=== design 1 ===
<file path="src/rtl/pot_sampler.sv">
// Round-robin sampler for an ADC128S-style SPI converter. Each channel costs a
// command frame (address) and a read frame (result); results land in a packed bus.
module pot_sampler #(
  parameter int NUM_CH   = 5,
  parameter int SCLK_DIV = 32
) (
  input  logic                 clk,
  input  logic                 rst,
  input  logic                 en,
  output logic [12*NUM_CH-1:0] pots,
  output logic                 pot_vld,
  output logic [2:0]           pot_ch,
  output logic                 round_done,
  output logic                 SS_n,
  output logic                 SCLK,
  output logic                 MOSI,
  input  logic                 MISO
);

  localparam int DW = (SCLK_DIV > 2) ? $clog2(SCLK_DIV) : 1;
  localparam logic [DW-1:0] DIV_LAST = DW'(SCLK_DIV - 1);
  localparam logic [DW-1:0] DIV_HALF = DW'(SCLK_DIV / 2);
  localparam logic [DW-1:0] DIV_PRE  = DW'(SCLK_DIV / 2 - 1);
  localparam logic [2:0]    CH_LAST  = 3'(NUM_CH - 1);

  typedef enum logic [2:0] {IDLE, CMD, GAP1, RD, GAP2} state_t;

  state_t              state_q;
  logic [DW-1:0]       div_q, div_d;
  logic [3:0]          bit_q, bit_d;
  logic [2:0]          ch_q, ch_d;
  logic [11:0]         sh_q;
  logic [12*NUM_CH-1:0] pots_q;
  logic                vld_q, rdone_q;
  logic [2:0]          pch_q;
  logic                ss_q, sclk_q, mosi_q;
  logic [15:0]         cmd_word;
  logic                frame_last;

  always_comb begin
    cmd_word   = {2'b00, ch_q, 11'b0};
    frame_last = (div_q == DIV_LAST) && (bit_q == 4'd15);
    div_d      = (div_q == DIV_LAST) ? '0 : div_q + DW'(1);
    bit_d      = (div_q == DIV_LAST) ? bit_q + 4'd1 : bit_q;
    ch_d       = (ch_q == CH_LAST) ? 3'd0 : ch_q + 3'd1;
  end

  // Outputs are registered alongside the state so SS_n/SCLK/MOSI describe
  // the cycle the FSM is in; every frame entry preloads the first MOSI bit.
  always_ff @(posedge clk) begin
    if (rst) begin
      state_q <= IDLE;
      div_q   <= '0;
      bit_q   <= '0;
      ch_q    <= '0;
      sh_q    <= '0;
      pots_q  <= '0;
      vld_q   <= 1'b0;
      rdone_q <= 1'b0;
      pch_q   <= '0;
      ss_q    <= 1'b1;
      sclk_q  <= 1'b1;
      mosi_q  <= 1'b0;
    end else begin
      vld_q   <= 1'b0;
      rdone_q <= 1'b0;
      case (state_q)
        IDLE: begin
          ss_q   <= 1'b1;
          sclk_q <= 1'b1;
          mosi_q <= 1'b0;
          if (en) begin
            state_q <= CMD;
            div_q   <= '0;
            bit_q   <= '0;
            ss_q    <= 1'b0;
            sclk_q  <= 1'b0;
            mosi_q  <= cmd_word[15];
          end
        end
        CMD, RD: begin
          // Only the last 12 bits shifted in survive; the ADC's leading
          // nibble and the whole command-frame response fall off the end.
          if (div_q == DIV_PRE) sh_q <= {sh_q[10:0], MISO};
          if (frame_last) begin
            state_q <= (state_q == CMD) ? GAP1 : GAP2;
            div_q   <= '0;
            ss_q    <= 1'b1;
            sclk_q  <= 1'b1;
            mosi_q  <= 1'b0;
          end else begin
            div_q  <= div_d;
            bit_q  <= bit_d;
            sclk_q <= (div_d >= DIV_HALF);
            mosi_q <= cmd_word[4'd15 - bit_d];
          end
        end
        GAP1: begin
          if (div_q == DIV_LAST) begin
            state_q <= RD;
            div_q   <= '0;
            bit_q   <= '0;
            ss_q    <= 1'b0;
            sclk_q  <= 1'b0;
            mosi_q  <= cmd_word[15];
          end else begin
            div_q <= div_d;
          end
        end
        GAP2: begin
          if (div_q == '0) begin
            for (int k = 0; k < NUM_CH; k++)
              if (ch_q == 3'(k)) pots_q[12*k +: 12] <= sh_q;
            vld_q   <= 1'b1;
            pch_q   <= ch_q;
            rdone_q <= (ch_q == CH_LAST);
            ch_q    <= ch_d;
          end
          // ch_q has already advanced here, so cmd_word addresses the next slot.
          if (div_q == DIV_LAST) begin
            div_q <= '0;
            bit_q <= '0;
            if (en) begin
              state_q <= CMD;
              ss_q    <= 1'b0;
              sclk_q  <= 1'b0;
              mosi_q  <= cmd_word[15];
            end else begin
              state_q <= IDLE;
            end
          end else begin
            div_q <= div_d;
          end
        end
        default: state_q <= IDLE;
      endcase
    end
  end

  assign pots       = pots_q;
  assign pot_vld    = vld_q;
  assign pot_ch     = pch_q;
  assign round_done = rdone_q;
  assign SS_n       = ss_q;
  assign SCLK       = sclk_q;
  assign MOSI       = mosi_q;

endmodule
</file>
<file path="config.mk">
export PLATFORM = sky130hd
export DESIGN_NAME = pot_sampler
export DESIGN_NICKNAME = d
export VERILOG_FILES = /design/src/rtl/pot_sampler.sv
export SDC_FILE = /design/constraint.sdc
export NUM_CORES = 1
export LEC_CHECK = 0
export CORE_ASPECT_RATIO = 2
export CORE_MARGIN = 10
export CORE_UTILIZATION = 46
export CTS_BUF_LIST = sky130_fd_sc_hd__clkbuf_16
export CTS_CLUSTER_DIAMETER = 200
export DETAILED_ROUTE_END_ITERATION = 16
export PLACE_DENSITY = 0.71
export RECOVER_POWER = 25
export SYNTH_ARGS = -nofsm -noshare
export SYNTH_HDL_FRONTEND = slang
export SYNTH_SLANG_ARGS = --single-unit
</file>
<file path="constraint.sdc">
create_clock -name clk -period 2.7 [get_ports clk]
set_input_delay 0.27 -clock clk [delete_from_list [all_inputs] [get_ports clk]]
set_output_delay 0.27 -clock clk [all_outputs]
set_load 0.02 [all_outputs]
</file>
=== design 2 ===
--- src/rtl/vedic_pkg.sv ---
// Shared types and constants for the sequential 16x16 Vedic multiplier.
package vedic_pkg;

  localparam int OPW  = 16;  // operand width
  localparam int PPW  = 16;  // partial-product width (8x8 result)
  localparam int ACCW = 32;  // accumulator / product width

  typedef enum logic [1:0] {
    ST_IDLE  = 2'd0,
    ST_MUL   = 2'd1,
    ST_DRAIN = 2'd2,
    ST_DONE  = 2'd3
  } state_e;

  // Left shift applied to each partial product, indexed by step.
  localparam logic [4:0] SHIFT_S0 = 5'd0;
  localparam logic [4:0] SHIFT_S1 = 5'd8;
  localparam logic [4:0] SHIFT_S2 = 5'd8;
  localparam logic [4:0] SHIFT_S3 = 5'd16;

  function automatic logic [4:0] step_shift(input logic [1:0] step);
    logic [4:0] sh;
    case (step)
      2'd0:    sh = SHIFT_S0;
      2'd1:    sh = SHIFT_S1;
      2'd2:    sh = SHIFT_S2;
      2'd3:    sh = SHIFT_S3;
      default: sh = SHIFT_S0;
    endcase
    return sh;
  endfunction

  // Zero-extend a partial product to accumulator width, then shift it into place.
  function automatic logic [ACCW-1:0] pp_align(input logic [PPW-1:0] pp, input logic [4:0] sh);
    return {{(ACCW-PPW){1'b0}}, pp} << sh;
  endfunction

endpackage

--- src/rtl/vedic_8bit_mul.sv ---
// Combinational 8x8 unsigned Vedic (Urdhva-Tiryagbhyam) multiplier, built
// recursively from 2x2 vertical-and-crosswise cells.
module vedic_8bit_mul (
  input  logic [7:0]  a,
  input  logic [7:0]  b,
  output logic [15:0] m
);

  function automatic logic [3:0] vm2(input logic [1:0] x, input logic [1:0] y);
    logic       t, u, c, h;
    logic [3:0] q;
    q[0] = x[0] & y[0];
    t    = x[1] & y[0];
    u    = x[0] & y[1];
    q[1] = t ^ u;
    c    = t & u;
    h    = x[1] & y[1];
    q[2] = h ^ c;
    q[3] = h & c;
    return q;
  endfunction

  function automatic logic [7:0] vm4(input logic [3:0] x, input logic [3:0] y);
    logic [3:0] ll, lh, hl, hh;
    logic [4:0] mid;
    ll  = vm2(x[1:0], y[1:0]);
    lh  = vm2(x[1:0], y[3:2]);
    hl  = vm2(x[3:2], y[1:0]);
    hh  = vm2(x[3:2], y[3:2]);
    mid = {1'b0, lh} + {1'b0, hl};
    return {4'd0, ll} + {1'b0, mid, 2'b00} + {hh, 4'd0};
  endfunction

  function automatic logic [15:0] vm8(input logic [7:0] x, input logic [7:0] y);
    logic [7:0] ll, lh, hl, hh;
    logic [8:0] mid;
    ll  = vm4(x[3:0], y[3:0]);
    lh  = vm4(x[3:0], y[7:4]);
    hl  = vm4(x[7:4], y[3:0]);
    hh  = vm4(x[7:4], y[7:4]);
    mid = {1'b0, lh} + {1'b0, hl};
    return {8'd0, ll} + {3'b000, mid, 4'd0} + {hh, 8'd0};
  endfunction

  // Product of the two 8-bit operands.
  always_comb begin
    m = vm8(a, b);
  end

endmodule

--- src/rtl/vedic_16bit_seq_mul.sv ---
// Sequential 16x16 unsigned multiplier: one shared 8x8 Vedic core, four
// partial-product steps accumulated into a 32-bit register, valid/ready on
// both sides. PIPE_MUL=1 registers the core output (one extra cycle).
module vedic_16bit_seq_mul
  import vedic_pkg::*;
#(
  parameter bit PIPE_MUL = 1'b0
) (
  input  logic            clk,
  input  logic            rst_n,
  input  logic            in_valid,
  output logic            in_ready,
  input  logic [OPW-1:0]  a,
  input  logic [OPW-1:0]  b,
  output logic            out_valid,
  input  logic            out_ready,
  output logic [ACCW-1:0] p,
  output logic            busy
);

  state_e          state_q;
  logic [1:0]      step_q;
  logic [OPW-1:0]  a_q, b_q;
  logic [ACCW-1:0] acc_q;
  logic [PPW-1:0]  pp_q;
  logic [4:0]      shift_q;
  logic            pp_vld_q;
  logic            in_ready_q, out_valid_q, busy_q;

  logic [7:0]      mul_a_s, mul_b_s;
  logic [PPW-1:0]  mul_m_s;
  logic [PPW-1:0]  acc_pp_s;
  logic [4:0]      acc_sh_s;
  logic            acc_en_s;
  logic [ACCW-1:0] acc_sum_s;

  // Operand mux: pick the byte pair for the current step.
  always_comb begin
    case (step_q)
      2'd0:    begin mul_a_s = a_q[7:0];  mul_b_s = b_q[7:0];  end
      2'd1:    begin mul_a_s = a_q[7:0];  mul_b_s = b_q[15:8]; end
      2'd2:    begin mul_a_s = a_q[15:8]; mul_b_s = b_q[7:0];  end
      2'd3:    begin mul_a_s = a_q[15:8]; mul_b_s = b_q[15:8]; end
      default: begin mul_a_s = 8'd0;      mul_b_s = 8'd0;      end
    endcase
  end

  vedic_8bit_mul u_mul (
    .a (mul_a_s),
    .b (mul_b_s),
    .m (mul_m_s)
  );

  // Accumulator input: live product with the current shift, or the registered
  // product with its delayed shift tag when the core output is pipelined.
  always_comb begin
    if (PIPE_MUL) begin
      acc_pp_s = pp_q;
      acc_sh_s = shift_q;
      acc_en_s = pp_vld_q;
    end else begin
      acc_pp_s = mul_m_s;
      acc_sh_s = step_shift(step_q);
      acc_en_s = (state_q == ST_MUL);
    end
    acc_sum_s = acc_q + pp_align(acc_pp_s, acc_sh_s);
  end

  // Control FSM, datapath registers and registered handshake outputs.
  always_ff @(posedge clk or negedge rst_n) begin
    if (!rst_n) begin
      state_q     <= ST_IDLE;
      step_q      <= 2'd0;
      a_q         <= '0;
      b_q         <= '0;
      acc_q       <= '0;
      pp_q        <= '0;
      shift_q     <= 5'd0;
      pp_vld_q    <= 1'b0;
      in_ready_q  <= 1'b0;
      out_valid_q <= 1'b0;
      busy_q      <= 1'b0;
    end else begin
      pp_vld_q <= 1'b0;
      case (state_q)
        ST_IDLE: begin
          if (in_valid && in_ready_q) begin
            a_q        <= a;
            b_q        <= b;
            acc_q      <= '0;
            step_q     <= 2'd0;
            state_q    <= ST_MUL;
            in_ready_q <= 1'b0;
            busy_q     <= 1'b1;
          end else begin
            in_ready_q <= 1'b1;
            busy_q     <= 1'b0;
          end
        end
        ST_MUL: begin
          if (acc_en_s) begin
            acc_q <= acc_sum_s;
          end
          if (PIPE_MUL) begin
            pp_q     <= mul_m_s;
            shift_q  <= step_shift(step_q);
            pp_vld_q <= 1'b1;
          end
          step_q <= step_q + 2'd1;
          if (step_q == 2'd3) begin
            if (PIPE_MUL) begin
              state_q <= ST_DRAIN;
            end else begin
              state_q     <= ST_DONE;
              out_valid_q <= 1'b1;
            end
          end
        end
        ST_DRAIN: begin
          acc_q       <= acc_sum_s;
          state_q     <= ST_DONE;
          out_valid_q <= 1'b1;
        end
        ST_DONE: begin
          if (out_ready) begin
            state_q     <= ST_IDLE;
            out_valid_q <= 1'b0;
            busy_q      <= 1'b0;
            in_ready_q  <= 1'b1;
          end
        end
        default: begin
          state_q     <= ST_IDLE;
          out_valid_q <= 1'b0;
          busy_q      <= 1'b0;
          in_ready_q  <= 1'b0;
        end
      endcase
    end
  end

  assign in_ready  = in_ready_q;
  assign out_valid = out_valid_q;
  assign busy      = busy_q;
  assign p         = acc_q;

endmodule
--- config.mk ---
export PLATFORM = sky130hd
export DESIGN_NAME = vedic_16bit_seq_mul
export DESIGN_NICKNAME = d
export VERILOG_FILES = /design/src/rtl/vedic_pkg.sv /design/src/rtl/vedic_8bit_mul.sv /design/src/rtl/vedic_16bit_seq_mul.sv
export SDC_FILE = /design/constraint.sdc
export NUM_CORES = 1
export LEC_CHECK = 0
export ABC_AREA = 1
export CORE_MARGIN = 10
export CORE_UTILIZATION = 50
export DETAILED_ROUTE_END_ITERATION = 6
export PLACE_DENSITY = 0.75
export SYNTH_ARGS = -nofsm -noshare
export SYNTH_HDL_FRONTEND = slang
export SYNTH_SLANG_ARGS = --single-unit
export TNS_END_PERCENT = 50
--- constraint.sdc ---
create_clock -name clk -period 9.7 [get_ports clk]
set_input_delay 1.94 -clock clk [delete_from_list [all_inputs] [get_ports clk]]
set_output_delay 1.94 -clock clk [all_outputs]
set_load 0.02 [all_outputs]
=== design 3 ===
==> config.mk <==
export PLATFORM = sky130hd
export DESIGN_NAME = key_matrix_scanner
export DESIGN_NICKNAME = d
export VERILOG_FILES = /design/src/rtl/kappa3_kbd_pkg.sv /design/src/rtl/scan_timer.sv /design/src/rtl/key_matrix_scanner.sv
export SDC_FILE = /design/constraint.sdc
export NUM_CORES = 1
export LEC_CHECK = 0
export CAP_MARGIN = 5
export CORE_UTILIZATION = 61
export DETAILED_ROUTE_END_ITERATION = 7
export PLACE_DENSITY = 0.79
export SLEW_MARGIN = 20
export SYNTH_ARGS = -nofsm -noshare
export SYNTH_HDL_FRONTEND = slang
export SYNTH_SLANG_ARGS = --single-unit
==> constraint.sdc <==
create_clock -name clock -period 14.43 [get_ports clock]
set_clock_uncertainty 0.15 [all_clocks]
set_input_delay 2.1645 -clock clock [delete_from_list [all_inputs] [get_ports clock]]
set_output_delay 2.1645 -clock clock [all_outputs]
set_load 0.05 [all_outputs]
==> src/rtl/kappa3_kbd_pkg.sv <==
// Shared keypad types: scanner FSM states, frame classification and row drive patterns.
// Imported by the scanner top and its scan timer.
package kappa3_kbd_pkg;

   typedef enum logic [1:0] {
      StReleased = 2'd0,
      StPressed  = 2'd1,
      StJammed   = 2'd2
   } kbd_state_e;

   typedef enum logic [1:0] {
      ClsNone   = 2'd0,
      ClsSingle = 2'd1,
      ClsMulti  = 2'd2
   } cls_kind_e;

   // idx is only meaningful for ClsSingle and is forced to 0 otherwise so that
   // whole-struct compares detect a change of classification exactly.
   typedef struct packed {
      cls_kind_e  kind;
      logic [3:0] idx;
   } cls_t;

   localparam logic [3:0] RowReset = 4'b1110;

   function automatic logic [3:0] row_pattern(input logic [1:0] idx);
      logic [3:0] pat;
      pat      = 4'b1111;
      pat[idx] = 1'b0;
      return pat;
   endfunction

   function automatic cls_t classify(input logic [15:0] frame);
      cls_t        c;
      int unsigned n;
      c.kind = ClsNone;
      c.idx  = 4'd0;
      n      = 0;
      for (int i = 0; i < 16; i++) begin
         if (frame[i]) begin
            n++;
            c.idx = 4'(i);
         end
      end
      if (n == 1) begin
         c.kind = ClsSingle;
      end else if (n > 1) begin
         c.kind = ClsMulti;
         c.idx  = 4'd0;
      end
      return c;
   endfunction

endpackage

==> src/rtl/scan_timer.sv <==
// Row scan timebase: holds each row low for SCAN_DIV cycles and flags the last cycle
// of every row period and of every 4-row frame.
module scan_timer
   import kappa3_kbd_pkg::*;
#(
   parameter int unsigned SCAN_DIV = 1000
) (
   input  logic       clock,
   input  logic       reset,
   output logic [3:0] row,
   output logic [1:0] row_idx,
   output logic       end_of_row,
   output logic       end_of_frame
);

   localparam int unsigned     DivW    = (SCAN_DIV > 1) ? $clog2(SCAN_DIV) : 1;
   localparam logic [DivW-1:0] DivLast = DivW'(SCAN_DIV - 1);

   logic [DivW-1:0] div_q, div_d;
   logic [1:0]      row_idx_q, row_idx_d;
   logic [3:0]      row_q, row_d;

   always_comb begin
      end_of_row   = (div_q == DivLast);
      end_of_frame = end_of_row && (row_idx_q == 2'd3);
      div_d        = end_of_row ? '0 : div_q + 1'b1;
      row_idx_d    = end_of_row ? row_idx_q + 2'd1 : row_idx_q;
      // Row drive is registered so the pins never glitch through a two-low pattern.
      row_d        = row_pattern(row_idx_d);
   end

   always_ff @(posedge clock or negedge reset) begin
      if (!reset) begin
         div_q     <= '0;
         row_idx_q <= 2'd0;
         row_q     <= RowReset;
      end else begin
         div_q     <= div_d;
         row_idx_q <= row_idx_d;
         row_q     <= row_d;
      end
   end

   assign row     = row_q;
   assign row_idx = row_idx_q;

endmodule

==> src/rtl/key_matrix_scanner.sv <==
// 4x4 keypad scanner: synchronizes columns, assembles one 16-bit frame per scan,
// debounces the frame classification and reports accepted presses.
module key_matrix_scanner
   import kappa3_kbd_pkg::*;
#(
   parameter int unsigned SCAN_DIV   = 1000,
   parameter int unsigned DEB_FRAMES = 4
) (
   input  logic       clock,
   input  logic       reset,
   output logic [3:0] row,
   input  logic [3:0] col,
   output logic       key_in,
   output logic [3:0] key_val,
   output logic       key_down,
   output logic       multi
);

   localparam logic [3:0] DebLast = 4'(DEB_FRAMES);

   logic [1:0] row_idx;
   logic       end_of_row;
   logic       end_of_frame;

   scan_timer #(
      .SCAN_DIV(SCAN_DIV)
   ) u_scan_timer (
      .clock       (clock),
      .reset       (reset),
      .row         (row),
      .row_idx     (row_idx),
      .end_of_row  (end_of_row),
      .end_of_frame(end_of_frame)
   );

   logic [3:0]  col_s1_q, col_s2_q;
   logic [15:0] frame_q, frame_d, frame_now;
   cls_t        cls_now, last_q, last_d;
   logic [3:0]  cnt_q, cnt_d;
   logic        stable;
   kbd_state_e  state_q, state_d;
   logic        key_in_q, key_in_d;
   logic [3:0]  key_val_q, key_val_d;
   logic        key_down_q, key_down_d;
   logic        multi_q, multi_d;

   // frame_now already holds the current row, so the end-of-frame classify sees row 3.
   always_comb begin
      frame_now                       = frame_q;
      frame_now[{row_idx, 2'b00} +: 4] = ~col_s2_q;
      frame_d                         = end_of_row ? frame_now : frame_q;
      cls_now                         = classify(frame_now);
      cnt_d                           = cnt_q;
      last_d                          = last_q;
      if (end_of_frame) begin
         last_d = cls_now;
         if (cls_now != last_q) begin
            cnt_d = 4'd1;
         end else if (cnt_q < DebLast) begin
            cnt_d = cnt_q + 4'd1;
         end
      end
      stable = end_of_frame && (cnt_d == DebLast);
   end

   always_comb begin
      state_d    = state_q;
      key_in_d   = 1'b0;
      key_val_d  = key_val_q;
      key_down_d = key_down_q;
      multi_d    = multi_q;
      if (stable) begin
         case (state_q)
            StReleased: begin
               if (cls_now.kind == ClsSingle) begin
                  state_d    = StPressed;
                  key_in_d   = 1'b1;
                  key_val_d  = cls_now.idx;
                  key_down_d = 1'b1;
               end else if (cls_now.kind == ClsMulti) begin
                  state_d = StJammed;
                  multi_d = 1'b1;
               end
            end
            StPressed: begin
               if (cls_now.kind == ClsNone) begin
                  state_d    = StReleased;
                  key_down_d = 1'b0;
               end
            end
            StJammed: begin
               if (cls_now.kind == ClsNone) begin
                  state_d = StReleased;
                  multi_d = 1'b0;
               end
            end
            default: state_d = StReleased;
         endcase
      end
   end

   always_ff @(posedge clock or negedge reset) begin
      if (!reset) begin
         // Pulled-up idle level: no key seen until real samples arrive.
         col_s1_q   <= 4'hF;
         col_s2_q   <= 4'hF;
         frame_q    <= '0;
         last_q     <= '{kind: ClsNone, idx: 4'd0};
         cnt_q      <= 4'd0;
         state_q    <= StReleased;
         key_in_q   <= 1'b0;
         key_val_q  <= 4'd0;
         key_down_q <= 1'b0;
         multi_q    <= 1'b0;
      end else begin
         col_s1_q   <= col;
         col_s2_q   <= col_s1_q;
         frame_q    <= frame_d;
         last_q     <= last_d;
         cnt_q      <= cnt_d;
         state_q    <= state_d;
         key_in_q   <= key_in_d;
         key_val_q  <= key_val_d;
         key_down_q <= key_down_d;
         multi_q    <= multi_d;
      end
   end

   assign key_in   = key_in_q;
   assign key_val  = key_val_q;
   assign key_down = key_down_q;
   assign multi    = multi_q;

endmodule

### Track usage over the die, design 1

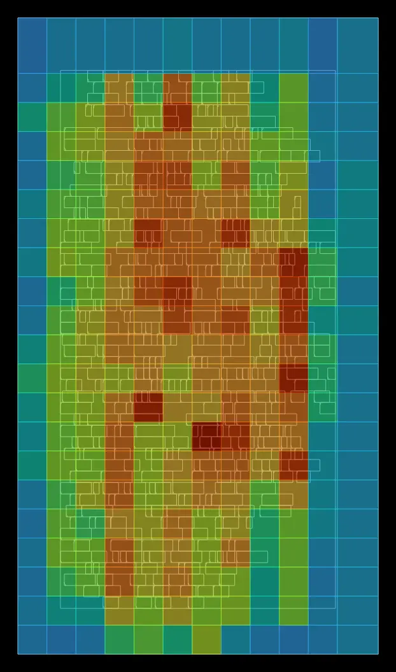
grt peak-use layer: met2
met1 global-route usage: 15.7%
routed len/inst: 17.7 um
met3 Resource Use GR: 4.95%

==> summary.txt, design 1 <==
run metrics: end-of-flow core utilization=60.1%, initial antenna violation count=0, post-synthesis async set-or-reset flop share=0%, crit path DAT=2.51 ns, Final #Nets=approximately 510, Post-Place Cell Area=between 0.004 and 0.005 mm^2, clock root buffer=clkbuf_16, via count=between 3000 and 4000, Adders+Majority by Area=~3.5%, Final Hold Fails=0, DRT antenna net count=0, Hold Startpoint=rst, Mapped Area=0.00396 mm^2, setup violators final=0, Worst setup SP type=flip-flop, H-Tree Depth=3, most used flip-flop cell=dfxtp_1, area leader, netlist=dfxtp_1, Detailed Route WL=10.5 mm, via/cell ratio=5.39, post-route setup TNS=0 ns, WP data required=just under 3 ns, YS warnings=0, global placer's final weighted congestion=about 0.84, Post-Place Worst Slack=a little over 0.5 ns, DR top layer=met4, Yosys top cell by instances=dfxtp_1, aoi share=9.54%, post-cts sizing count=0, Die Size=about 0.013 mm^2, post-route cell area=0.00502 mm^2, first-pass GRT wire length=around 17 mm, max reg flops=60, total congestion overflow=0, most frequent CP cell=ha_1, Yosys cell types=46, Slew @ Worst Pin=between 0.6 and 0.7 ns, mux share=~14%, R2R depth=7, FF-to-FF setup slack=0.42 ns, Yosys chip area=a little under 0.004 mm^2, #FFs+latches synth=95, Max Cap Viol=0, critical path, cell by cell=ha_1 > and3_1 > ha_1 > a21oi_1 > or2_2 > a21o_1 > a221oi_1, outcome=finished clean, gr usage total=between 15 and 20%, share of cells above drive strength 1=under 10%, vias in the first global route=about 3300, largest net degree at the start of global routing=about 65, Slowest-stage cell, CP=ha_1, RSZ-0062 raised after global routing=false, Worst R2R End=bit_q[2], # rows=roughly 47, die width=~86 um, clock transition at the registers of the reported paths=0.07 ns
[design 1: worst max-delay path, delay by kind of cell, from the launching register on]
kind,cells,cell delay (ns)
simple gates,2,0.53
fa+ha+maj,2,0.68
flops,1,0.40
compound gates,3,0.55
[design 1: area by class of cell]
type	count	area (um^2)
multi-input combinational	297	1890
timing repair buffer	79	766
inverter	9	33.8
clock buffer	9	225
fill	760	3330
sequential	95	1900
clock inverter	7	78.8
tap	98	123
[design 1: metal layers]
metal / vias up / GRT usage, %
met4: 0 / 7.37
met5: - / 0
li1: 1598 / -
met2: 57 / 31.5
met1: 1533 / 15.7
met3: 16 / 4.95
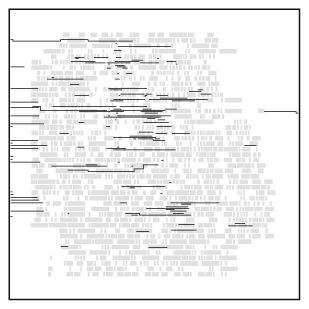
*M3 wires, design 2*
Drawn at 2 px/um.
longest straight run: 33.1 um
main direction: horizontal
Detailed Route WL: 20.3 mm
via count: 7365
met3 Resource Use GR: 4.20%

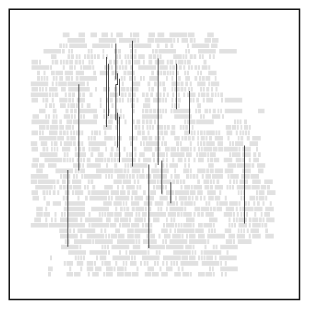
*Met4 routing, design 2*
Drawn at 2 px/um.
longest straight run: 62.6 um
wire length on this layer: 497 um
main direction: vertical
nets with wire on the layer: 13

==> summary.txt, design 2 <==
run metrics: YS warnings=0, post-cts sizing count=0, WP data required=9.94 ns, IO Port Bufs=roughly 70, num ports=approximately 70, Max Cap Viol=0, most frequent CP cell=inv_1, outcome=finished clean, end-of-flow core utilization=59.0%, DRC Markers=0, Final Hold Fails=0, Final #Nets=1337, sequential cell area=approximately 0.0018 mm^2, met1 global-route usage=27.2%, die width=between 100 and 150 um, Yosys cell types=48, Tapcell Cnt=about 190, non-clk buf share=approximately 8.5%, Non-clk invs=between 100 and 150, Slew @ Worst Pin=between 0.9 and 1 ns, Mapped Area=slightly below 0.008 mm^2, clock root buffer=clkbuf_16, fin cells=~1400, met2 Resource Use GR=between 30% and 40%, top cells, area=dfrtp_1 (23%), ha_1 (20%), nand2_1 (15%), floorplan utilization=between 50% and 60%, Hold Slack=about 0.47 ns, post-route cell area=between 0.008 and 0.009 mm^2, Worst R2R End=p[25], R2R depth=38, routed len/inst=around 15 um, XOR/XNOR Fraction of Synth Area=4.51%, placed cell count=1342, Critical Path Sink=p[25], Max Slew Vio Count=0, Final HPWL DP=around 16 mm, flip-flops=~71, CP Class=flip-flop to flip-flop, clock buffer depth=2, CP Max Fanout=22, n_diodes=0, combinational share of cell area=about three fifths
design 2: critical path, delay by kind of cell, from the launching register on:
family / cells / cell delay, ns
AND/OR/NAND/NOR: 12 / 1.60
flip-flops: 1 / 0.40
XOR/XNOR: 3 / 0.48
multiplexers: 1 / 0.71
AND-OR/OR-AND: 7 / 1.35
adder cells (fa/ha/maj): 8 / 3.33
buffers and inverters: 7 / 0.40
design 2: sequential cells by signal, indices dropped and copies added, names as in the netlist:
register   flops
b_q           16
in_ready       1
out_valid      1
a_q           16
busy           1
state_q        2
p             32
step_q         2
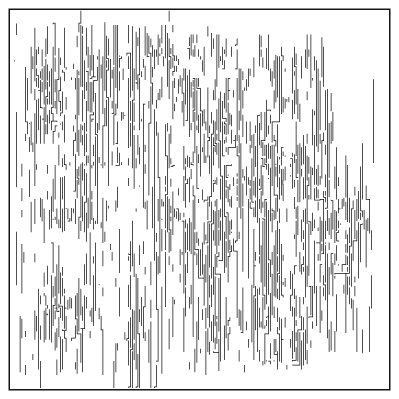
*Signal wires on met2, design 3*
Drawn at 4 px/um.
longest straight run: 37.7 um
share of all routed wire: 50%
nets with wire on the layer: 560
wire length on this layer: 5900 um

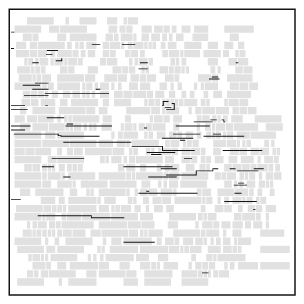
*M3 wires, design 3*
Drawn at 3 px/um.
main direction: horizontal
nets with wire on the layer: 52
share of all routed wire: 3.7%
wire length on this layer: 444 um

==> summary.txt, design 3 <==
run metrics: outcome=finished clean, Non-clk invs=24, largest net degree at the start of global routing=60, CP top delay family=adder cells, floorplan utilization=between 60% and 70%, clock transition at the registers of the reported paths=around 0.08 ns, synth-to-layout area growth=8.70%, placed cell count=roughly 700, MI comb area=0.00362 mm^2, area leader, netlist=dfrtp_1, tally of OpenROAD warnings=32, total congestion overflow=0, XOR/XNOR Fraction of Synth Area=13.6%, Die Size=0.00898 mm^2, post-synthesis async set-or-reset flop share=100%, non-clk buf share=under 10%, simple-gate share of the synthesized area=a little under a quarter, Clock Latency Late Sink=around 0.35 ns
-- design 3: final timing paths --
check	startpoint	end	slack [ns]	depth (start not counted)
worst min register to register	col_s1_q[3]	col_s2_q[3]	0.20	0
min in group asynchronous	reset	u_scan_timer.div_q[1]	1.80	2
worst min-delay path	col_s1_q[3]	col_s2_q[3]	0.20	0
worst max register to register	u_scan_timer.row_idx[0]	key_val[2]	1.08	59
max in group asynchronous	reset	u_scan_timer.row_idx[0]	11.84	2
worst max-delay path	u_scan_timer.row_idx[0]	key_val[2]	1.08	59

=== design 4 ===
### Track usage over the die, design 4

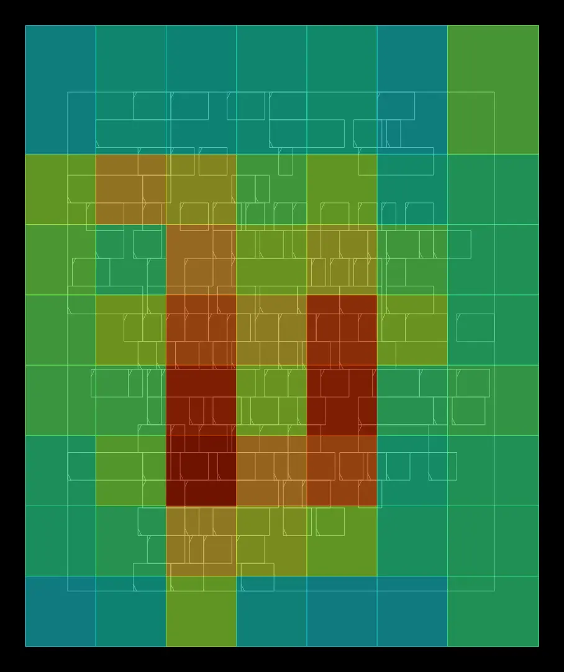

## src/rtl/param_counter.sv

```systemverilog
// rtl/param_counter.sv - parametrised up/down/bounce counter with prescaler, load and terminal-count pulse
module param_counter #(
    parameter int          WIDTH     = 4,
    parameter int unsigned MAX_VAL   = 15,
    parameter int          PRESCALE  = 1,
    parameter int unsigned RESET_VAL = 0
) (
    input  logic             clk,
    input  logic             rst,
    input  logic             en,
    input  logic [1:0]       mode,
    input  logic             load,
    input  logic [WIDTH-1:0] load_val,
    output logic [WIDTH-1:0] po_cnt,
    output logic             po_tc,
    output logic             po_dir,
    output logic             po_tick
);

    typedef enum logic [1:0] {
        MODE_UP     = 2'b00,
        MODE_DOWN   = 2'b01,
        MODE_BOUNCE = 2'b10,
        MODE_HOLD   = 2'b11
    } mode_e;

    // A 1-bit prescaler is kept even for PRESCALE=1; it simply never leaves 0.
    localparam int               PW       = (PRESCALE > 1) ? $clog2(PRESCALE) : 1;
    localparam logic [PW-1:0]    PRE_LAST = PW'(PRESCALE - 1);
    localparam logic [WIDTH-1:0] MAX_W    = WIDTH'(MAX_VAL);
    localparam logic [WIDTH-1:0] RST_W    = WIDTH'(RESET_VAL);

    logic [PW-1:0]    r_pre;
    logic [WIDTH-1:0] r_cnt;
    logic             r_dir;
    logic             r_tc;
    logic             r_tick;

    logic             w_step;
    mode_e            w_mode;
    logic [WIDTH-1:0] w_load_clamped;
    logic [WIDTH-1:0] w_next_cnt;
    logic             w_next_dir;
    logic             w_next_tc;
    logic             w_next_tick;

    assign w_step         = en && (r_pre == PRE_LAST);
    assign w_mode         = mode_e'(mode);
    assign w_load_clamped = (load_val > MAX_W) ? MAX_W : load_val;

    // Prescaler: advances on enabled cycles, wraps on the step, cleared by reset or load.
    always_ff @(posedge clk) begin
        if (rst || load) begin
            r_pre <= '0;
        end else if (en) begin
            r_pre <= w_step ? '0 : r_pre + 1'b1;
        end
    end

    // Next count/direction/pulses: load beats step; hold mode only ticks.
    always_comb begin
        w_next_cnt  = r_cnt;
        w_next_dir  = r_dir;
        w_next_tc   = 1'b0;
        w_next_tick = 1'b0;
        if (load) begin
            w_next_cnt = w_load_clamped;
        end else begin
            case (w_mode)
                MODE_UP: begin
                    w_next_dir = 1'b1;
                    if (w_step) begin
                        w_next_tick = 1'b1;
                        if (r_cnt == MAX_W) begin
                            w_next_cnt = '0;
                            w_next_tc  = 1'b1;
                        end else begin
                            w_next_cnt = r_cnt + 1'b1;
                        end
                    end
                end
                MODE_DOWN: begin
                    w_next_dir = 1'b0;
                    if (w_step) begin
                        w_next_tick = 1'b1;
                        if (r_cnt == '0) begin
                            w_next_cnt = MAX_W;
                            w_next_tc  = 1'b1;
                        end else begin
                            w_next_cnt = r_cnt - 1'b1;
                        end
                    end
                end
                MODE_BOUNCE: begin
                    if (w_step) begin
                        w_next_tick = 1'b1;
                        if (MAX_W == '0) begin
                            // Degenerate range: every step is a turnaround but there is nowhere to go.
                            w_next_tc = 1'b1;
                        end else if (r_dir && (r_cnt == MAX_W)) begin
                            w_next_cnt = MAX_W - 1'b1;
                            w_next_dir = 1'b0;
                            w_next_tc  = 1'b1;
                        end else if (!r_dir && (r_cnt == '0)) begin
                            w_next_cnt = {{(WIDTH-1){1'b0}}, 1'b1};
                            w_next_dir = 1'b1;
                            w_next_tc  = 1'b1;
                        end else if (r_dir) begin
                            w_next_cnt = r_cnt + 1'b1;
                        end else begin
                            w_next_cnt = r_cnt - 1'b1;
                        end
                    end
                end
                default: begin
                    w_next_tick = w_step;
                end
            endcase
        end
    end

    // Output registers so tick/tc line up with the cycle the new count appears.
    always_ff @(posedge clk) begin
        if (rst) begin
            r_cnt  <= RST_W;
            r_dir  <= 1'b1;
            r_tc   <= 1'b0;
            r_tick <= 1'b0;
        end else begin
            r_cnt  <= w_next_cnt;
            r_dir  <= w_next_dir;
            r_tc   <= w_next_tc;
            r_tick <= w_next_tick;
        end
    end

    assign po_cnt  = r_cnt;
    assign po_dir  = r_dir;
    assign po_tc   = r_tc;
    assign po_tick = r_tick;

endmodule

```

## config.mk

```make
export PLATFORM = sky130hd
export DESIGN_NAME = param_counter
export DESIGN_NICKNAME = d
export VERILOG_FILES = /design/src/rtl/param_counter.sv
export SDC_FILE = /design/constraint.sdc
export NUM_CORES = 1
export LEC_CHECK = 0
export CORE_ASPECT_RATIO = 1.25
export CORE_MARGIN = 4
export CORE_UTILIZATION = 35
export DETAILED_ROUTE_END_ITERATION = 6
export SLEW_MARGIN = 20
export SYNTH_ARGS = -nofsm -noshare
export SYNTH_HDL_FRONTEND = slang
export SYNTH_SLANG_ARGS = --single-unit
```

## constraint.sdc

```tcl
create_clock -name clk -period 1.79 [get_ports clk]
set_input_delay 0.537 -clock clk [delete_from_list [all_inputs] [get_ports clk]]
set_output_delay 0.537 -clock clk [all_outputs]
set_load 0.01 [all_outputs]
```

=== design 5 ===
**config.mk**
```make
export PLATFORM = sky130hd
export DESIGN_NAME = memory_receive_queue
export DESIGN_NICKNAME = d
export VERILOG_FILES = /design/src/rtl/memory_receive_queue.sv
export SDC_FILE = /design/constraint.sdc
export NUM_CORES = 1
export LEC_CHECK = 0
export CORE_MARGIN = 4
export CORE_UTILIZATION = 25
export DETAILED_ROUTE_END_ITERATION = 8
export PLACE_DENSITY = 0.46
export SLEW_MARGIN = 20
export SYNTH_ARGS = -nofsm -noshare
export SYNTH_HDL_FRONTEND = slang
export SYNTH_SLANG_ARGS = --single-unit
export TNS_END_PERCENT = 30
```
**constraint.sdc**
```tcl
create_clock -name clock -period 2.7 [get_ports clock]
set_input_delay 0.405 -clock clock [delete_from_list [all_inputs] [get_ports clock]]
set_output_delay 0.405 -clock clock [all_outputs]
set_load 0.01 [all_outputs]
```
**src/rtl/memory_receive_queue.sv**
```systemverilog
// memory_receive_queue
//
// Load-return stage that sits directly after the memory issue stage. Each issued
// load leaves its metadata (byte offset, access size, extension mode, destination
// tag) in a small in-order pending FIFO. Each memory read response is paired with
// the oldest pending entry. The returned word is aligned to the addressed byte,
// sign- or zero-extended, and registered toward writeback behind a valid/ready
// handshake. A stalled writeback stalls memory, and a full FIFO stalls issue.
//
// Ports
//   clock, reset      single clock; asynchronous active-high reset
//   load              issue: a load is issued this cycle
//   unsigned_load     issue: 1 = zero-extend, 0 = sign-extend
//   address           issue: byte address (only the in-word offset is kept)
//   log2_bytes        issue: access size (0 byte, 1 half, 2 word)
//   rd                issue: destination register tag
//   issue_ready       issue: pending FIFO has room
//   memory_valid      memory: read data valid
//   memory_data       memory: full read word
//   memory_ready      memory: response accepted this cycle
//   load_valid        writeback: registered result valid
//   load_data         writeback: aligned, extended result
//   load_rd           writeback: destination tag of the result
//   writeback_ready   writeback: result consumed this cycle
//   outstanding       current pending FIFO occupancy
//   protocol_error    sticky flag for dropped loads and unmatched responses
//   scan              debug dump enable (not used by the synthesizable logic)

module memory_receive_queue #(
  parameter int CORE           = 0,
  parameter int DATA_WIDTH     = 32,
  parameter int ADDRESS_BITS   = 20,
  parameter int NUM_BYTES      = DATA_WIDTH / 8,
  parameter int LOG2_NUM_BYTES = $clog2(NUM_BYTES),
  parameter int DEPTH          = 4,
  parameter int LOG2_DEPTH     = $clog2(DEPTH)
) (
  input  logic                      clock,
  input  logic                      reset,
  input  logic                      load,
  input  logic                      unsigned_load,
  input  logic [ADDRESS_BITS-1:0]   address,
  input  logic [LOG2_NUM_BYTES-1:0] log2_bytes,
  input  logic [4:0]                rd,
  output logic                      issue_ready,
  input  logic                      memory_valid,
  input  logic [DATA_WIDTH-1:0]     memory_data,
  output logic                      memory_ready,
  output logic                      load_valid,
  output logic [DATA_WIDTH-1:0]     load_data,
  output logic [4:0]                load_rd,
  input  logic                      writeback_ready,
  output logic [LOG2_DEPTH:0]       outstanding,
  output logic                      protocol_error,
  input  logic                      scan
);

  localparam logic [LOG2_DEPTH:0] FULL_COUNT = (LOG2_DEPTH + 1)'(DEPTH);

  // Pending FIFO storage, one array per metadata field.
  logic [LOG2_NUM_BYTES-1:0] offset_mem   [DEPTH];
  logic [LOG2_NUM_BYTES-1:0] size_mem     [DEPTH];
  logic                      unsigned_mem [DEPTH];
  logic [4:0]                rd_mem       [DEPTH];

  logic [LOG2_DEPTH-1:0] write_ptr;
  logic [LOG2_DEPTH-1:0] read_ptr;
  logic [LOG2_DEPTH:0]   count;

  logic push;
  logic pop;
  logic response_accepted;
  logic fifo_empty;

  logic [LOG2_NUM_BYTES-1:0] head_offset;
  logic [LOG2_NUM_BYTES-1:0] head_size;
  logic                      head_unsigned;
  logic [4:0]                head_rd;

  logic [DATA_WIDTH-1:0] shifted;
  logic [DATA_WIDTH-1:0] result;
  logic                  byte_fill;
  logic                  half_fill;

  // The scan dump and the upper address bits play no part in the datapath.
  logic unused_inputs;
  assign unused_inputs = ^{scan, address[ADDRESS_BITS-1:LOG2_NUM_BYTES], CORE[0]};

  // Handshake decode. issue_ready looks only at the registered count, so a pop
  // in the same cycle never frees a slot combinationally.
  assign fifo_empty        = (count == '0);
  assign issue_ready       = (count != FULL_COUNT);
  assign memory_ready      = !load_valid || writeback_ready;
  assign push              = load && issue_ready;
  assign response_accepted = memory_valid && memory_ready;
  assign pop               = response_accepted && !fifo_empty;
  assign outstanding       = count;

  assign head_offset   = offset_mem[read_ptr];
  assign head_size     = size_mem[read_ptr];
  assign head_unsigned = unsigned_mem[read_ptr];
  assign head_rd       = rd_mem[read_ptr];

  // Metadata capture. Entries need no reset because the pointers and count
  // decide what is live.
  always_ff @(posedge clock) begin
    if (push) begin
      offset_mem[write_ptr]   <= address[LOG2_NUM_BYTES-1:0];
      size_mem[write_ptr]     <= log2_bytes;
      unsigned_mem[write_ptr] <= unsigned_load;
      rd_mem[write_ptr]       <= rd;
    end
  end

  // Pointers and occupancy. A push and a pop in the same cycle cancel in the
  // count while both pointers move on. Pointers wrap naturally because DEPTH
  // is a power of two.
  always_ff @(posedge clock or posedge reset) begin
    if (reset) begin
      write_ptr <= '0;
      read_ptr  <= '0;
      count     <= '0;
    end else begin
      if (push) begin
        write_ptr <= write_ptr + 1'b1;
      end
      if (pop) begin
        read_ptr <= read_ptr + 1'b1;
      end
      if (push && !pop) begin
        count <= count + 1'b1;
      end else if (pop && !push) begin
        count <= count - 1'b1;
      end
    end
  end

  // A load issued into a full FIFO is dropped, and a response with nothing
  // pending is discarded. Both leave a sticky mark. Memory latency is at
  // least one cycle, so a response arriving in the same cycle as the push into
  // an empty FIFO also counts as unmatched.
  always_ff @(posedge clock or posedge reset) begin
    if (reset) begin
      protocol_error <= 1'b0;
    end else if ((load && !issue_ready) || (response_accepted && fifo_empty)) begin
      protocol_error <= 1'b1;
    end
  end

  // Alignment and extension of the returned word for the oldest pending load.
  // Misaligned half and word accesses simply use the shifted word, so the bytes
  // above the top of the word read as zero.
  always_comb begin
    shifted   = memory_data >> {head_offset, 3'b000};
    byte_fill = !head_unsigned && shifted[7];
    half_fill = !head_unsigned && shifted[15];
    result    = '0;
    case (head_size)
      LOG2_NUM_BYTES'(0): result = {{(DATA_WIDTH - 8){byte_fill}}, shifted[7:0]};
      LOG2_NUM_BYTES'(1): result = {{(DATA_WIDTH - 16){half_fill}}, shifted[15:0]};
      LOG2_NUM_BYTES'(2): result = shifted;
      default:            result = '0;
    endcase
  end

  // Writeback output register. It loads on every pop and holds while
  // writeback stalls. It drops valid after a consumed result when nothing new
  // arrives, and it keeps data and tag at their last values.
  always_ff @(posedge clock or posedge reset) begin
    if (reset) begin
      load_valid <= 1'b0;
      load_data  <= '0;
      load_rd    <= '0;
    end else if (pop) begin
      load_valid <= 1'b1;
      load_data  <= result;
      load_rd    <= head_rd;
    end else if (load_valid && writeback_ready) begin
      load_valid <= 1'b0;
    end
  end

endmodule
```
=== design 6 ===
### src/rtl/shift_ctrl.sv
// shift_ctrl: sequencer for an external combinational shift datapath.
// It packs {op1,op2} into an accumulator, feeds it to the datapath through
// shift_in/shift_lines, and reloads it from shift_out for `count` passes.
// The final value is then presented on result, together with a one-cycle done pulse.
//
// Optional build macro: SHIFT_CTRL_EARLY_EXIT_EN
//   When it is defined, RUN finishes early as soon as the datapath stops changing the
//   accumulator (shift_out == acc). The port list is the same in both builds.
module shift_ctrl #(
  parameter int CNT_W = 4
) (
  input  logic             clk,
  input  logic             rst,
  input  logic             start,
  output logic             ready,
  input  logic [15:0]      op1,
  input  logic [15:0]      op2,
  input  logic [2:0]       sel,
  input  logic [CNT_W-1:0] count,
  output logic [31:0]      shift_in,
  output logic [2:0]       shift_lines,
  input  logic [31:0]      shift_out,
  output logic [31:0]      result,
  output logic             done,
  output logic             busy
);

  typedef enum logic [1:0] {
    IDLE = 2'd0,
    RUN  = 2'd1,
    DONE = 2'd2
  } state_t;

  localparam logic [CNT_W-1:0] REM_ONE = {{(CNT_W-1){1'b0}}, 1'b1};

  state_t            state_reg;
  logic [31:0]       acc_reg;
  logic [2:0]        sel_reg;
  logic [CNT_W-1:0]  rem_reg;
  logic [31:0]       result_reg;
  logic              done_reg;
  logic              run_last;

  // RUN ends on the final counted pass or, in the early-exit build, at a fixed point.
`ifdef SHIFT_CTRL_EARLY_EXIT_EN
  assign run_last = (rem_reg == REM_ONE) || (shift_out == acc_reg);
`else
  assign run_last = (rem_reg == REM_ONE);
`endif

  // Control FSM and datapath registers. Operands are captured only on acceptance,
  // so input changes after acceptance cannot disturb the operation in flight.
  always_ff @(posedge clk or posedge rst) begin
    if (rst) begin
      state_reg  <= IDLE;
      acc_reg    <= '0;
      sel_reg    <= '0;
      rem_reg    <= '0;
      result_reg <= '0;
      done_reg   <= 1'b0;
    end else begin
      done_reg <= 1'b0;
      case (state_reg)
        IDLE: begin
          if (start) begin
            acc_reg <= {op1, op2};
            sel_reg <= sel;
            rem_reg <= count;
            if (count != '0) begin
              state_reg <= RUN;
            end else begin
              // A zero-pass request completes at once with the packed operands.
              state_reg  <= DONE;
              result_reg <= {op1, op2};
              done_reg   <= 1'b1;
            end
          end
        end
        RUN: begin
          acc_reg <= shift_out;
          rem_reg <= rem_reg - REM_ONE;
          if (run_last) begin
            // shift_out is the value the accumulator takes on this edge.
            state_reg  <= DONE;
            result_reg <= shift_out;
            done_reg   <= 1'b1;
          end
        end
        DONE: begin
          state_reg <= IDLE;
        end
        default: begin
          state_reg <= IDLE;
        end
      endcase
    end
  end

  assign ready       = (state_reg == IDLE);
  assign busy        = (state_reg == RUN) || (state_reg == DONE);
  assign shift_in    = acc_reg;
  assign shift_lines = sel_reg;
  assign result      = result_reg;
  assign done        = done_reg;

endmodule

### config.mk
export PLATFORM = sky130hd
export DESIGN_NAME = shift_ctrl
export DESIGN_NICKNAME = d
export VERILOG_FILES = /design/src/rtl/shift_ctrl.sv
export SDC_FILE = /design/constraint.sdc
export NUM_CORES = 1
export LEC_CHECK = 0
export CELL_PAD_IN_SITES_DETAIL_PLACEMENT = 1
export CELL_PAD_IN_SITES_GLOBAL_PLACEMENT = 2
export CORE_MARGIN = 4
export CORE_UTILIZATION = 23
export CTS_BUF_LIST = sky130_fd_sc_hd__clkbuf_4 sky130_fd_sc_hd__clkbuf_8
export CTS_CLUSTER_SIZE = 20
export DETAILED_ROUTE_END_ITERATION = 6
export GPL_TIMING_DRIVEN = 0
export PLACE_DENSITY_LB_ADDON = 0.1
export SYNTH_ARGS = -nofsm -noshare
export SYNTH_HDL_FRONTEND = slang
export SYNTH_SLANG_ARGS = --single-unit
### constraint.sdc
create_clock -name clk -period 2.4 [get_ports clk]
set_input_delay 0.48 -clock clk [delete_from_list [all_inputs] [get_ports clk]]
set_output_delay 0.48 -clock clk [all_outputs]
set_load 0.01 [all_outputs]
=== design 7 ===
## config.mk

```make
export PLATFORM = sky130hd
export DESIGN_NAME = switch_core
export DESIGN_NICKNAME = d
export VERILOG_FILES = /design/src/rtl/switch_core.sv
export SDC_FILE = /design/constraint.sdc
export NUM_CORES = 1
export LEC_CHECK = 0
export CORE_UTILIZATION = 47
export DETAILED_ROUTE_END_ITERATION = 10
export GPL_TIMING_DRIVEN = 0
export PLACE_DENSITY = 0.83
export REMOVE_ABC_BUFFERS = 1
export SETUP_SLACK_MARGIN = 0.05
export SLEW_MARGIN = 20
export SYNTH_ARGS = -nofsm -noshare
export SYNTH_HDL_FRONTEND = slang
export SYNTH_SLANG_ARGS = --single-unit
```

## constraint.sdc

```tcl
create_clock -name clk_i -period 7.3 [get_ports clk_i]
set_clock_uncertainty 0.15 [all_clocks]
set_input_delay 1.095 -clock clk_i [delete_from_list [all_inputs] [get_ports clk_i]]
set_output_delay 1.095 -clock clk_i [all_outputs]
set_load 0.005 [all_outputs]
```

## src/rtl/switch_core.sv

```systemverilog
// Central 4-port crossbar: round-robin grant, one-cycle FIFO write, 4-phase ack to source.
// Optional ACK-phase timeout guarded by SWITCH_TIMEOUT_EN (adds err_o).
module switch_core #(
  parameter int DW     = 4,
  parameter int NP     = 4,
  parameter int TO_CYC = 15
) (
  input  logic             clk_i,
  input  logic             rst_i,
  input  logic [NP-1:0]    validtx_i,
  input  logic [NP*DW-1:0] dat_i,
  input  logic [2*NP-1:0]  adr_i,
  output logic [NP-1:0]    acktx_o,
  input  logic [NP-1:0]    full_i,
  output logic [DW-1:0]    fifo_o,
  output logic [NP-1:0]    wen_o
`ifdef SWITCH_TIMEOUT_EN
  ,
  output logic             err_o
`endif
);

  typedef enum logic [1:0] {IDLE, XFER, ACK} state_t;

  state_t      state;
  logic [1:0]  rr_ptr, src, pick;
  logic        found;
  logic [NP-1:0] elig, blk;

`ifdef SWITCH_TIMEOUT_EN
  localparam int CW = $clog2(TO_CYC + 1);
  logic [CW-1:0] to_cnt;
`else
  assign blk = '0;
`endif

  // A request is only eligible if its target FIFO can take the word now.
  for (genvar p = 0; p < NP; p++) begin : g_elig
    assign elig[p] = validtx_i[p] & ~full_i[adr_i[p*2 +: 2]] & ~blk[p];
  end

  // Scan from rr_ptr upward; descending loop so the nearest offset wins.
  always_comb begin
    logic [1:0] idx;
    idx   = '0;
    found = 1'b0;
    pick  = rr_ptr;
    for (int k = NP - 1; k >= 0; k--) begin
      idx = rr_ptr + 2'(k);
      if (elig[idx]) begin
        found = 1'b1;
        pick  = idx;
      end
    end
  end

  always_ff @(posedge clk_i) begin
    if (rst_i) begin
      state   <= IDLE;
      rr_ptr  <= '0;
      src     <= '0;
      acktx_o <= '0;
      wen_o   <= '0;
      fifo_o  <= '0;
`ifdef SWITCH_TIMEOUT_EN
      err_o   <= 1'b0;
      to_cnt  <= '0;
      blk     <= '0;
`endif
    end else begin
      wen_o <= '0;
`ifdef SWITCH_TIMEOUT_EN
      err_o <= 1'b0;
      // A timed-out source stays locked out until it drops its request.
      blk   <= blk & validtx_i;
`endif
      case (state)
        IDLE: begin
          if (found) begin
            src                       <= pick;
            wen_o[adr_i[pick*2 +: 2]] <= 1'b1;
            fifo_o                    <= dat_i[pick*DW +: DW];
            state                     <= XFER;
          end
        end
        XFER: begin
          acktx_o[src] <= 1'b1;
          state        <= ACK;
`ifdef SWITCH_TIMEOUT_EN
          to_cnt       <= '0;
`endif
        end
        ACK: begin
          if (!validtx_i[src]) begin
            acktx_o <= '0;
            rr_ptr  <= src + 2'd1;
            state   <= IDLE;
          end
`ifdef SWITCH_TIMEOUT_EN
          else if (to_cnt == CW'(TO_CYC - 1)) begin
            acktx_o  <= '0;
            err_o    <= 1'b1;
            blk[src] <= 1'b1;
            rr_ptr   <= src + 2'd1;
            state    <= IDLE;
          end else begin
            to_cnt <= to_cnt + 1'b1;
          end
`endif
        end
        default: state <= IDLE;
      endcase
    end
  end

endmodule

```


## Gallery

M3 wires.
shot_01.png
Drawn at 2 px/um.
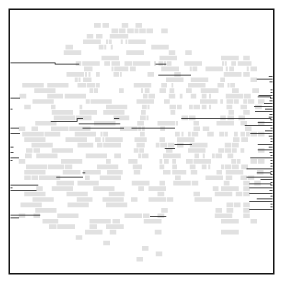
shot_02.png
Drawn at 6 px/um.
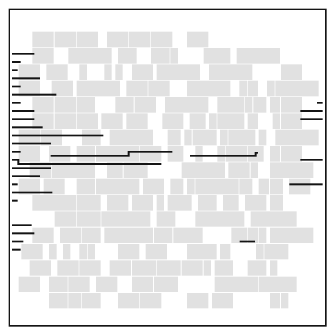
shot_03.png
Drawn at 4 px/um.
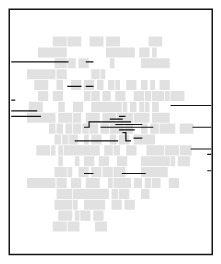
shot_04.png
Drawn at 2 px/um.
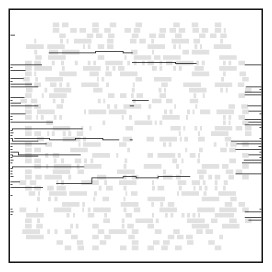
shot_04.png comes from design 6.
shot_01.png comes from design 5.
shot_02.png comes from design 7.
shot_03.png comes from design 4.

Key to shot_03.png:
nets with wire on the layer: 19
wire length on this layer: 119 um
share of all routed wire: 5.7%
longest straight run: 14.0 um
main direction: horizontal

### Metal 1, design 5

Drawn at 3 px/um.
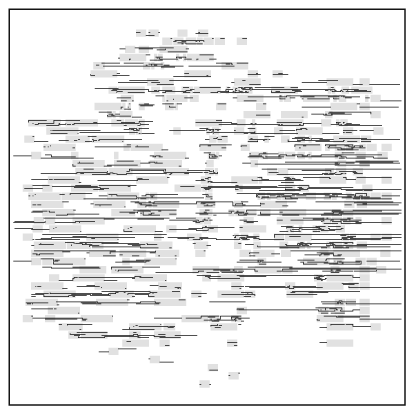
wire length on this layer: 4800 um
nets with wire on the layer: 360
share of all routed wire: 47%
longest straight run: 42.3 um
Detailed Route WL: 10.2 mm
met1 global-route usage: 16.6%
via count: 2591

==> summary.txt, design 5 <==
run metrics: most flop-heavy register=load_data, sequential cell area share=45.0%, Non-clk invs=5, fin cells=roughly 540, comb_multi_in=between 150 and 200, most used flip-flop cell=dfrtp_1, capturing element type of the critical path=flip-flop, Largest regs=load_data: 32 flops, rd_mem: 20 flops, Final #Nets=around 430, most instantiated cells after synthesis=dfrtp_1 (46), edfxtp_1 (40), nand2_1 (21), VDD IR max=between 0.0003 and 0.0004 V, Adders+Majority by Area=between 2 and 2.5%, Yosys cell types=37, Worst R2R End=load_data[25], via/cell ratio=between 4 and 5, Clock Latency Late Sink=roughly 0.34 ns, Final WS setup=about 0.26 ns, Slew @ Worst Pin=a little over 0.9 ns, H-Tree Depth=3, Slew headroom=around two fifths, outcome=finished clean, clock sink count=~86, # rows=around 44, switching share of power=35.7%, CP Class=flip-flop to flip-flop
design 5: metal layers:
metal  up-vias  routed length, um  share of wire, %
met5         -                  0                 0
met2        78               4840                47
met1      1312               4800                47
met3        10                517               5.0
li1       1191                  -                 -
met4         0                 95              0.93
design 5: through the flow:
| step | hold slack, ns | area (um^2) | power, mW |
|---|---|---|---|
| finish | 0.424 | 5230 | 5.81 |
| global route | 0.452 | 5230 | 6.24 |
| CTS | 0.436 | 5230 | 5.92 |
| detailed placement | 0.457 | 4950 | 4.72 |
| global placement | 0.443 | 4950 | 4.69 |
| floorplan | 0.493 | 3810 | 3.65 |
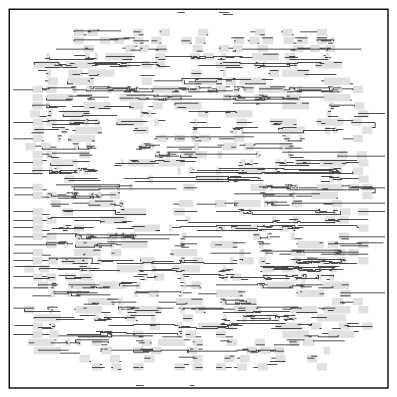
*Metal 1, design 6*
Drawn at 3 px/um.
main direction: horizontal
share of all routed wire: 43%
longest straight run: 39.6 um
nets with wire on the layer: 476
wire length on this layer: 4810 um

==> summary.txt, design 6 <==
run metrics: final-layout fill cell count=about 1500, # rows=roughly 42, synth-to-layout area growth=57.8%, VDD IR max=around 0.00045 V, # Cells Yosys=approximately 300, CP Buf/Inv Count=2, global placer's final weighted congestion=around 0.73, period utilisation layout=between 90% and 100%, dominant kind of cell=flip-flops and latches, Critical Path Sink=ready, Top cells excl fill/tap=clkdlybuf4s50_1 (143), dfrtp_1 (74), o21ai_0 (39), a21oi_1 (37), Dominant cell area share=about three fifths, H-Tree Depth=3, Lkg Pwr=about 2.0 nW, Mapped Area=approximately 0.0032 mm^2, clock root buffer=clkbuf_8, Max Slew Vio Count=0, Final #Nets=~540, total congestion overflow=0, outcome=finished clean, first-iteration detailed-routing DRC count=between 80 and 90, comb_multi_in=a little over 200, num ports=~140, post-route cell area=approximately 0.005 mm^2, DRC Markers=0, TritonCTS buffer count=9, dominant logic cell type in the layout=clkdlybuf4s50_1, capturing element type of the critical path=output port
-- design 6: cells by family after synthesis --
family	synth area share [%]
compound gates	18.8
fa+ha+maj	1.57
buf+inv	4.00
flops	58.1
mux	11.1
simple gates	6.43
-- design 6: where the power goes --
part | total, mW | internal [mW] | switching [mW] | leakage, nW
clock network | 0.835 | 0.391 | 0.444 | 0.0804
registers | 2.17 | 1.85 | 0.315 | 0.874
logic | 3.71 | 1.78 | 1.93 | 1.06
total | 6.72 | 4.03 | 2.69 | 2.02
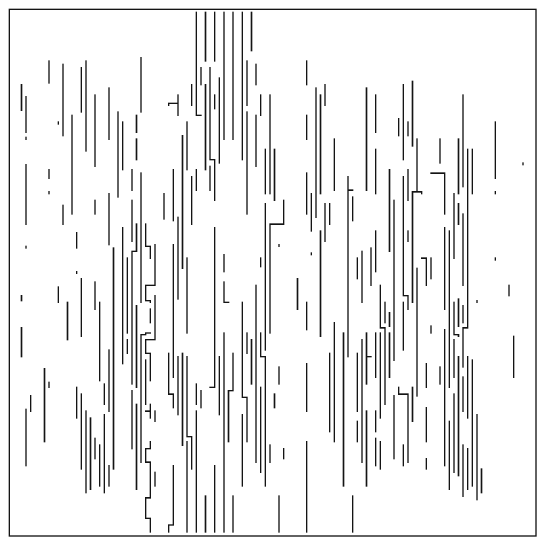
*Signal wires on met2, design 7*
Drawn at 10 px/um.
nets with wire on the layer: 178
share of all routed wire: 50%
main direction: vertical
longest straight run: 22.1 um
met2 Resource Use GR: 42.6%
via count: 1057
Detailed Route WL: 2.74 mm

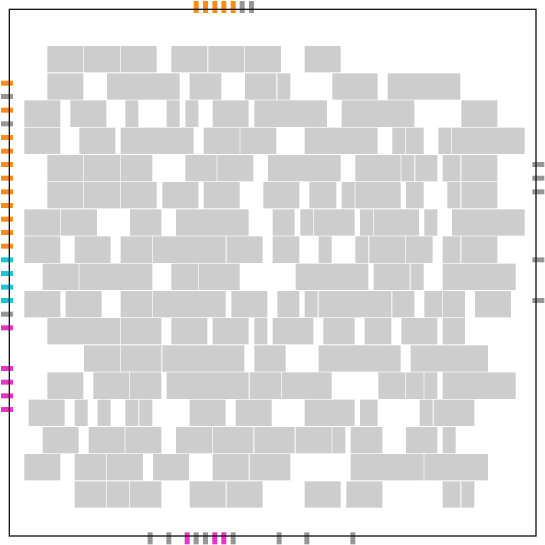
*I/O pins on the die edge, design 7*
Drawn at 10 px/um. Pins as bars across the die edge, other pins in grey.
| colour | port | pins | direction | edge |
|---|---|---|---|---|
| cyan | wen_o | 4 | output | left |
| orange | dat_i | 16 | input | 11 left, 5 top |
| magenta | adr_i | 8 | input | 5 left, 3 bottom |

==> summary.txt, design 7 <==
run metrics: Die H=52.5 um, end-of-flow core utilization=between 70% and 80%, Total Power=approximately 0.28 mW, Post-Place Cell Area=around 0.0017 mm^2, Top non-seq family=multiplexers, post-route cell area=around 0.0017 mm^2, capturing element type of the critical path=flip-flop, initial antenna violation count=0, DRT antenna net count=0, Max Slew Vio Count=0, Dominant cell area share=between 30% and 40%, largest net degree at the start of global routing=18, num ports=about 46, met3 Resource Use GR=6.96%, simple-gate share of the synthesized area=between 10% and 20%, Worst setup SP type=primary input, MI comb area=~810 um^2, Yosys top cell by instances=dfxtp_1, grt peak-use layer=met2, Final Hold Fails=0, Max Freq=251 MHz, Hold Crit Depth=2, routed len/inst=roughly 14 um, YS warnings=0, Final #Nets=204, total core area=around 0.0023 mm^2, Comb. pwr=around 0.11 mW, total congestion overflow=0, Hold Path Sink=fifo_o[1], DR top layer=met4, Worst R2R End=wen_o[2], most instantiated cells after synthesis=dfxtp_1 (18), mux2i_1 (16), nor2_1 (15), Yosys cell types=32, crit path launch=adr_i[0], die width=approximately 53 um, wire length on met3=between 150 and 200 um, outcome=finished clean, post-route setup TNS=0 ns, switching share of power=30.5%, IO Port Bufs=between 40 and 50, top cells, area=dfxtp_1 (30%), mux2i_1 (13%), mux2_2 (6.6%), synth-to-layout area growth=40.7%, clock transition at the registers of the reported paths=approximately 0.10 ns, Post-Place Worst Slack=3.03 ns, min Tclk post-route=approximately 4.0 ns, Crit path depth=8
design 7: sequential cells by signal (all words and copies together), names as in the netlist:
name / flops
acktx_o: 4
wen_o: 4
fifo_o: 4
src: 2
rr_ptr: 2
state: 2
design 7: layout make-up:
cell class                 instances  area share [%]
multi-input combinational         96            48.1
sequential                        18            21.3
clock buffer                       3            1.33
timing repair buffer              45            26.7
tap                               28            2.08
inverter                           2           0.445
design 7: worst min-delay path, stage by stage, from the launching register on:
cell      delay [ns]
dfxtp_1         0.34
nand2_1         0.05
o221ai_1        0.06
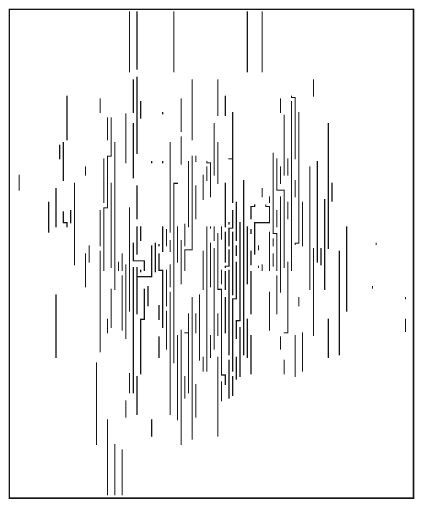
*Signal wires on met2, design 4*
Drawn at 8 px/um.
wire length on this layer: 1070 um
nets with wire on the layer: 123
share of all routed wire: 51%
longest straight run: 22.4 um
via count: 842
met2 Resource Use GR: 27.1%
Detailed Route WL: 2.11 mm

About 'Track usage over the die' of design 4:
grt peak-use layer: met2
met3 Resource Use GR: 2.46%
end-of-flow core utilization: 54.9%
routed len/inst: 13.2 um
met1 global-route usage: 17.1%

==> summary.txt, design 4 <==
run metrics: Hold Crit Depth=1, post-route cell area=roughly 0.0011 mm^2, Critical Path Sink=po_cnt[2], DRC Markers=0, Crit path depth=1, TritonCTS clock tree=yes, # rows=18, first-pass GRT wire length=about 3.5 mm, synth-to-layout area growth=43.5%, hold-fix buffer count after cts=0, Total Power=0.614 mW, Top non-seq family=AND-OR/OR-AND gates, Pwr per Cell Area=~540 mW/mm^2, setup violators final=0, IO Port Bufs=16, Yosys chip area=slightly below 800 um^2, Int Power=~0.41 mW, Adders+Majority by Area=around a tenth, Slowest-stage cell, CP=clkdlybuf4s50_1, Final WS setup=a little under 0.06 ns, number of enable flip-flop cells=0, Worst R2R End=po_cnt[3], via/cell ratio=roughly 5.3, num ports=17, VDD IR max=between 0.0003 and 0.0004 V, global placer's final weighted congestion=roughly 0.86, capturing element type of the critical path=output port, DRT antenna net count=0, placed cell count=~160, average cell area after synthesis=8.09 um^2, largest net degree at the start of global routing=12, FF-to-FF setup slack=0.19 ns, Yosys cell types=39, CP Max Fanout=5, top cells, area=dfxtp_1 (20%), ha_1 (9.6%), clkbuf_8 (7.0%), clock transition at the registers of the reported paths=0.07 ns, Hold Slack=between 0.4 and 0.5 ns, R2R depth=7, RSZ-0062 raised after global routing=false, first-iteration detailed-routing DRC count=27, most used flip-flop cell=dfxtp_1, outcome=finished clean, post-cts sizing count=13, Post-Place Worst Slack=-0.537 ns, Slew @ Worst Pin=~0.25 ns, floorplan utilization=a little under two fifths, clock buffer depth=2, die width=about 50 um, Max Cap Viol=0, clock share of power=approximately 25%, Sequential Power Share=a little under a third, Comb. pwr=between 0.2 and 0.3 mW, mux share=about 2.7%, post-synthesis async set-or-reset flop share=0%, dominant logic cell type in the layout=buf_4, FF-to-FF Start=po_cnt[0], TritonCTS buffer count=3, total congestion overflow=0, fin cells=roughly 160, most instantiated cells after synthesis=dfxtp_1 (8), a21oi_1 (7), inv_1 (7), nand2_1 (7), nor3_1 (7)
design 4: metal layers:
layer	share of wire, %	GRT usage, %
met2	51	27.1
met3	5.6	2.46
met4	1.9	5.77
met5	0	0
met1	42	17.1
design 4: cell type report:
class | count | share of cell area [%]
Clock buffer | 3 | 2.00
Inverter | 7 | 2.33
Multi-Input combinational cell | 76 | 50.4
Sequential cell | 8 | 14.3
Tap cell | 30 | 3.33
Timing Repair Buffer | 36 | 27.6
design 4: registers in the layout, summed over array words and instances (netlist names):
signal,flops
r_pre,1
po_tick,1
po_dir,1
po_cnt,4
po_tc,1

=== design 8 ===
### Track usage over the die, design 8

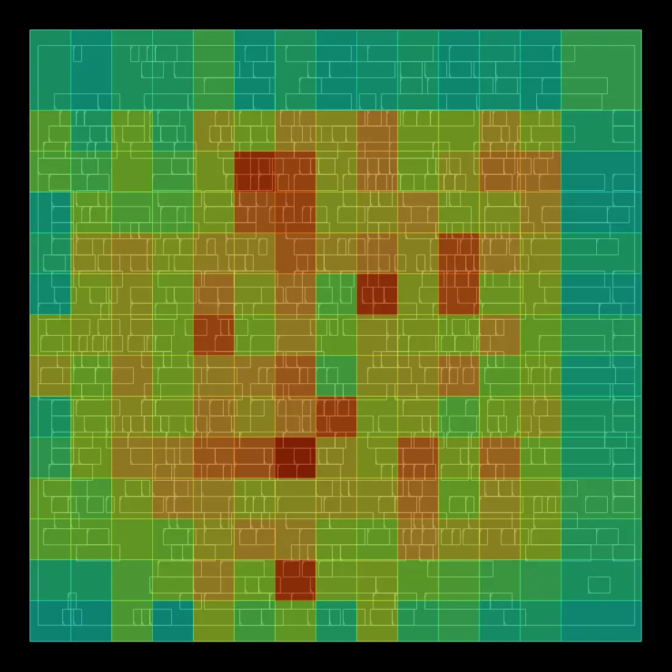

==> src/rtl/bin_to_digits.sv <==
// Sequential double-dabble binary-to-BCD converter producing eight seven-segment digit codes.
// Optional feature: define LEADING_ZERO_BLANK_EN to blank digits above the most significant nonzero digit.
module bin_to_digits #(
    parameter int          WIDTH     = 27,
    parameter int unsigned OVF_LIMIT = 99_999_999
) (
    input  logic             clk,
    input  logic             rst,
    input  logic             start,
    input  logic [WIDTH-1:0] bin,
    output logic             busy,
    output logic             done,
    output logic             overflow,
    output logic [6:0]       d0,
    output logic [6:0]       d1,
    output logic [6:0]       d2,
    output logic [6:0]       d3,
    output logic [6:0]       d4,
    output logic [6:0]       d5,
    output logic [6:0]       d6,
    output logic [6:0]       d7,
    output logic [1:0]       o_dbg_state
);

    typedef enum logic [1:0] {
        S_IDLE  = 2'd0,
        S_SHIFT = 2'd1,
        S_OVF   = 2'd2,
        S_DONE  = 2'd3
    } state_t;

    localparam logic [31:0] LIMIT = OVF_LIMIT;
    localparam logic [6:0]  DASH  = 7'h50;

    state_t           r_state;
    logic [WIDTH-1:0] r_shift;
    logic [31:0]      r_bcd;
    logic [4:0]       r_cnt;
    logic             r_pend_ovf;
    logic             r_busy;
    logic             r_done;
    logic             r_ovf;
    logic [6:0]       r_d [8];

    logic [31:0]      w_bin_ext;
    logic [31:0]      w_bcd_adj;
    logic [6:0]       w_code [8];
    logic             w_accept;
`ifdef LEADING_ZERO_BLANK_EN
    logic             w_seen;
`endif

    assign w_bin_ext = 32'(bin);
    // The done cycle is already IDLE, so a start there must be refused explicitly.
    assign w_accept  = (r_state == S_IDLE) && start && !r_done;

    always_comb begin
        w_bcd_adj = '0;
        for (int i = 0; i < 8; i++) begin
            if (r_bcd[4*i +: 4] >= 4'd5)
                w_bcd_adj[4*i +: 4] = r_bcd[4*i +: 4] + 4'd3;
            else
                w_bcd_adj[4*i +: 4] = r_bcd[4*i +: 4];
        end
    end

`ifdef LEADING_ZERO_BLANK_EN
    always_comb begin
        w_seen = 1'b0;
        for (int i = 7; i >= 0; i--) begin
            if ((r_bcd[4*i +: 4] != 4'd0) || (i == 0))
                w_seen = 1'b1;
            w_code[i] = w_seen ? {3'b100, r_bcd[4*i +: 4]} : 7'h00;
        end
    end
`else
    always_comb begin
        for (int i = 0; i < 8; i++)
            w_code[i] = {3'b100, r_bcd[4*i +: 4]};
    end
`endif

    always_ff @(posedge clk) begin
        if (rst) begin
            r_state    <= S_IDLE;
            r_shift    <= '0;
            r_bcd      <= '0;
            r_cnt      <= '0;
            r_pend_ovf <= 1'b0;
            r_busy     <= 1'b0;
            r_done     <= 1'b0;
            r_ovf      <= 1'b0;
            for (int i = 0; i < 8; i++)
                r_d[i] <= 7'h00;
        end else begin
            r_done <= 1'b0;
            case (r_state)
                S_IDLE: begin
                    if (w_accept) begin
                        r_shift    <= bin;
                        r_bcd      <= '0;
                        r_busy     <= 1'b1;
                        r_pend_ovf <= 1'b0;
                        if (w_bin_ext > LIMIT) begin
                            r_state <= S_OVF;
                        end else begin
                            r_state <= S_SHIFT;
                            r_cnt   <= 5'(WIDTH - 1);
                        end
                    end
                end
                S_SHIFT: begin
                    r_bcd   <= {w_bcd_adj[30:0], r_shift[WIDTH-1]};
                    r_shift <= r_shift << 1;
                    if (r_cnt == 5'd0)
                        r_state <= S_DONE;
                    else
                        r_cnt <= r_cnt - 5'd1;
                end
                S_OVF: begin
                    r_pend_ovf <= 1'b1;
                    r_state    <= S_DONE;
                end
                S_DONE: begin
                    r_done  <= 1'b1;
                    r_busy  <= 1'b0;
                    r_ovf   <= r_pend_ovf;
                    for (int i = 0; i < 8; i++)
                        r_d[i] <= r_pend_ovf ? DASH : w_code[i];
                    r_state <= S_IDLE;
                end
                default: r_state <= S_IDLE;
            endcase
        end
    end

    assign busy        = r_busy;
    assign done        = r_done;
    assign overflow    = r_ovf;
    assign d0          = r_d[0];
    assign d1          = r_d[1];
    assign d2          = r_d[2];
    assign d3          = r_d[3];
    assign d4          = r_d[4];
    assign d5          = r_d[5];
    assign d6          = r_d[6];
    assign d7          = r_d[7];
    assign o_dbg_state = r_state;

endmodule

==> config.mk <==
export PLATFORM = sky130hd
export DESIGN_NAME = bin_to_digits
export DESIGN_NICKNAME = d
export VERILOG_FILES = /design/src/rtl/bin_to_digits.sv
export SDC_FILE = /design/constraint.sdc
export NUM_CORES = 1
export LEC_CHECK = 0
export CORE_UTILIZATION = 51
export DETAILED_ROUTE_END_ITERATION = 12
export PLACE_DENSITY_LB_ADDON = 0.15
export SYNTH_ARGS = -nofsm -noshare
export SYNTH_HDL_FRONTEND = slang
export SYNTH_SLANG_ARGS = --single-unit
==> constraint.sdc <==
create_clock -name clk -period 4.7 [get_ports clk]
set_input_delay 0.94 -clock clk [delete_from_list [all_inputs] [get_ports clk]]
set_output_delay 0.94 -clock clk [all_outputs]
set_load 0.02 [all_outputs]
=== design 9 ===
--- src/rtl/common_pkg.sv ---
// Shared fetch-side types and constants: instruction bus structs, the reset PC
// and the fetch buffer FSM state encoding.
package common_pkg;

    localparam logic [63:0] PCINIT = 64'h0000_0000_8000_0000;

    typedef struct packed {
        logic        valid;
        logic [63:0] addr;
    } ibus_req_t;

    typedef struct packed {
        logic        addr_ok;
        logic        data_ok;
        logic [31:0] data;
    } ibus_resp_t;

    typedef enum logic [1:0] {
        IDLE = 2'd0,
        REQ  = 2'd1,
        DROP = 2'd2
    } fb_state_t;

endpackage

--- src/rtl/fetch_buffer.sv ---
// Instruction fetch buffer: sequential fetch with one outstanding bus request,
// feeding a DEPTH-entry FIFO of {pc, instr}; redirect flushes and restarts.
module fetch_buffer
    import common_pkg::*;
#(
    parameter int          DEPTH    = 4,
    parameter logic [63:0] RESET_PC = PCINIT
) (
    input  logic                    clk,
    input  logic                    reset,
    output ibus_req_t               ireq,
    input  ibus_resp_t              iresp,
    input  logic                    redirect,
    input  logic [63:0]             redirect_pc,
    // Consumer handshake: an entry transfers on any cycle with out_valid &&
    // out_ready; out_valid/out_pc/out_instr never depend on out_ready.
    output logic                    out_valid,
    output logic [63:0]             out_pc,
    output logic [31:0]             out_instr,
    input  logic                    out_ready,
    output logic [$clog2(DEPTH):0]  count,
    output fb_state_t               fsm_state
);

    localparam int PW = $clog2(DEPTH);
    localparam int CW = PW + 1;

    logic [63:0]   pc_mem    [DEPTH];
    logic [31:0]   instr_mem [DEPTH];
    logic [PW-1:0] wr_ptr;
    logic [PW-1:0] rd_ptr;

    fb_state_t     state;
    fb_state_t     state_next;
    logic [63:0]   fetch_pc;
    logic [63:0]   fetch_pc_next;
    logic [63:0]   drop_addr;

    logic          full;
    logic          issue;
    logic          push;
    logic          pop;
    logic [CW-1:0] count_after;
    logic          unused_bits;

    assign full        = (count == CW'(DEPTH));
    // A request may start straight out of IDLE in the same cycle it is decided.
    assign issue       = (state == IDLE) && !full && !redirect && !reset;
    assign push        = (issue || (state == REQ)) && iresp.data_ok && !redirect;
    assign pop         = out_valid && out_ready && !redirect;
    assign count_after = count + CW'(push) - CW'(pop);
    assign unused_bits = ^{iresp.addr_ok, redirect_pc[1:0]};

    assign out_valid = (count != '0);
    assign out_pc    = out_valid ? pc_mem[rd_ptr] : '0;
    assign out_instr = out_valid ? instr_mem[rd_ptr] : '0;
    assign fsm_state = state;

    always_comb begin
        state_next    = state;
        fetch_pc_next = fetch_pc;
        ireq.valid    = issue || (!reset && (state != IDLE));
        ireq.addr     = (state == DROP) ? drop_addr : fetch_pc;

        case (state)
            IDLE: begin
                if (redirect)
                    state_next = REQ;
                else if (issue)
                    state_next = (push && (count_after == CW'(DEPTH))) ? IDLE : REQ;
            end
            REQ: begin
                if (redirect)
                    state_next = iresp.data_ok ? REQ : DROP;
                else if (push)
                    state_next = (count_after < CW'(DEPTH)) ? REQ : IDLE;
            end
            DROP: begin
                if (iresp.data_ok)
                    state_next = REQ;
            end
            default: state_next = IDLE;
        endcase

        if (redirect)
            fetch_pc_next = {redirect_pc[63:2], 2'b00};
        else if (push)
            fetch_pc_next = fetch_pc + 64'd4;
    end

    always_ff @(posedge clk) begin
        if (reset) begin
            state     <= IDLE;
            fetch_pc  <= RESET_PC;
            drop_addr <= '0;
            wr_ptr    <= '0;
            rd_ptr    <= '0;
            count     <= '0;
        end else begin
            state    <= state_next;
            fetch_pc <= fetch_pc_next;
            // The abandoned request must keep its address on the bus until data_ok.
            if ((state == REQ) && redirect && !iresp.data_ok)
                drop_addr <= fetch_pc;
            if (redirect) begin
                wr_ptr <= '0;
                rd_ptr <= '0;
                count  <= '0;
            end else begin
                if (push)
                    wr_ptr <= wr_ptr + PW'(1);
                if (pop)
                    rd_ptr <= rd_ptr + PW'(1);
                count <= count_after;
            end
        end
    end

    always_ff @(posedge clk) begin
        if (push) begin
            pc_mem[wr_ptr]    <= fetch_pc;
            instr_mem[wr_ptr] <= iresp.data;
        end
    end

endmodule

--- config.mk ---
export PLATFORM = sky130hd
export DESIGN_NAME = fetch_buffer
export DESIGN_NICKNAME = d
export VERILOG_FILES = /design/src/rtl/common_pkg.sv /design/src/rtl/fetch_buffer.sv
export SDC_FILE = /design/constraint.sdc
export NUM_CORES = 1
export LEC_CHECK = 0
export CAP_MARGIN = 40
export CORE_MARGIN = 10
export CORE_UTILIZATION = 35
export CTS_BUF_LIST = sky130_fd_sc_hd__clkbuf_8
export DETAILED_ROUTE_END_ITERATION = 12
export GPL_TIMING_DRIVEN = 1
export SYNTH_ARGS = -nofsm -noshare
export SYNTH_HDL_FRONTEND = slang
export SYNTH_SLANG_ARGS = --single-unit
--- constraint.sdc ---
create_clock -name clk -period 5.76 [get_ports clk]
set_input_delay 0.864 -clock clk [delete_from_list [all_inputs] [get_ports clk]]
set_output_delay 0.864 -clock clk [all_outputs]
set_load 0.05 [all_outputs]

==> screenshots <==
Metal 1.
image #1
Drawn at 4 px/um.
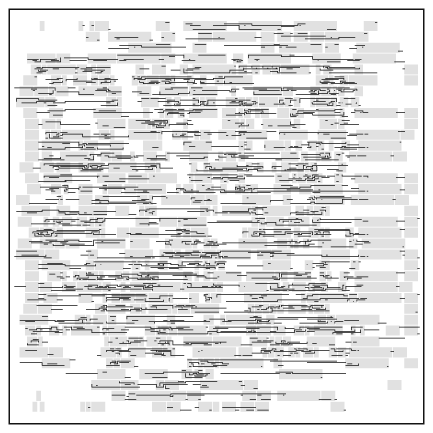
image #2
Drawn at 1.5 px/um.
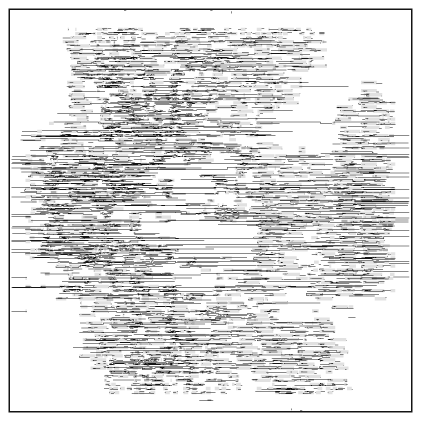
- largest die: image #2
| from | picture |
|---|---|
| design 8 | image #1 |
| design 9 | image #2 |

Key to image #2:
wire length on this layer: 27.2 mm
longest straight run: 77.7 um

### M3 wires, design 9

Drawn at 1 px/um.
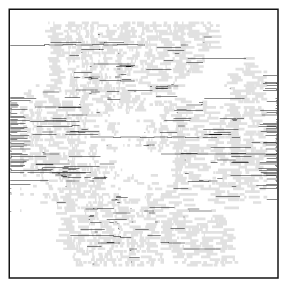
share of all routed wire: 6.6%
nets with wire on the layer: 210
longest straight run: 115 um
main direction: horizontal
wire length on this layer: 4050 um
via count: 13800
Detailed Route WL: 61.7 mm
met3 Resource Use GR: 3.96%

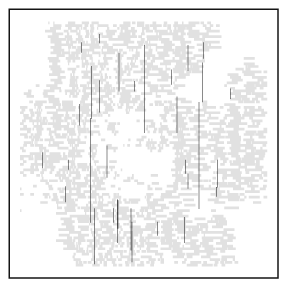
*Met4 routing, design 9*
Drawn at 1 px/um.
longest straight run: 107 um
share of all routed wire: 1.7%
nets with wire on the layer: 16
wire length on this layer: 1020 um

==> summary.txt, design 9 <==
run metrics: Slew @ Worst Pin=slightly below 1 ns, clock transition at the registers of the reported paths=roughly 0.06 ns, n_diodes=1, wire length on met3=~4 mm, DR top layer=met4, DRC Markers=0, crit path DAT=3.55 ns, total core area=roughly 0.06 mm^2, max reg flops=~250, die width=267 um, synth-to-layout area growth=24.7%, dominant kind of cell=flip-flops and latches, CP top delay family=buffers and inverters, Final HPWL DP=39.3 mm, gr usage total=17.0%, VDD IR max=0.000134 V, top cells, area=edfxtp_1 (53%), dfxtp_1 (13%), mux4_2 (9.9%), number of enable flip-flop cells=between 300 and 400, TritonCTS buffer count=86, via/cell ratio=5.25, TritonCTS clock tree=yes, combinational power share=under 10%, #FFs+latches synth=511, non-clk buf share=between 10% and 20%, H-Tree Depth=3, P_seq=4.15 mW, # rows=90, met2 Resource Use GR=27.5%, Max Slew Vio Count=0, Tapcell Cnt=slightly below 800, Int Power=between 6 and 7 mW, Sequential Power Share=just over 50%, average cell area after synthesis=roughly 14 um^2, min Tclk post-route=4.41 ns, clock root buffer=clkbuf_8, most used flip-flop cell=edfxtp_1, total setup buffers inserted after CTS=0, clock share of power=roughly two fifths, # Cells Yosys=about 1500, comb_multi_in=between 800 and 900, largest net degree at the start of global routing=slightly below 70, Hold Path Class=flip-flop to flip-flop, flip-flops=~500, Crit path depth=5, Hold Path Sink=drop_addr[38], sw power=about 2.0 mW, post-route cell area=0.0267 mm^2, outcome=finished clean, Yosys cell types=about 64, placed cell count=2469
==> design 9: worst min-delay path, delay by kind of cell (launching register included) <==
family	cells	cell delay, ns
compound gates	1	0.05
flops	1	0.31
simple gates	1	0.05
==> design 9: kinds of logic after synthesis <==
| group | share of synthesized area, % |
|---|---|
| buffers and inverters | 2.35 |
| other | 0.0175 |
| XOR/XNOR | 1.60 |
| AND-OR/OR-AND | 5.16 |
| multiplexers | 12.8 |
| adder cells (fa/ha/maj) | 0.503 |
| flip-flops | 65.4 |
| AND/OR/NAND/NOR | 12.2 |
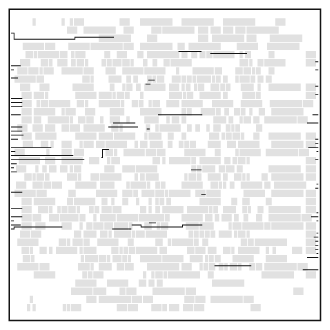
*M3 wires, design 8*
Drawn at 3 px/um.
share of all routed wire: 3.1%
wire length on this layer: 300 um

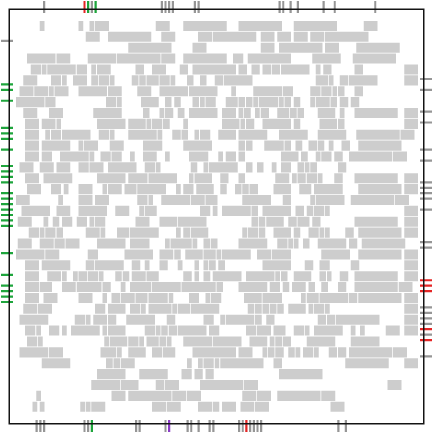
*I/O pins on the die edge, design 8*
Drawn at 4 px/um. Pins as bars across the die edge, other pins in grey.
| colour | port | pins | direction | edge |
|---|---|---|---|---|
| purple | start | 1 | input | bottom |
| red | d1 | 7 | output | 5 right, 1 bottom, 1 top |
| green | bin | 27 | input | 24 left, 2 top, 1 bottom |
all pins by edge: 25 left, 24 bottom, 24 right, 18 top
Die H: 103 um
IO Port Bufs: 82
die width: 103 um

## Picture notes: 'Track usage over the die' of design 8
gr usage total: 19.0%
routed len/inst: 13.5 um
met1 global-route usage: 23.6%
met3 Resource Use GR: 3.16%
grt peak-use layer: met2

==> summary.txt, design 8 <==
run metrics: Pwr per Cell Area=463 mW/mm^2, capturing element type of the critical path=flip-flop, share of cells above drive strength 1=between 5 and 6%, RSZ-0062 raised after global routing=false, mux share=6.51%, Final HPWL DP=between 6 and 7 mm, CP Buf/Inv Count=3, Worst path max stage delay=about 0.94 ns, Yosys chip area=around 0.0052 mm^2, Worst setup SP type=flip-flop, placed cell count=about 700, post-route cell area=slightly above 0.006 mm^2, Max Cap Viol=0, DRC Markers=0, hold-fix buffer count after cts=0, Hold Slack=between 0.5 and 0.6 ns, # Cells Yosys=528, sw power=roughly 1.1 mW, wire length on met3=approximately 300 um, Final Hold Fails=0, WP data required=around 5.0 ns, P_seq=between 1 and 1.5 mW, Top cells excl fill/tap=clkdlybuf4s50_1 (81), dfxtp_1 (71), nor2_1 (64), edfxtp_1 (37), mux2i_1 (34), clock root buffer=clkbuf_8, # rows=36, floorplan utilization=a little over half, TritonCTS buffer count=9, DRT antenna net count=0, Lkg Pwr=about 2.4 nW, Dominant cell area share=between 20% and 30%, H-Tree Depth=3, first-iteration detailed-routing DRC count=187, comb_multi_in=between 300 and 400, global placer's final weighted congestion=about 0.8, flip-flops=approximately 110, post-synthesis async set-or-reset flop share=0%, drt pass-1 iters=4, crit path DAT=between 2 and 3 ns, via/cell ratio=roughly 5.4, R2R depth=7, CP top delay family=AND-OR/OR-AND gates, total core area=just under 0.01 mm^2, Yosys cell types=roughly 50, YS warnings=0, vias in the first global route=between 3000 and 4000, clk cell area share=2.83%, Hold Path Sink=overflow, Final #Nets=between 600 and 700, fin cells=between 700 and 800, bufs w/o clock=88, Sequential Power Share=42.9%, outcome=finished clean, combinational power share=approximately two fifths, simple-gate share of the synthesized area=about 16%, Pwr top=sequential cells, Post-Place Cell Area=0.00602 mm^2, most used flip-flop cell=dfxtp_1, non-clk buf share=between 10% and 20%
[design 8: sequential cells by signal (all words and copies together) (netlist names)]
signal,cells
busy,1
done,1
o_dbg_state,2
overflow,1
r_bcd,32
r_cnt,5
r_d,38
r_pend_ovf,1
r_shift,27
[design 8: how the worst max path moves through the flow]
stage / to / startpoint / depth (start not counted)
after global placement: r_cnt[3] / start / 7
after CTS: r_shift[20] / o_dbg_state[1] / 7
after global routing: r_shift[1] / o_dbg_state[1] / 7
after floorplan: r_d[0][0] / rst / 3
after detailed placement: r_shift[14] / o_dbg_state[1] / 7
final: r_shift[18] / o_dbg_state[1] / 7

=== design 10 ===
### I/O pins on the die edge, design 10

Drawn at 6 px/um. Pins as bars across the die edge, other pins in grey.
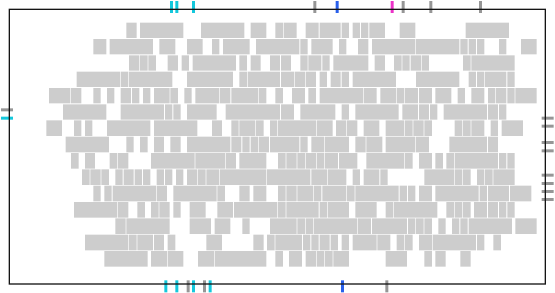

$ cat src/rtl/spi_master.sv
// SPI master: 8-bit full-duplex transfers in all four CPOL/CPHA modes.
// Define SPI_MASTER_LSB_FIRST_EN for LSB-first TX and RX bit order.
module spi_master #(
  parameter int CLK_DIV = 4
) (
  input  logic       CLK,
  input  logic       RST,
  input  logic [1:0] mode,
  input  logic       load,
  input  logic [7:0] data_in,
  input  logic       MISO,
  output logic       MOSI,
  output logic       SCLK,
  output logic       CS,
  output logic       busy,
  output logic       done,
  output logic [7:0] rx
);

  localparam int DW = $clog2(CLK_DIV + 1);

`ifdef SPI_MASTER_LSB_FIRST_EN
  localparam bit LsbFirst = 1'b1;
`else
  localparam bit LsbFirst = 1'b0;
`endif

  typedef enum logic [1:0] {
    IDLE,
    LEAD,
    SHIFT,
    TRAIL
  } state_t;

  state_t          state_q;
  logic [DW-1:0]   div_q;
  logic [4:0]      edge_q;
  logic [7:0]      tx_q;
  logic [7:0]      rx_q;
  logic            cpol_q;
  logic            cpha_q;

  logic            tick;
  logic [4:0]      edge_d;
  logic            lead_edge;
  logic            samp;
  logic            last;
  logic [7:0]      tx_d;
  logic [7:0]      rx_d;
  logic            tx_bit;
  logic            tx_nxt;
  logic            first_bit;

  always_comb begin
    tick      = (div_q == DW'(CLK_DIV));
    edge_d    = edge_q + 5'd1;
    lead_edge = edge_d[0];
    // CPHA=0 samples on leading edges, CPHA=1 on trailing ones
    samp      = lead_edge ^ cpha_q;
    last      = (edge_d == 5'd16);
    tx_d      = LsbFirst ? {1'b0, tx_q[7:1]} : {tx_q[6:0], 1'b0};
    rx_d      = LsbFirst ? {MISO, rx_q[7:1]} : {rx_q[6:0], MISO};
    tx_bit    = LsbFirst ? tx_q[0] : tx_q[7];
    tx_nxt    = LsbFirst ? tx_d[0] : tx_d[7];
    first_bit = LsbFirst ? data_in[0] : data_in[7];
  end

  always_ff @(posedge CLK) begin
    if (RST) begin
      state_q <= IDLE;
      div_q   <= '0;
      edge_q  <= '0;
      tx_q    <= '0;
      rx_q    <= '0;
      cpol_q  <= 1'b0;
      cpha_q  <= 1'b0;
      MOSI    <= 1'b0;
      SCLK    <= 1'b0;
      CS      <= 1'b1;
      busy    <= 1'b0;
      done    <= 1'b0;
      rx      <= '0;
    end else begin
      done <= 1'b0;
      unique case (state_q)
        IDLE: begin
          CS   <= 1'b1;
          MOSI <= 1'b0;
          busy <= 1'b0;
          SCLK <= mode[1];
          if (load) begin
            tx_q    <= data_in;
            cpol_q  <= mode[1];
            cpha_q  <= mode[0];
            div_q   <= DW'(1);
            edge_q  <= '0;
            CS      <= 1'b0;
            busy    <= 1'b1;
            MOSI    <= mode[0] ? 1'b0 : first_bit;
            state_q <= LEAD;
          end
        end
        LEAD, SHIFT: begin
          if (tick) begin
            div_q  <= DW'(1);
            SCLK   <= ~SCLK;
            edge_q <= edge_d;
            if (samp) begin
              rx_q <= rx_d;
            end else if (!last) begin
              // CPHA=1 puts out the current bit, CPHA=0 the following one
              MOSI <= cpha_q ? tx_bit : tx_nxt;
              tx_q <= tx_d;
            end
            state_q <= last ? TRAIL : SHIFT;
          end else begin
            div_q <= div_q + DW'(1);
          end
        end
        TRAIL: begin
          SCLK <= cpol_q;
          if (tick) begin
            CS      <= 1'b1;
            busy    <= 1'b0;
            done    <= 1'b1;
            MOSI    <= 1'b0;
            rx      <= rx_q;
            state_q <= IDLE;
          end else begin
            div_q <= div_q + DW'(1);
          end
        end
        default: state_q <= IDLE;
      endcase
    end
  end

endmodule

$ cat config.mk
export PLATFORM = sky130hd
export DESIGN_NAME = spi_master
export DESIGN_NICKNAME = d
export VERILOG_FILES = /design/src/rtl/spi_master.sv
export SDC_FILE = /design/constraint.sdc
export NUM_CORES = 1
export LEC_CHECK = 0
export ABC_AREA = 1
export CAP_MARGIN = 20
export CORE_ASPECT_RATIO = 0.5
export CORE_UTILIZATION = 50
export CTS_BUF_LIST = sky130_fd_sc_hd__clkbuf_8
export DETAILED_ROUTE_END_ITERATION = 6
export PLACE_DENSITY = 0.81
export SETUP_SLACK_MARGIN = 0.3
export SKIP_CTS_REPAIR_TIMING = 1
export SYNTH_ARGS = -nofsm -noshare
export SYNTH_HDL_FRONTEND = slang
export SYNTH_SLANG_ARGS = --single-unit
$ cat constraint.sdc
create_clock -name CLK -period 1.7 [get_ports CLK]
set_input_delay 0.34 -clock CLK [delete_from_list [all_inputs] [get_ports CLK]]
set_output_delay 0.34 -clock CLK [all_outputs]
set_load 0.05 [all_outputs]
=== design 11 ===
$ cat src/rtl/perceptron_pkg.sv
// Shared definitions for the perceptron UART command sequencer:
// FSM state encoding, opcode/reply bytes, error codes and write-target select.
package perceptron_pkg;

    typedef enum logic [2:0] {
        S_IDLE      = 3'd0,
        S_LOAD      = 3'd1,
        S_RUN       = 3'd2,
        S_WAIT_DONE = 3'd3,
        S_SEND      = 3'd4,
        S_ERR       = 3'd5
    } state_t;

    typedef enum logic [1:0] {
        SEL_W = 2'd0,
        SEL_X = 2'd1,
        SEL_B = 2'd2
    } wr_sel_t;

    localparam logic [7:0] OP_W = 8'h57;
    localparam logic [7:0] OP_X = 8'h58;
    localparam logic [7:0] OP_B = 8'h42;
    localparam logic [7:0] OP_R = 8'h52;
    localparam logic [7:0] OP_S = 8'h53;

    localparam logic [7:0] ACK = 8'h06;
    localparam logic [7:0] NAK = 8'hEE;

    localparam logic [1:0] ERR_NONE = 2'd0;
    localparam logic [1:0] ERR_OPC  = 2'd1;
    localparam logic [1:0] ERR_OVR  = 2'd2;
    localparam logic [1:0] ERR_TMO  = 2'd3;

    // Status reply: bit 0 flags that an error has been recorded since the last read.
    function automatic logic [7:0] status_byte(input logic [1:0] err);
        return {7'b0, (err != ERR_NONE)};
    endfunction

endpackage

$ cat src/rtl/perceptron_uart_ctrl_if.sv
// Byte/handshake bundle between the command sequencer, the UART RX/TX blocks
// and the perceptron register file. The sequencer uses the master modport.
interface perceptron_uart_ctrl_if #(
    parameter int DATA_W = 8,
    parameter int IDX_W  = 4
);
    logic [7:0]        rx_data;
    logic              rx_valid;
    logic [7:0]        tx_data;
    logic              tx_start;
    logic              tx_busy;
    logic              p_wr_en;
    logic [1:0]        p_wr_sel;
    logic [IDX_W-1:0]  p_wr_idx;
    logic [DATA_W-1:0] p_wr_data;
    logic              p_start;
    logic              p_done;
    logic [DATA_W-1:0] p_result;

    modport master (
        input  rx_data, rx_valid, tx_busy, p_done, p_result,
        output tx_data, tx_start, p_wr_en, p_wr_sel, p_wr_idx, p_wr_data, p_start
    );

    modport slave (
        output rx_data, rx_valid, tx_busy, p_done, p_result,
        input  tx_data, tx_start, p_wr_en, p_wr_sel, p_wr_idx, p_wr_data, p_start
    );
endinterface

$ cat src/rtl/perceptron_tx_slot.sv
// One-byte transmit holding register. A load captures the reply byte; while
// send is high the slot launches it with a single tx_start pulse as soon as
// the UART transmitter is idle. tx_data stays put until the next load.
module perceptron_tx_slot
    import perceptron_pkg::*;
(
    input  logic       clk,
    input  logic       rst,
    input  logic       load,
    input  logic [7:0] load_data,
    input  logic       send,
    input  logic       tx_busy,
    output logic [7:0] tx_data,
    output logic       tx_start
);

    // Hold the reply byte and fire one start strobe when the transmitter is free.
    always_ff @(posedge clk) begin
        if (rst) begin
            tx_data  <= 8'h00;
            tx_start <= 1'b0;
        end else begin
            tx_start <= send && !tx_busy;
            if (load) begin
                tx_data <= load_data;
            end
        end
    end

endmodule

$ cat src/rtl/perceptron_uart_ctrl.sv
// Command sequencer between the UART byte stream and the perceptron core.
// Parses opcodes (W/X/B payload loads, R run, S status), writes the register
// file, runs an evaluation and returns ack/result/status/NAK bytes over TX.
// Optional inter-byte timeout in LOAD: define PERCEPTRON_CTRL_TIMEOUT_EN.
module perceptron_uart_ctrl
    import perceptron_pkg::*;
#(
    parameter int N_INPUTS       = 4,
    parameter int DATA_W         = 8,
    parameter int IDX_W          = 4,
    parameter int TIMEOUT_CYCLES = 120000
) (
    input  logic clk,
    input  logic rst,
    perceptron_uart_ctrl_if.master bus,
    output logic busy
);

    state_t            state;
    wr_sel_t           target;
    logic [IDX_W-1:0]  cnt;
    logic [1:0]        last_err;
    logic              slot_load;
    logic [7:0]        slot_data;
    logic              wr_en;
    logic [1:0]        wr_sel;
    logic [IDX_W-1:0]  wr_idx;
    logic [DATA_W-1:0] wr_data;
    logic              start;
    logic              tmo_hit;

    // The bias takes a single byte; weights and inputs take N_INPUTS bytes.
    function automatic logic load_last(input wr_sel_t sel, input logic [IDX_W-1:0] idx);
        return (sel == SEL_B) || (idx == IDX_W'(N_INPUTS - 1));
    endfunction

`ifdef PERCEPTRON_CTRL_TIMEOUT_EN
    localparam int TMO_W = $clog2(TIMEOUT_CYCLES + 1);

    logic [TMO_W-1:0] tmo_cnt;

    // Idle-cycle counter for a partially received payload; restarts on every byte.
    always_ff @(posedge clk) begin
        if (rst || state != S_LOAD || bus.rx_valid) begin
            tmo_cnt <= '0;
        end else if (!tmo_hit) begin
            tmo_cnt <= tmo_cnt + 1'b1;
        end
    end

    assign tmo_hit = (tmo_cnt == TMO_W'(TIMEOUT_CYCLES));
`else
    assign tmo_hit = 1'b0;
`endif

    // Command FSM with registered write/start strobes and reply-slot load.
    always_ff @(posedge clk) begin
        if (rst) begin
            state     <= S_IDLE;
            target    <= SEL_W;
            cnt       <= '0;
            last_err  <= ERR_NONE;
            slot_load <= 1'b0;
            slot_data <= 8'h00;
            wr_en     <= 1'b0;
            wr_sel    <= 2'd0;
            wr_idx    <= '0;
            wr_data   <= '0;
            start     <= 1'b0;
        end else begin
            wr_en     <= 1'b0;
            start     <= 1'b0;
            slot_load <= 1'b0;
            case (state)
                S_IDLE: begin
                    if (bus.rx_valid) begin
                        case (bus.rx_data)
                            OP_W: begin
                                target <= SEL_W;
                                cnt    <= '0;
                                state  <= S_LOAD;
                            end
                            OP_X: begin
                                target <= SEL_X;
                                cnt    <= '0;
                                state  <= S_LOAD;
                            end
                            OP_B: begin
                                target <= SEL_B;
                                cnt    <= '0;
                                state  <= S_LOAD;
                            end
                            OP_R: begin
                                state <= S_RUN;
                            end
                            OP_S: begin
                                slot_load <= 1'b1;
                                slot_data <= status_byte(last_err);
                                last_err  <= ERR_NONE;
                                state     <= S_SEND;
                            end
                            default: begin
                                last_err <= ERR_OPC;
                                state    <= S_ERR;
                            end
                        endcase
                    end
                end
                S_LOAD: begin
                    if (bus.rx_valid) begin
                        wr_en   <= 1'b1;
                        wr_sel  <= target;
                        wr_idx  <= cnt;
                        wr_data <= bus.rx_data;
                        if (load_last(target, cnt)) begin
                            slot_load <= 1'b1;
                            slot_data <= ACK;
                            state     <= S_SEND;
                        end else begin
                            cnt <= cnt + 1'b1;
                        end
                    end else if (tmo_hit) begin
                        // Partial command is abandoned; earlier writes stay in place.
                        last_err <= ERR_TMO;
                        state    <= S_ERR;
                    end
                end
                S_RUN: begin
                    start <= 1'b1;
                    state <= S_WAIT_DONE;
                end
                S_WAIT_DONE: begin
                    // A byte arriving while the core computes is lost; the result still goes out.
                    if (bus.rx_valid) begin
                        last_err <= ERR_OVR;
                    end
                    if (bus.p_done) begin
                        slot_load <= 1'b1;
                        slot_data <= bus.p_result;
                        state     <= S_SEND;
                    end
                end
                S_SEND: begin
                    if (bus.rx_valid) begin
                        last_err <= ERR_OVR;
                    end
                    // The slot fires tx_start on this same condition.
                    if (!bus.tx_busy) begin
                        state <= S_IDLE;
                    end
                end
                S_ERR: begin
                    slot_load <= 1'b1;
                    slot_data <= NAK;
                    state     <= S_SEND;
                end
                default: begin
                    state <= S_IDLE;
                end
            endcase
        end
    end

    perceptron_tx_slot u_tx_slot (
        .clk       (clk),
        .rst       (rst),
        .load      (slot_load),
        .load_data (slot_data),
        .send      (state == S_SEND),
        .tx_busy   (bus.tx_busy),
        .tx_data   (bus.tx_data),
        .tx_start  (bus.tx_start)
    );

    assign bus.p_wr_en   = wr_en;
    assign bus.p_wr_sel  = wr_sel;
    assign bus.p_wr_idx  = wr_idx;
    assign bus.p_wr_data = wr_data;
    assign bus.p_start   = start;
    assign busy          = (state != S_IDLE);

endmodule

$ cat src/flat_wrapper.sv
// flat-port wrapper written by rule: the top's interface ports become plain ports
module perceptron_uart_ctrl_flat import perceptron_pkg::*;
#(
    parameter int N_INPUTS       = 4,
    parameter int DATA_W         = 8,
    parameter int IDX_W          = 4,
    parameter int TIMEOUT_CYCLES = 120000
)
  (clk, rst, busy, bus_rx_data, bus_rx_valid, bus_tx_busy, bus_p_done, bus_p_result, bus_tx_data, bus_tx_start, bus_p_wr_en, bus_p_wr_sel, bus_p_wr_idx, bus_p_wr_data, bus_p_start);
  perceptron_uart_ctrl_if #(.DATA_W(DATA_W), .IDX_W(IDX_W)) bus_i ();
  input  logic clk;
  input  logic rst;
  output logic busy;
  input wire logic [$bits(bus_i.rx_data)-1:0] bus_rx_data;
  input wire logic [$bits(bus_i.rx_valid)-1:0] bus_rx_valid;
  input wire logic [$bits(bus_i.tx_busy)-1:0] bus_tx_busy;
  input wire logic [$bits(bus_i.p_done)-1:0] bus_p_done;
  input wire logic [$bits(bus_i.p_result)-1:0] bus_p_result;
  output wire logic [$bits(bus_i.tx_data)-1:0] bus_tx_data;
  output wire logic [$bits(bus_i.tx_start)-1:0] bus_tx_start;
  output wire logic [$bits(bus_i.p_wr_en)-1:0] bus_p_wr_en;
  output wire logic [$bits(bus_i.p_wr_sel)-1:0] bus_p_wr_sel;
  output wire logic [$bits(bus_i.p_wr_idx)-1:0] bus_p_wr_idx;
  output wire logic [$bits(bus_i.p_wr_data)-1:0] bus_p_wr_data;
  output wire logic [$bits(bus_i.p_start)-1:0] bus_p_start;
  assign bus_i.rx_data = bus_rx_data;
  assign bus_i.rx_valid = bus_rx_valid;
  assign bus_i.tx_busy = bus_tx_busy;
  assign bus_i.p_done = bus_p_done;
  assign bus_i.p_result = bus_p_result;
  assign bus_tx_data = bus_i.tx_data;
  assign bus_tx_start = bus_i.tx_start;
  assign bus_p_wr_en = bus_i.p_wr_en;
  assign bus_p_wr_sel = bus_i.p_wr_sel;
  assign bus_p_wr_idx = bus_i.p_wr_idx;
  assign bus_p_wr_data = bus_i.p_wr_data;
  assign bus_p_start = bus_i.p_start;
  perceptron_uart_ctrl #(.N_INPUTS(N_INPUTS), .DATA_W(DATA_W), .IDX_W(IDX_W), .TIMEOUT_CYCLES(TIMEOUT_CYCLES)) u_core (.clk(clk), .rst(rst), .bus(bus_i), .busy(busy));
endmodule
$ cat config.mk
export PLATFORM = sky130hd
export DESIGN_NAME = perceptron_uart_ctrl_flat
export DESIGN_NICKNAME = d
export VERILOG_FILES = /design/src/rtl/perceptron_pkg.sv /design/src/rtl/perceptron_uart_ctrl_if.sv /design/src/rtl/perceptron_tx_slot.sv /design/src/rtl/perceptron_uart_ctrl.sv /design/src/flat_wrapper.sv
export SDC_FILE = /design/constraint.sdc
export NUM_CORES = 1
export LEC_CHECK = 0
export CAP_MARGIN = 30
export CORE_MARGIN = 5
export CORE_UTILIZATION = 45
export CTS_BUF_LIST = sky130_fd_sc_hd__clkbuf_8 sky130_fd_sc_hd__clkbuf_16
export CTS_CLUSTER_SIZE = 20
export DETAILED_ROUTE_END_ITERATION = 16
export HOLD_SLACK_MARGIN = 0.06
export PLACE_DENSITY_LB_ADDON = 0.05
export REMOVE_ABC_BUFFERS = 1
export SLEW_MARGIN = 15
export SYNTH_ARGS = -nofsm -noshare
export SYNTH_HDL_FRONTEND = slang
export SYNTH_HIERARCHICAL = 1
export SYNTH_SLANG_ARGS = --single-unit
$ cat constraint.sdc
create_clock -name clk -period 1.6 [get_ports clk]
set_input_delay 0.48 -clock clk [delete_from_list [all_inputs] [get_ports clk]]
set_output_delay 0.48 -clock clk [all_outputs]
set_load 0.1 [all_outputs]
=== design 12 ===
==> src/rtl/ram_arbiter.sv <==
// Merges instruction-fetch and load/store requests onto one single-port RAM
// with a request/ready handshake, alternating priority under contention.
module ram_arbiter #(
  parameter bit DATA_FIRST = 1'b1
) (
  input  logic        clk,
  input  logic        rst,
  input  logic        iren,
  input  logic [31:0] iaddr,
  output logic [31:0] iload,
  output logic        iwait,
  input  logic        dren,
  input  logic [3:0]  dwen,
  input  logic [31:0] daddr,
  input  logic [31:0] dstore,
  output logic [31:0] dload,
  output logic        dwait,
  output logic        ram_ren,
  output logic [3:0]  ram_wen,
  output logic [31:0] ram_addr,
  output logic [31:0] ram_wdata,
  input  logic [31:0] ram_rdata,
  input  logic        ram_ready
);

  typedef enum logic [1:0] {
    IDLE,
    IACC,
    DACC
  } state_e;

  state_e      state_q, state_d;
  logic        last_d_q, last_d_d;
  logic [31:0] addr_q, addr_d;
  logic [31:0] wdata_q, wdata_d;
  logic [3:0]  wen_q, wen_d;
  logic        dren_q, dren_d;

  logic        dreq;
  logic        imatch;
  logic        dmatch;
  logic        pick_d;

  assign dreq = dren | (|dwen);

  // Completion is only honoured if the requester still asks for the same thing.
  assign imatch = iren && (iaddr == addr_q);
  assign dmatch = (daddr == addr_q) && (dren == dren_q) && (dwen == wen_q);

  // last_d_q = 1 means data was served last, so the fetch wins a tie.
  assign pick_d = dreq && (!iren || !last_d_q);

  always_comb begin
    state_d  = state_q;
    last_d_d = last_d_q;
    addr_d   = addr_q;
    wdata_d  = wdata_q;
    wen_d    = wen_q;
    dren_d   = dren_q;
    iwait    = iren;
    dwait    = dreq;
    iload    = '0;
    dload    = '0;
    unique case (state_q)
      IDLE: begin
        if (pick_d) begin
          state_d = DACC;
          addr_d  = daddr;
          wen_d   = dwen;
          wdata_d = dstore;
          dren_d  = dren;
        end else if (iren) begin
          state_d = IACC;
          addr_d  = iaddr;
          wen_d   = '0;
          wdata_d = '0;
          dren_d  = 1'b0;
        end
      end
      IACC: begin
        if (ram_ready) begin
          state_d  = IDLE;
          last_d_d = 1'b0;
          if (imatch) begin
            iwait = 1'b0;
            iload = ram_rdata;
          end
        end
      end
      DACC: begin
        if (ram_ready) begin
          state_d  = IDLE;
          last_d_d = 1'b1;
          if (dmatch) begin
            dwait = 1'b0;
            dload = ram_rdata;
          end
        end
      end
      default: state_d = IDLE;
    endcase
  end

  always_ff @(posedge clk or posedge rst) begin
    if (rst) begin
      state_q  <= IDLE;
      last_d_q <= ~DATA_FIRST;
      addr_q   <= '0;
      wdata_q  <= '0;
      wen_q    <= '0;
      dren_q   <= 1'b0;
    end else begin
      state_q  <= state_d;
      last_d_q <= last_d_d;
      addr_q   <= addr_d;
      wdata_q  <= wdata_d;
      wen_q    <= wen_d;
      dren_q   <= dren_d;
    end
  end

  // A store takes priority over a read latched in the same request.
  assign ram_ren   = (state_q == IACC)
                   | ((state_q == DACC) & ~(|wen_q));
  assign ram_wen   = (state_q == DACC) ? wen_q : 4'b0000;
  assign ram_addr  = {addr_q[31:2], 2'b00};
  assign ram_wdata = wdata_q;

endmodule

==> config.mk <==
export PLATFORM = sky130hd
export DESIGN_NAME = ram_arbiter
export DESIGN_NICKNAME = d
export VERILOG_FILES = /design/src/rtl/ram_arbiter.sv
export SDC_FILE = /design/constraint.sdc
export NUM_CORES = 1
export LEC_CHECK = 0
export CAP_MARGIN = 10
export CORE_ASPECT_RATIO = 0.75
export CORE_MARGIN = 4
export CORE_UTILIZATION = 28
export CTS_BUF_LIST = sky130_fd_sc_hd__clkbuf_4 sky130_fd_sc_hd__clkbuf_8
export CTS_CLUSTER_DIAMETER = 200
export DETAILED_ROUTE_END_ITERATION = 12
export SYNTH_ARGS = -nofsm -noshare
export SYNTH_HDL_FRONTEND = slang
export SYNTH_SLANG_ARGS = --single-unit
==> constraint.sdc <==
create_clock -name clk -period 5.5 [get_ports clk]
set_clock_uncertainty 0.05 [all_clocks]
set_input_delay 0.55 -clock clk [delete_from_list [all_inputs] [get_ports clk]]
set_output_delay 0.55 -clock clk [all_outputs]
set_load 0.005 [all_outputs]
### I/O pins on the die edge, design 11

Drawn at 6 px/um. Pins as bars across the die edge, other pins in grey.
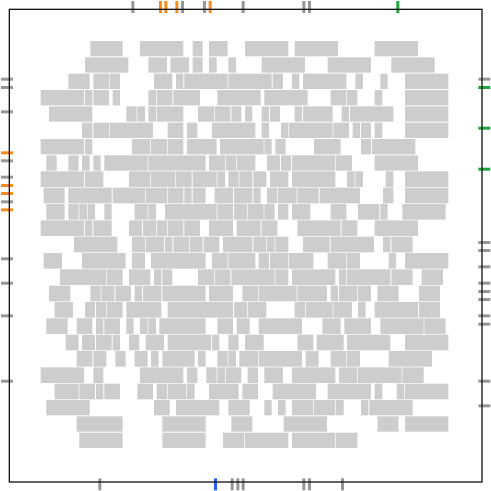
| colour | port | pins | direction | edge |
|---|---|---|---|---|
| green | bus_p_wr_idx | 4 | output | 3 right, 1 top |
| blue | bus_p_start | 1 | output | bottom |
| orange | bus_rx_data | 8 | input | 4 left, 4 top |
Die H: 78.5 um
die width: 78.5 um
IO Port Bufs: 46

==> summary.txt, design 11 <==
run metrics: MI comb area=about 0.0012 mm^2, failing checks=negative setup slack, non-clk buf share=32.0%, outcome=finished with violations, met1 global-route usage=about 26%, H-Tree Depth=2, share of cells above drive strength 1=between 30% and 40%, Comb. pwr=~0.63 mW, post-synthesis async set-or-reset flop share=0%, #FFs+latches synth=45, Synth Seq Share=about 43%, Max Slew Vio Count=0, Slew @ Worst Pin=between 0.4 and 0.5 ns, setup violators final=11, post-cts sizing count=28, CP Max Fanout=2, Final WS setup=-0.188 ns, WL met2=about 2.9 mm, CP Class=flip-flop to output port
-- design 11: flip-flops by register name, indices dropped and copies added (netlist names) --
register                   cells
u_core/bus.p_start             1
u_core/bus.p_wr_data           8
u_core/bus.p_wr_en             1
u_core/bus.p_wr_idx            4
u_core/bus.p_wr_sel            2
u_core/cnt                     4
u_core/last_err                2
u_core/slot_data               8
u_core/slot_load               1
u_core/state                   3
u_core/target                  2
u_core/u_tx_slot/tx_data       8
u_core/u_tx_slot/tx_start      1
-- design 11: worst max-delay path: stages, from the launching register on --
cell and delay [ns]:
dfxtp_2 0.33, buf_6 0.11, or3_4 0.39, buf_12 0.17
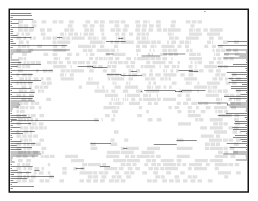
*M3 wires, design 12*
Drawn at 1.5 px/um.
nets with wire on the layer: 154
share of all routed wire: 8.1%
Detailed Route WL: 17.3 mm
via count: 4234
met3 Resource Use GR: 6.44%

==> summary.txt, design 12 <==
run metrics: most frequent CP cell=clkdlybuf4s50_1, fin cells=around 910, outcome=finished clean, Yosys top cell by instances=dfrtp_1, IO Port Bufs=269, clk cell area share=between 2 and 3%, clock share of power=14.3%, XOR/XNOR Fraction of Synth Area=approximately 11%, Cells after Synth=around 460, Die H=about 120 um, switching share of power=about two fifths, mux share=approximately 6.7%, combinational power share=roughly 53%, sw power=about 1.2 mW, Top non-seq family=simple AND/OR/NAND/NOR gates, post-synthesis async set-or-reset flop share=100%, Critical Path Sink=dload[6], most instantiated cells after synthesis=dfrtp_1 (72), and2_1 (68), xor2_1 (58), first-pass GRT wire length=between 20 and 30 mm, Worst setup SP type=primary input, period utilisation layout=between 70% and 80%, Non-clk invs=11, Post-Place Cell Area=between 0.007 and 0.008 mm^2, #FFs+latches synth=between 70 and 80, Final #Nets=around 830, clkbuf count=9, Final Hold Fails=0, floorplan utilization=about 29%, final-layout fill cell count=between 1500 and 2000, n_diodes=0, synth-to-layout area growth=57.4%, Clock Latency Late Sink=between 0.3 and 0.4 ns, total core area=between 0.015 and 0.02 mm^2, Dominant cell area share=between 30 and 40%, post-route setup TNS=0 ns, share of cells above drive strength 1=7.15%, post-cts sizing count=0, Hold Slack=between 0.4 and 0.5 ns, # rows=roughly 40, num ports=approximately 270, setup violators final=0, comb_multi_in=approximately 330, CP Max Fanout=33, Max Cap Viol=0, critical path, cell by cell=clkdlybuf4s50_1 > xor2_1 > nor4_1 > nand4_1 > nor4_4 > buf_4 > and2_1 > clkdlybuf4s50_1, Yosys chip area=between 0.004 and 0.005 mm^2, die width=158 um, Yosys cell types=41, Adders+Majority by Area=0.791%, min Tclk post-route=about 4.0 ns, largest net degree at the start of global routing=about 73, Int Power=between 1.5 and 2 mW, Mapped Area=between 0.004 and 0.005 mm^2, Hold Path Sink=ram_wdata[9], top cells, area=dfrtp_1 (38%), xor2_1 (11%), and2_1 (9.0%), clk pwr=approximately 0.44 mW
design 12: sequential cells by signal, indices dropped and copies added (netlist names):
name / cells
state_q: 2
last_d_q: 1
addr_q: 32
ram_wdata: 32
dren_q: 1
wen_q: 4
design 12: critical path: cells and delay by family:
kind | cells | cell delay [ns]
xor+xnor | 1 | 0.18
buf+inv | 3 | 1.30
simple gates | 4 | 1.33
design 12: per-layer routing:
metal	vias up	share of wire (%)	track usage (%)
li1	2024	-	-
met2	182	46	28.3
met4	0	0.71	3.04
met3	7	8.1	6.44
met1	2021	45	23.4
met5	-	0	0
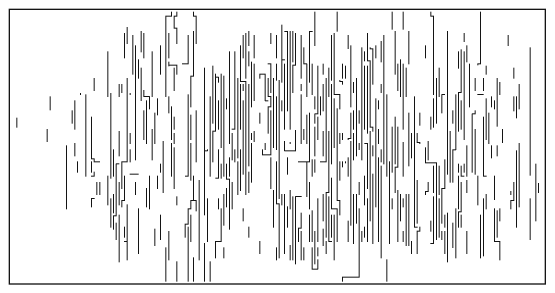
*Signal wires on met2, design 10*
Drawn at 6 px/um.
share of all routed wire: 50%
nets with wire on the layer: 265
main direction: vertical
longest straight run: 24.5 um
wire length on this layer: 2290 um

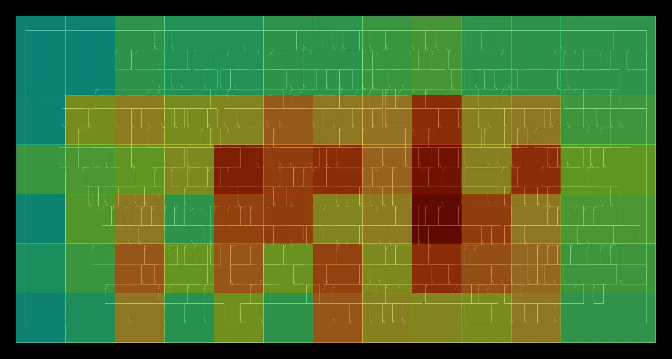
*Track usage over the die, design 10*
grt peak-use layer: met2
met2 Resource Use GR: 36.6%
end-of-flow core utilization: 70.2%

Notes on 'I/O pins on the die edge' of design 10 above:
| colour | port | pins | direction | edge |
|---|---|---|---|---|
| blue | mode | 2 | input | 1 bottom, 1 top |
| cyan | rx | 8 | output | 4 bottom, 3 top, 1 left |
| magenta | SCLK | 1 | output | top |
IO Port Bufs: 26
die width: 89.1 um

==> summary.txt, design 10 <==
run metrics: Synth Seq Share=between 40% and 50%, Mapped Area=between 0.0015 and 0.002 mm^2, DRC Markers=0, Die Size=between 0.004 and 0.005 mm^2, mux share=0%, via/cell ratio=4.96, global placer's final weighted congestion=about 0.87, n_diodes=0, num ports=27, most used flip-flop cell=dfxtp_1, Adders+Majority by Area=3.96%, Max Slew Vio Count=0, sequential cell area=just over 800 um^2, final-layout fill cell count=290, gr usage total=roughly a fifth, Slew @ Worst Pin=about 0.26 ns, clock buffer depth=2, bufs w/o clock=38, average cell area after synthesis=7.00 um^2, clk cell area share=under 10%, RSZ-0062 raised after global routing=true, clock root buffer=clkbuf_8, outcome=finished clean, setup violators final=0, Hold Path Class=flip-flop to flip-flop, Lkg Pwr=around 1.1 nW, Slowest-stage cell, CP=dfxtp_2, placed cell count=around 350, Hold Path Sink=rx[3], Critical Path Sink=state_q[0], WL met2=around 2.3 mm, WP data required=~1.9 ns, dominant logic cell type in the layout=nand2_1, capturing element type of the critical path=flip-flop, clock sink count=approximately 40, XOR/XNOR Fraction of Synth Area=0%, dominant kind of cell=logic gates, post-route setup TNS=0 ns, top cells, area=dfxtp_1 (43%), nand2_1 (14%), nor2_1 (8.9%), aoi share=14.9%, Hold Slack=around 0.47 ns, via count=roughly 1800, FF-to-FF setup slack=around 0.11 ns, #FFs+latches synth=approximately 40, combinational share of cell area=around two fifths, tally of OpenROAD warnings=31, VDD IR max=0.000694 V, largest net degree at the start of global routing=24, non-clk buf share=between 10% and 20%, Hold Startpoint=rx[3], Pwr per Cell Area=around 1700 mW/mm^2, Final WS setup=around 0.11 ns, Top cells excl fill/tap=nand2_1 (57), nor2_1 (39), dfxtp_1 (38), inv_1 (27), buf_4 (24), fin cells=362, YS warnings=0, sequential cell area share=33.4%, Slew headroom=just over 80%
## design 10: power by group
| part | total [mW] | switching [mW] | internal [mW] |
|---|---|---|---|
| combinational | 2.23 | 1.42 | 0.812 |
| clock | 0.651 | 0.359 | 0.292 |
| sequential | 1.25 | 0.0910 | 1.16 |
| total | 4.13 | 1.87 | 2.26 |
## design 10: sequential cells by signal (all words and copies together), names as in the netlist, 2 cells and up
name / flops
rx_q: 8
div_q: 3
edge_q: 5
tx_q: 8
state_q: 2
rx: 8

=== design 13 ===
### Metal 1, design 13

Drawn at 4 px/um.
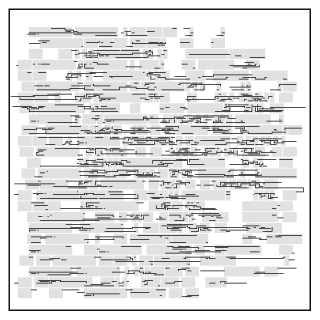
===== config.mk =====
export PLATFORM = sky130hd
export DESIGN_NAME = pcm_tdm_scheduler
export DESIGN_NICKNAME = d
export VERILOG_FILES = /design/src/rtl/pcm_pkg.sv /design/src/rtl/pcm_chan_buf.sv /design/src/rtl/pcm_tdm_scheduler.sv
export SDC_FILE = /design/constraint.sdc
export NUM_CORES = 1
export LEC_CHECK = 0
export ABC_AREA = 1
export CAP_MARGIN = 20
export CORE_MARGIN = 1.5
export CORE_UTILIZATION = 48
export CTS_CLUSTER_DIAMETER = 50
export CTS_CLUSTER_SIZE = 30
export DETAILED_ROUTE_END_ITERATION = 8
export PLACE_DENSITY = 0.87
export RECOVER_POWER = 100
export SLEW_MARGIN = 20
export SYNTH_ARGS = -nofsm -noshare
export SYNTH_HDL_FRONTEND = slang
export SYNTH_HIERARCHICAL = 1
export SYNTH_SLANG_ARGS = --single-unit

===== constraint.sdc =====
create_clock -name clk -period 2.64 [get_ports clk]
set_clock_uncertainty 0.05 [all_clocks]
set_input_delay 0.396 -clock clk [delete_from_list [all_inputs] [get_ports clk]]
set_output_delay 0.396 -clock clk [all_outputs]
set_load 0.02 [all_outputs]

===== src/rtl/pcm_pkg.sv =====
// Shared types and defaults for the PCM TDM scheduler.
package pcm_pkg;

    localparam int         BITS_PER_SLOT = 8;
    localparam logic [7:0] SYNC_WORD_DEF = 8'h9B;
    localparam logic [7:0] IDLE_WORD_DEF = 8'hD5;

    typedef enum logic {IDLE, RUN} state_t;

endpackage


===== src/rtl/pcm_chan_buf.sv =====
// One-entry holding register for a single channel's linear sample.
module pcm_chan_buf
    import pcm_pkg::*;
#(
    parameter int DATA_W = BITS_PER_SLOT
) (
    input  logic              clk,
    input  logic              rst_n,
    input  logic              in_valid,
    input  logic [DATA_W-1:0] in_data,
    output logic              in_ready,
    input  logic              consume,
    output logic              full,
    output logic [DATA_W-1:0] data
);

    assign in_ready = ~full;

    // Consume and accept never coincide: ready is low whenever consume can fire.
    always_ff @(posedge clk or negedge rst_n) begin
        if (!rst_n) begin
            full <= 1'b0;
        end else if (consume) begin
            full <= 1'b0;
        end else if (in_valid && !full) begin
            full <= 1'b1;
        end
    end

    always_ff @(posedge clk) begin
        if (in_valid && !full) begin
            data <= in_data;
        end
    end

endmodule


===== src/rtl/pcm_tdm_scheduler.sv =====
// Time-division scheduler: buffers one sample per channel, routes it through the
// shared compressor on its slot, and shifts the assembled TDM frame out MSB first.
module pcm_tdm_scheduler
    import pcm_pkg::*;
#(
    parameter int         N_CH        = 4,
    parameter int         FRAME_SLOTS = 8,
    parameter logic [7:0] SYNC_WORD   = SYNC_WORD_DEF,
    parameter logic [7:0] IDLE_WORD   = IDLE_WORD_DEF
) (
    input  logic                           clk,
    input  logic                           rst_n,
    input  logic                           en,
    input  logic [N_CH-1:0]                ch_valid,
    input  logic [8*N_CH-1:0]              ch_data,
    output logic [N_CH-1:0]                ch_ready,
    output logic [7:0]                     enc_in,
    input  logic [7:0]                     enc_out,
    output logic                           ser_out,
    output logic                           frame_sync,
    output logic [$clog2(FRAME_SLOTS)-1:0] slot_idx,
    output logic [N_CH-1:0]                underrun
);

    localparam int              SW        = $clog2(FRAME_SLOTS);
    localparam int              BW        = $clog2(BITS_PER_SLOT);
    localparam logic [SW-1:0]   LAST_SLOT = SW'(FRAME_SLOTS - 1);
    localparam logic [BW-1:0]   LAST_BIT  = BW'(BITS_PER_SLOT - 1);

    state_t          state;
    logic [7:0]      shreg;
    logic [BW-1:0]   bit_cnt;
    logic [SW-1:0]   slot;
    logic [SW-1:0]   next_slot;
    logic            load;
    logic [7:0]      next_word;
    logic [N_CH-1:0] consume;
    logic [N_CH-1:0] full;
    logic [N_CH-1:0] und_next;
    logic [7:0]      buf_data [N_CH];

    genvar g;
    generate
        for (g = 0; g < N_CH; g++) begin : g_chan
            pcm_chan_buf #(.DATA_W(8)) u_buf (
                .clk      (clk),
                .rst_n    (rst_n),
                .in_valid (ch_valid[g]),
                .in_data  (ch_data[8*g +: 8]),
                .in_ready (ch_ready[g]),
                .consume  (consume[g]),
                .full     (full[g]),
                .data     (buf_data[g])
            );
        end
    endgenerate

    assign next_slot = (slot == LAST_SLOT) ? '0 : slot + 1'b1;
    // en only matters on the final bit of the frame; elsewhere the frame always continues.
    assign load      = (state == RUN) && (bit_cnt == LAST_BIT) && !((slot == LAST_SLOT) && !en);

    always_comb begin
        next_word = (next_slot == '0) ? SYNC_WORD : IDLE_WORD;
        enc_in    = '0;
        consume   = '0;
        und_next  = '0;
        for (int i = 0; i < N_CH; i++) begin
            if (load && (next_slot == SW'(i + 1))) begin
                if (full[i]) begin
                    enc_in     = buf_data[i];
                    next_word  = enc_out;
                    consume[i] = 1'b1;
                end else begin
                    und_next[i] = 1'b1;
                end
            end
        end
    end

    assign ser_out  = shreg[7];
    assign slot_idx = slot;

    always_ff @(posedge clk or negedge rst_n) begin
        if (!rst_n) begin
            state      <= IDLE;
            shreg      <= '0;
            bit_cnt    <= '0;
            slot       <= '0;
            frame_sync <= 1'b0;
            underrun   <= '0;
        end else begin
            frame_sync <= 1'b0;
            underrun   <= '0;
            case (state)
                IDLE: begin
                    if (en) begin
                        state      <= RUN;
                        shreg      <= SYNC_WORD;
                        frame_sync <= 1'b1;
                    end
                end
                RUN: begin
                    if (bit_cnt != LAST_BIT) begin
                        shreg   <= {shreg[6:0], 1'b0};
                        bit_cnt <= bit_cnt + 1'b1;
                    end else if (load) begin
                        shreg      <= next_word;
                        bit_cnt    <= '0;
                        slot       <= next_slot;
                        frame_sync <= (next_slot == '0);
                        underrun   <= und_next;
                    end else begin
                        state   <= IDLE;
                        shreg   <= '0;
                        bit_cnt <= '0;
                        slot    <= '0;
                    end
                end
            endcase
        end
    end

endmodule


==> summary.txt <==
run metrics: bufs w/o clock=approximately 93, n_diodes=0, die width=74.9 um, total congestion overflow=0, combinational power share=38.7%, setup violators final=8, Hold Path Sink=bit_cnt[1], post-route cell area=0.00359 mm^2, crit path launch=slot_idx[0], synth-to-layout area growth=44.8%, initial antenna violation count=0, CP Class=flip-flop to output port, outcome=finished with violations, clk pwr=0.648 mW, failing checks=negative setup slack, Final WS setup=-0.0747 ns, TritonCTS buffer count=5, clock sink count=between 50 and 60
Notes on 'Metal 1' of design 13 above:
share of all routed wire: 38%
wire length on this layer: 2200 um
main direction: horizontal
nets with wire on the layer: 333
longest straight run: 17.0 um
Detailed Route WL: 5.83 mm
via count: 2049
met1 global-route usage: 24.8%

==> metal layers <==
metal | global-route usage, % | up-vias
met5 | 0 | -
met4 | 7.27 | 0
met3 | 4.95 | 11
met2 | 40.8 | 77
met1 | 24.8 | 965
li1 | - | 996
==> synthesized netlist by cell type (3+ instances only) <==
master    count
o211ai_1      8
nand3_1      18
edfxtp_1     32
nor2_1       23
nor4_1        3
a21oi_1      11
inv_1        32
dfrtp_1      24
nand4_1       3
nand2_1      54
ha_1          8
o21ai_0       7


==> notes/layouts.md <==
Pictures saved along the way, in no particular order.

Track usage over the die.
Plate I
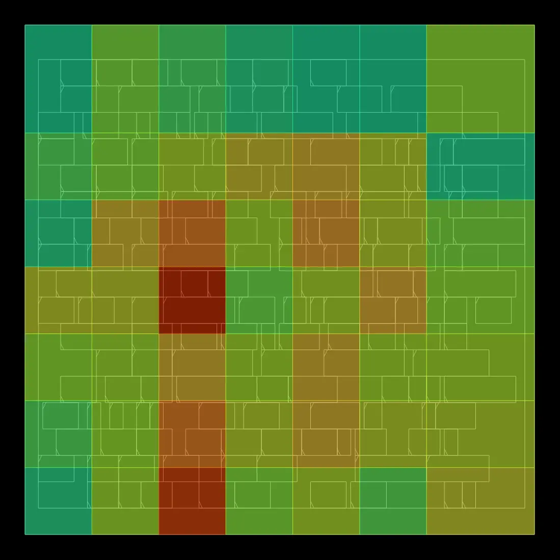
Plate II
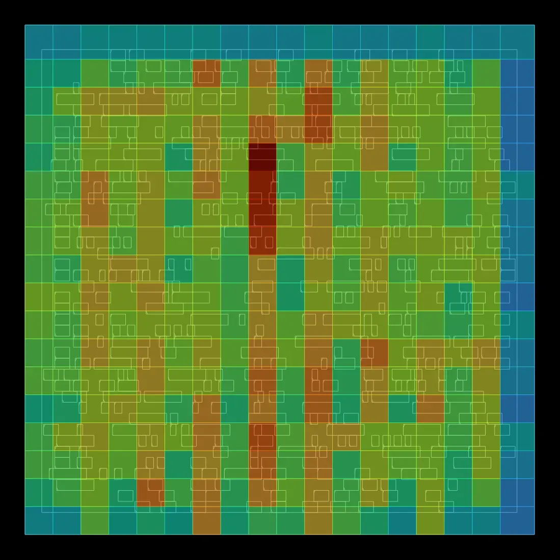
Plate III
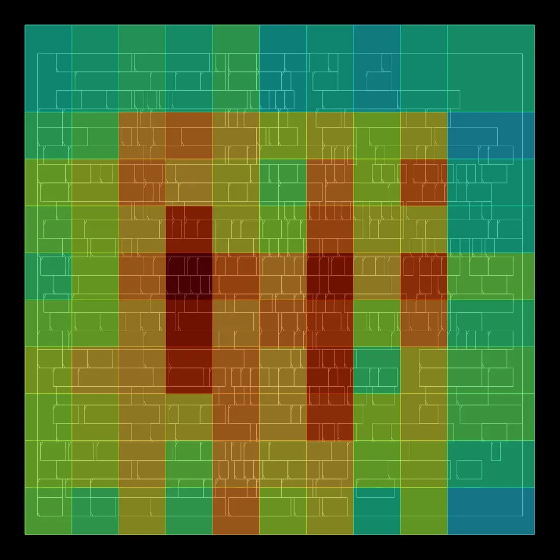
Plate IV
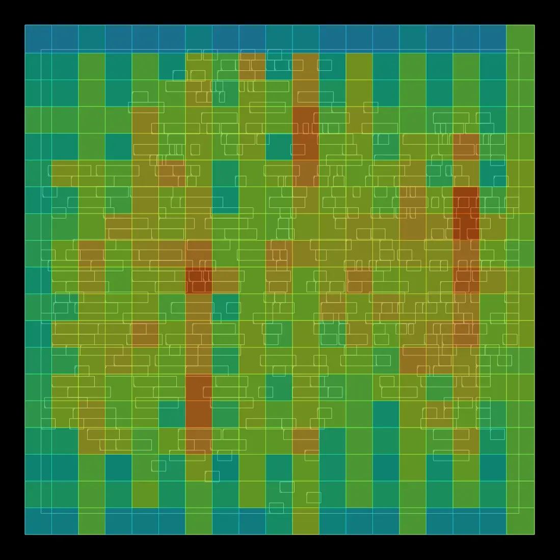
Plate V
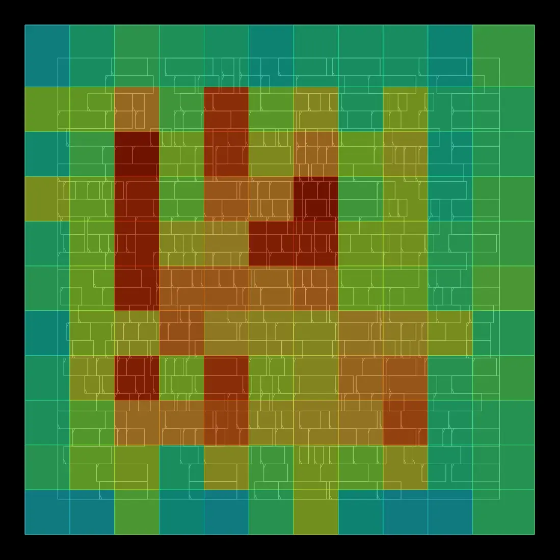
Plate VI
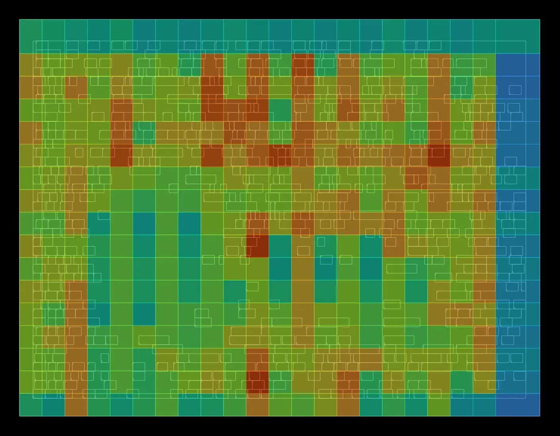
Plate II is design 6.
Plate IV is design 5.
Plate VI is design 12.
Plate V is design 11.
Plate III is design 13.
Plate I is design 7.


==> notes/layouts.md <==
Pictures saved along the way, in no particular order.

Track usage over the die.
(a)
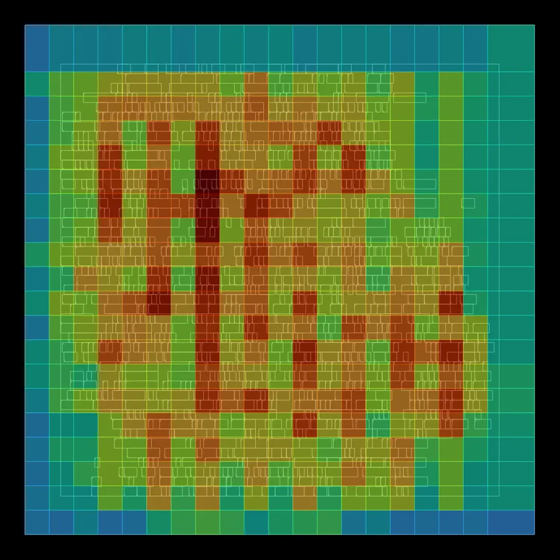
(b)
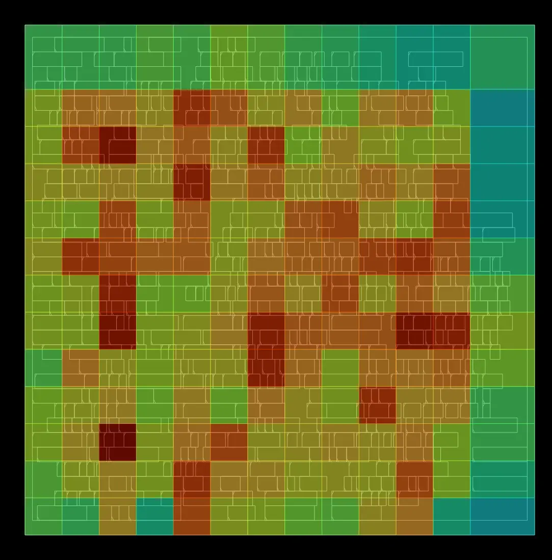
(c)
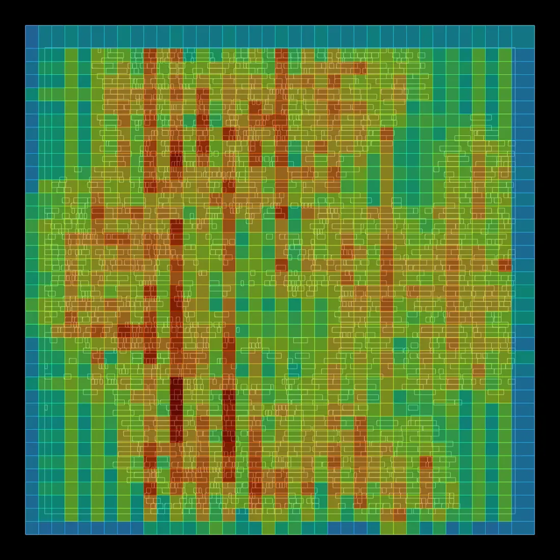
- highest track usage: (b)
(a): design 2
(c): design 9
(b): design 3

Power and IR drop assume default switching activity.
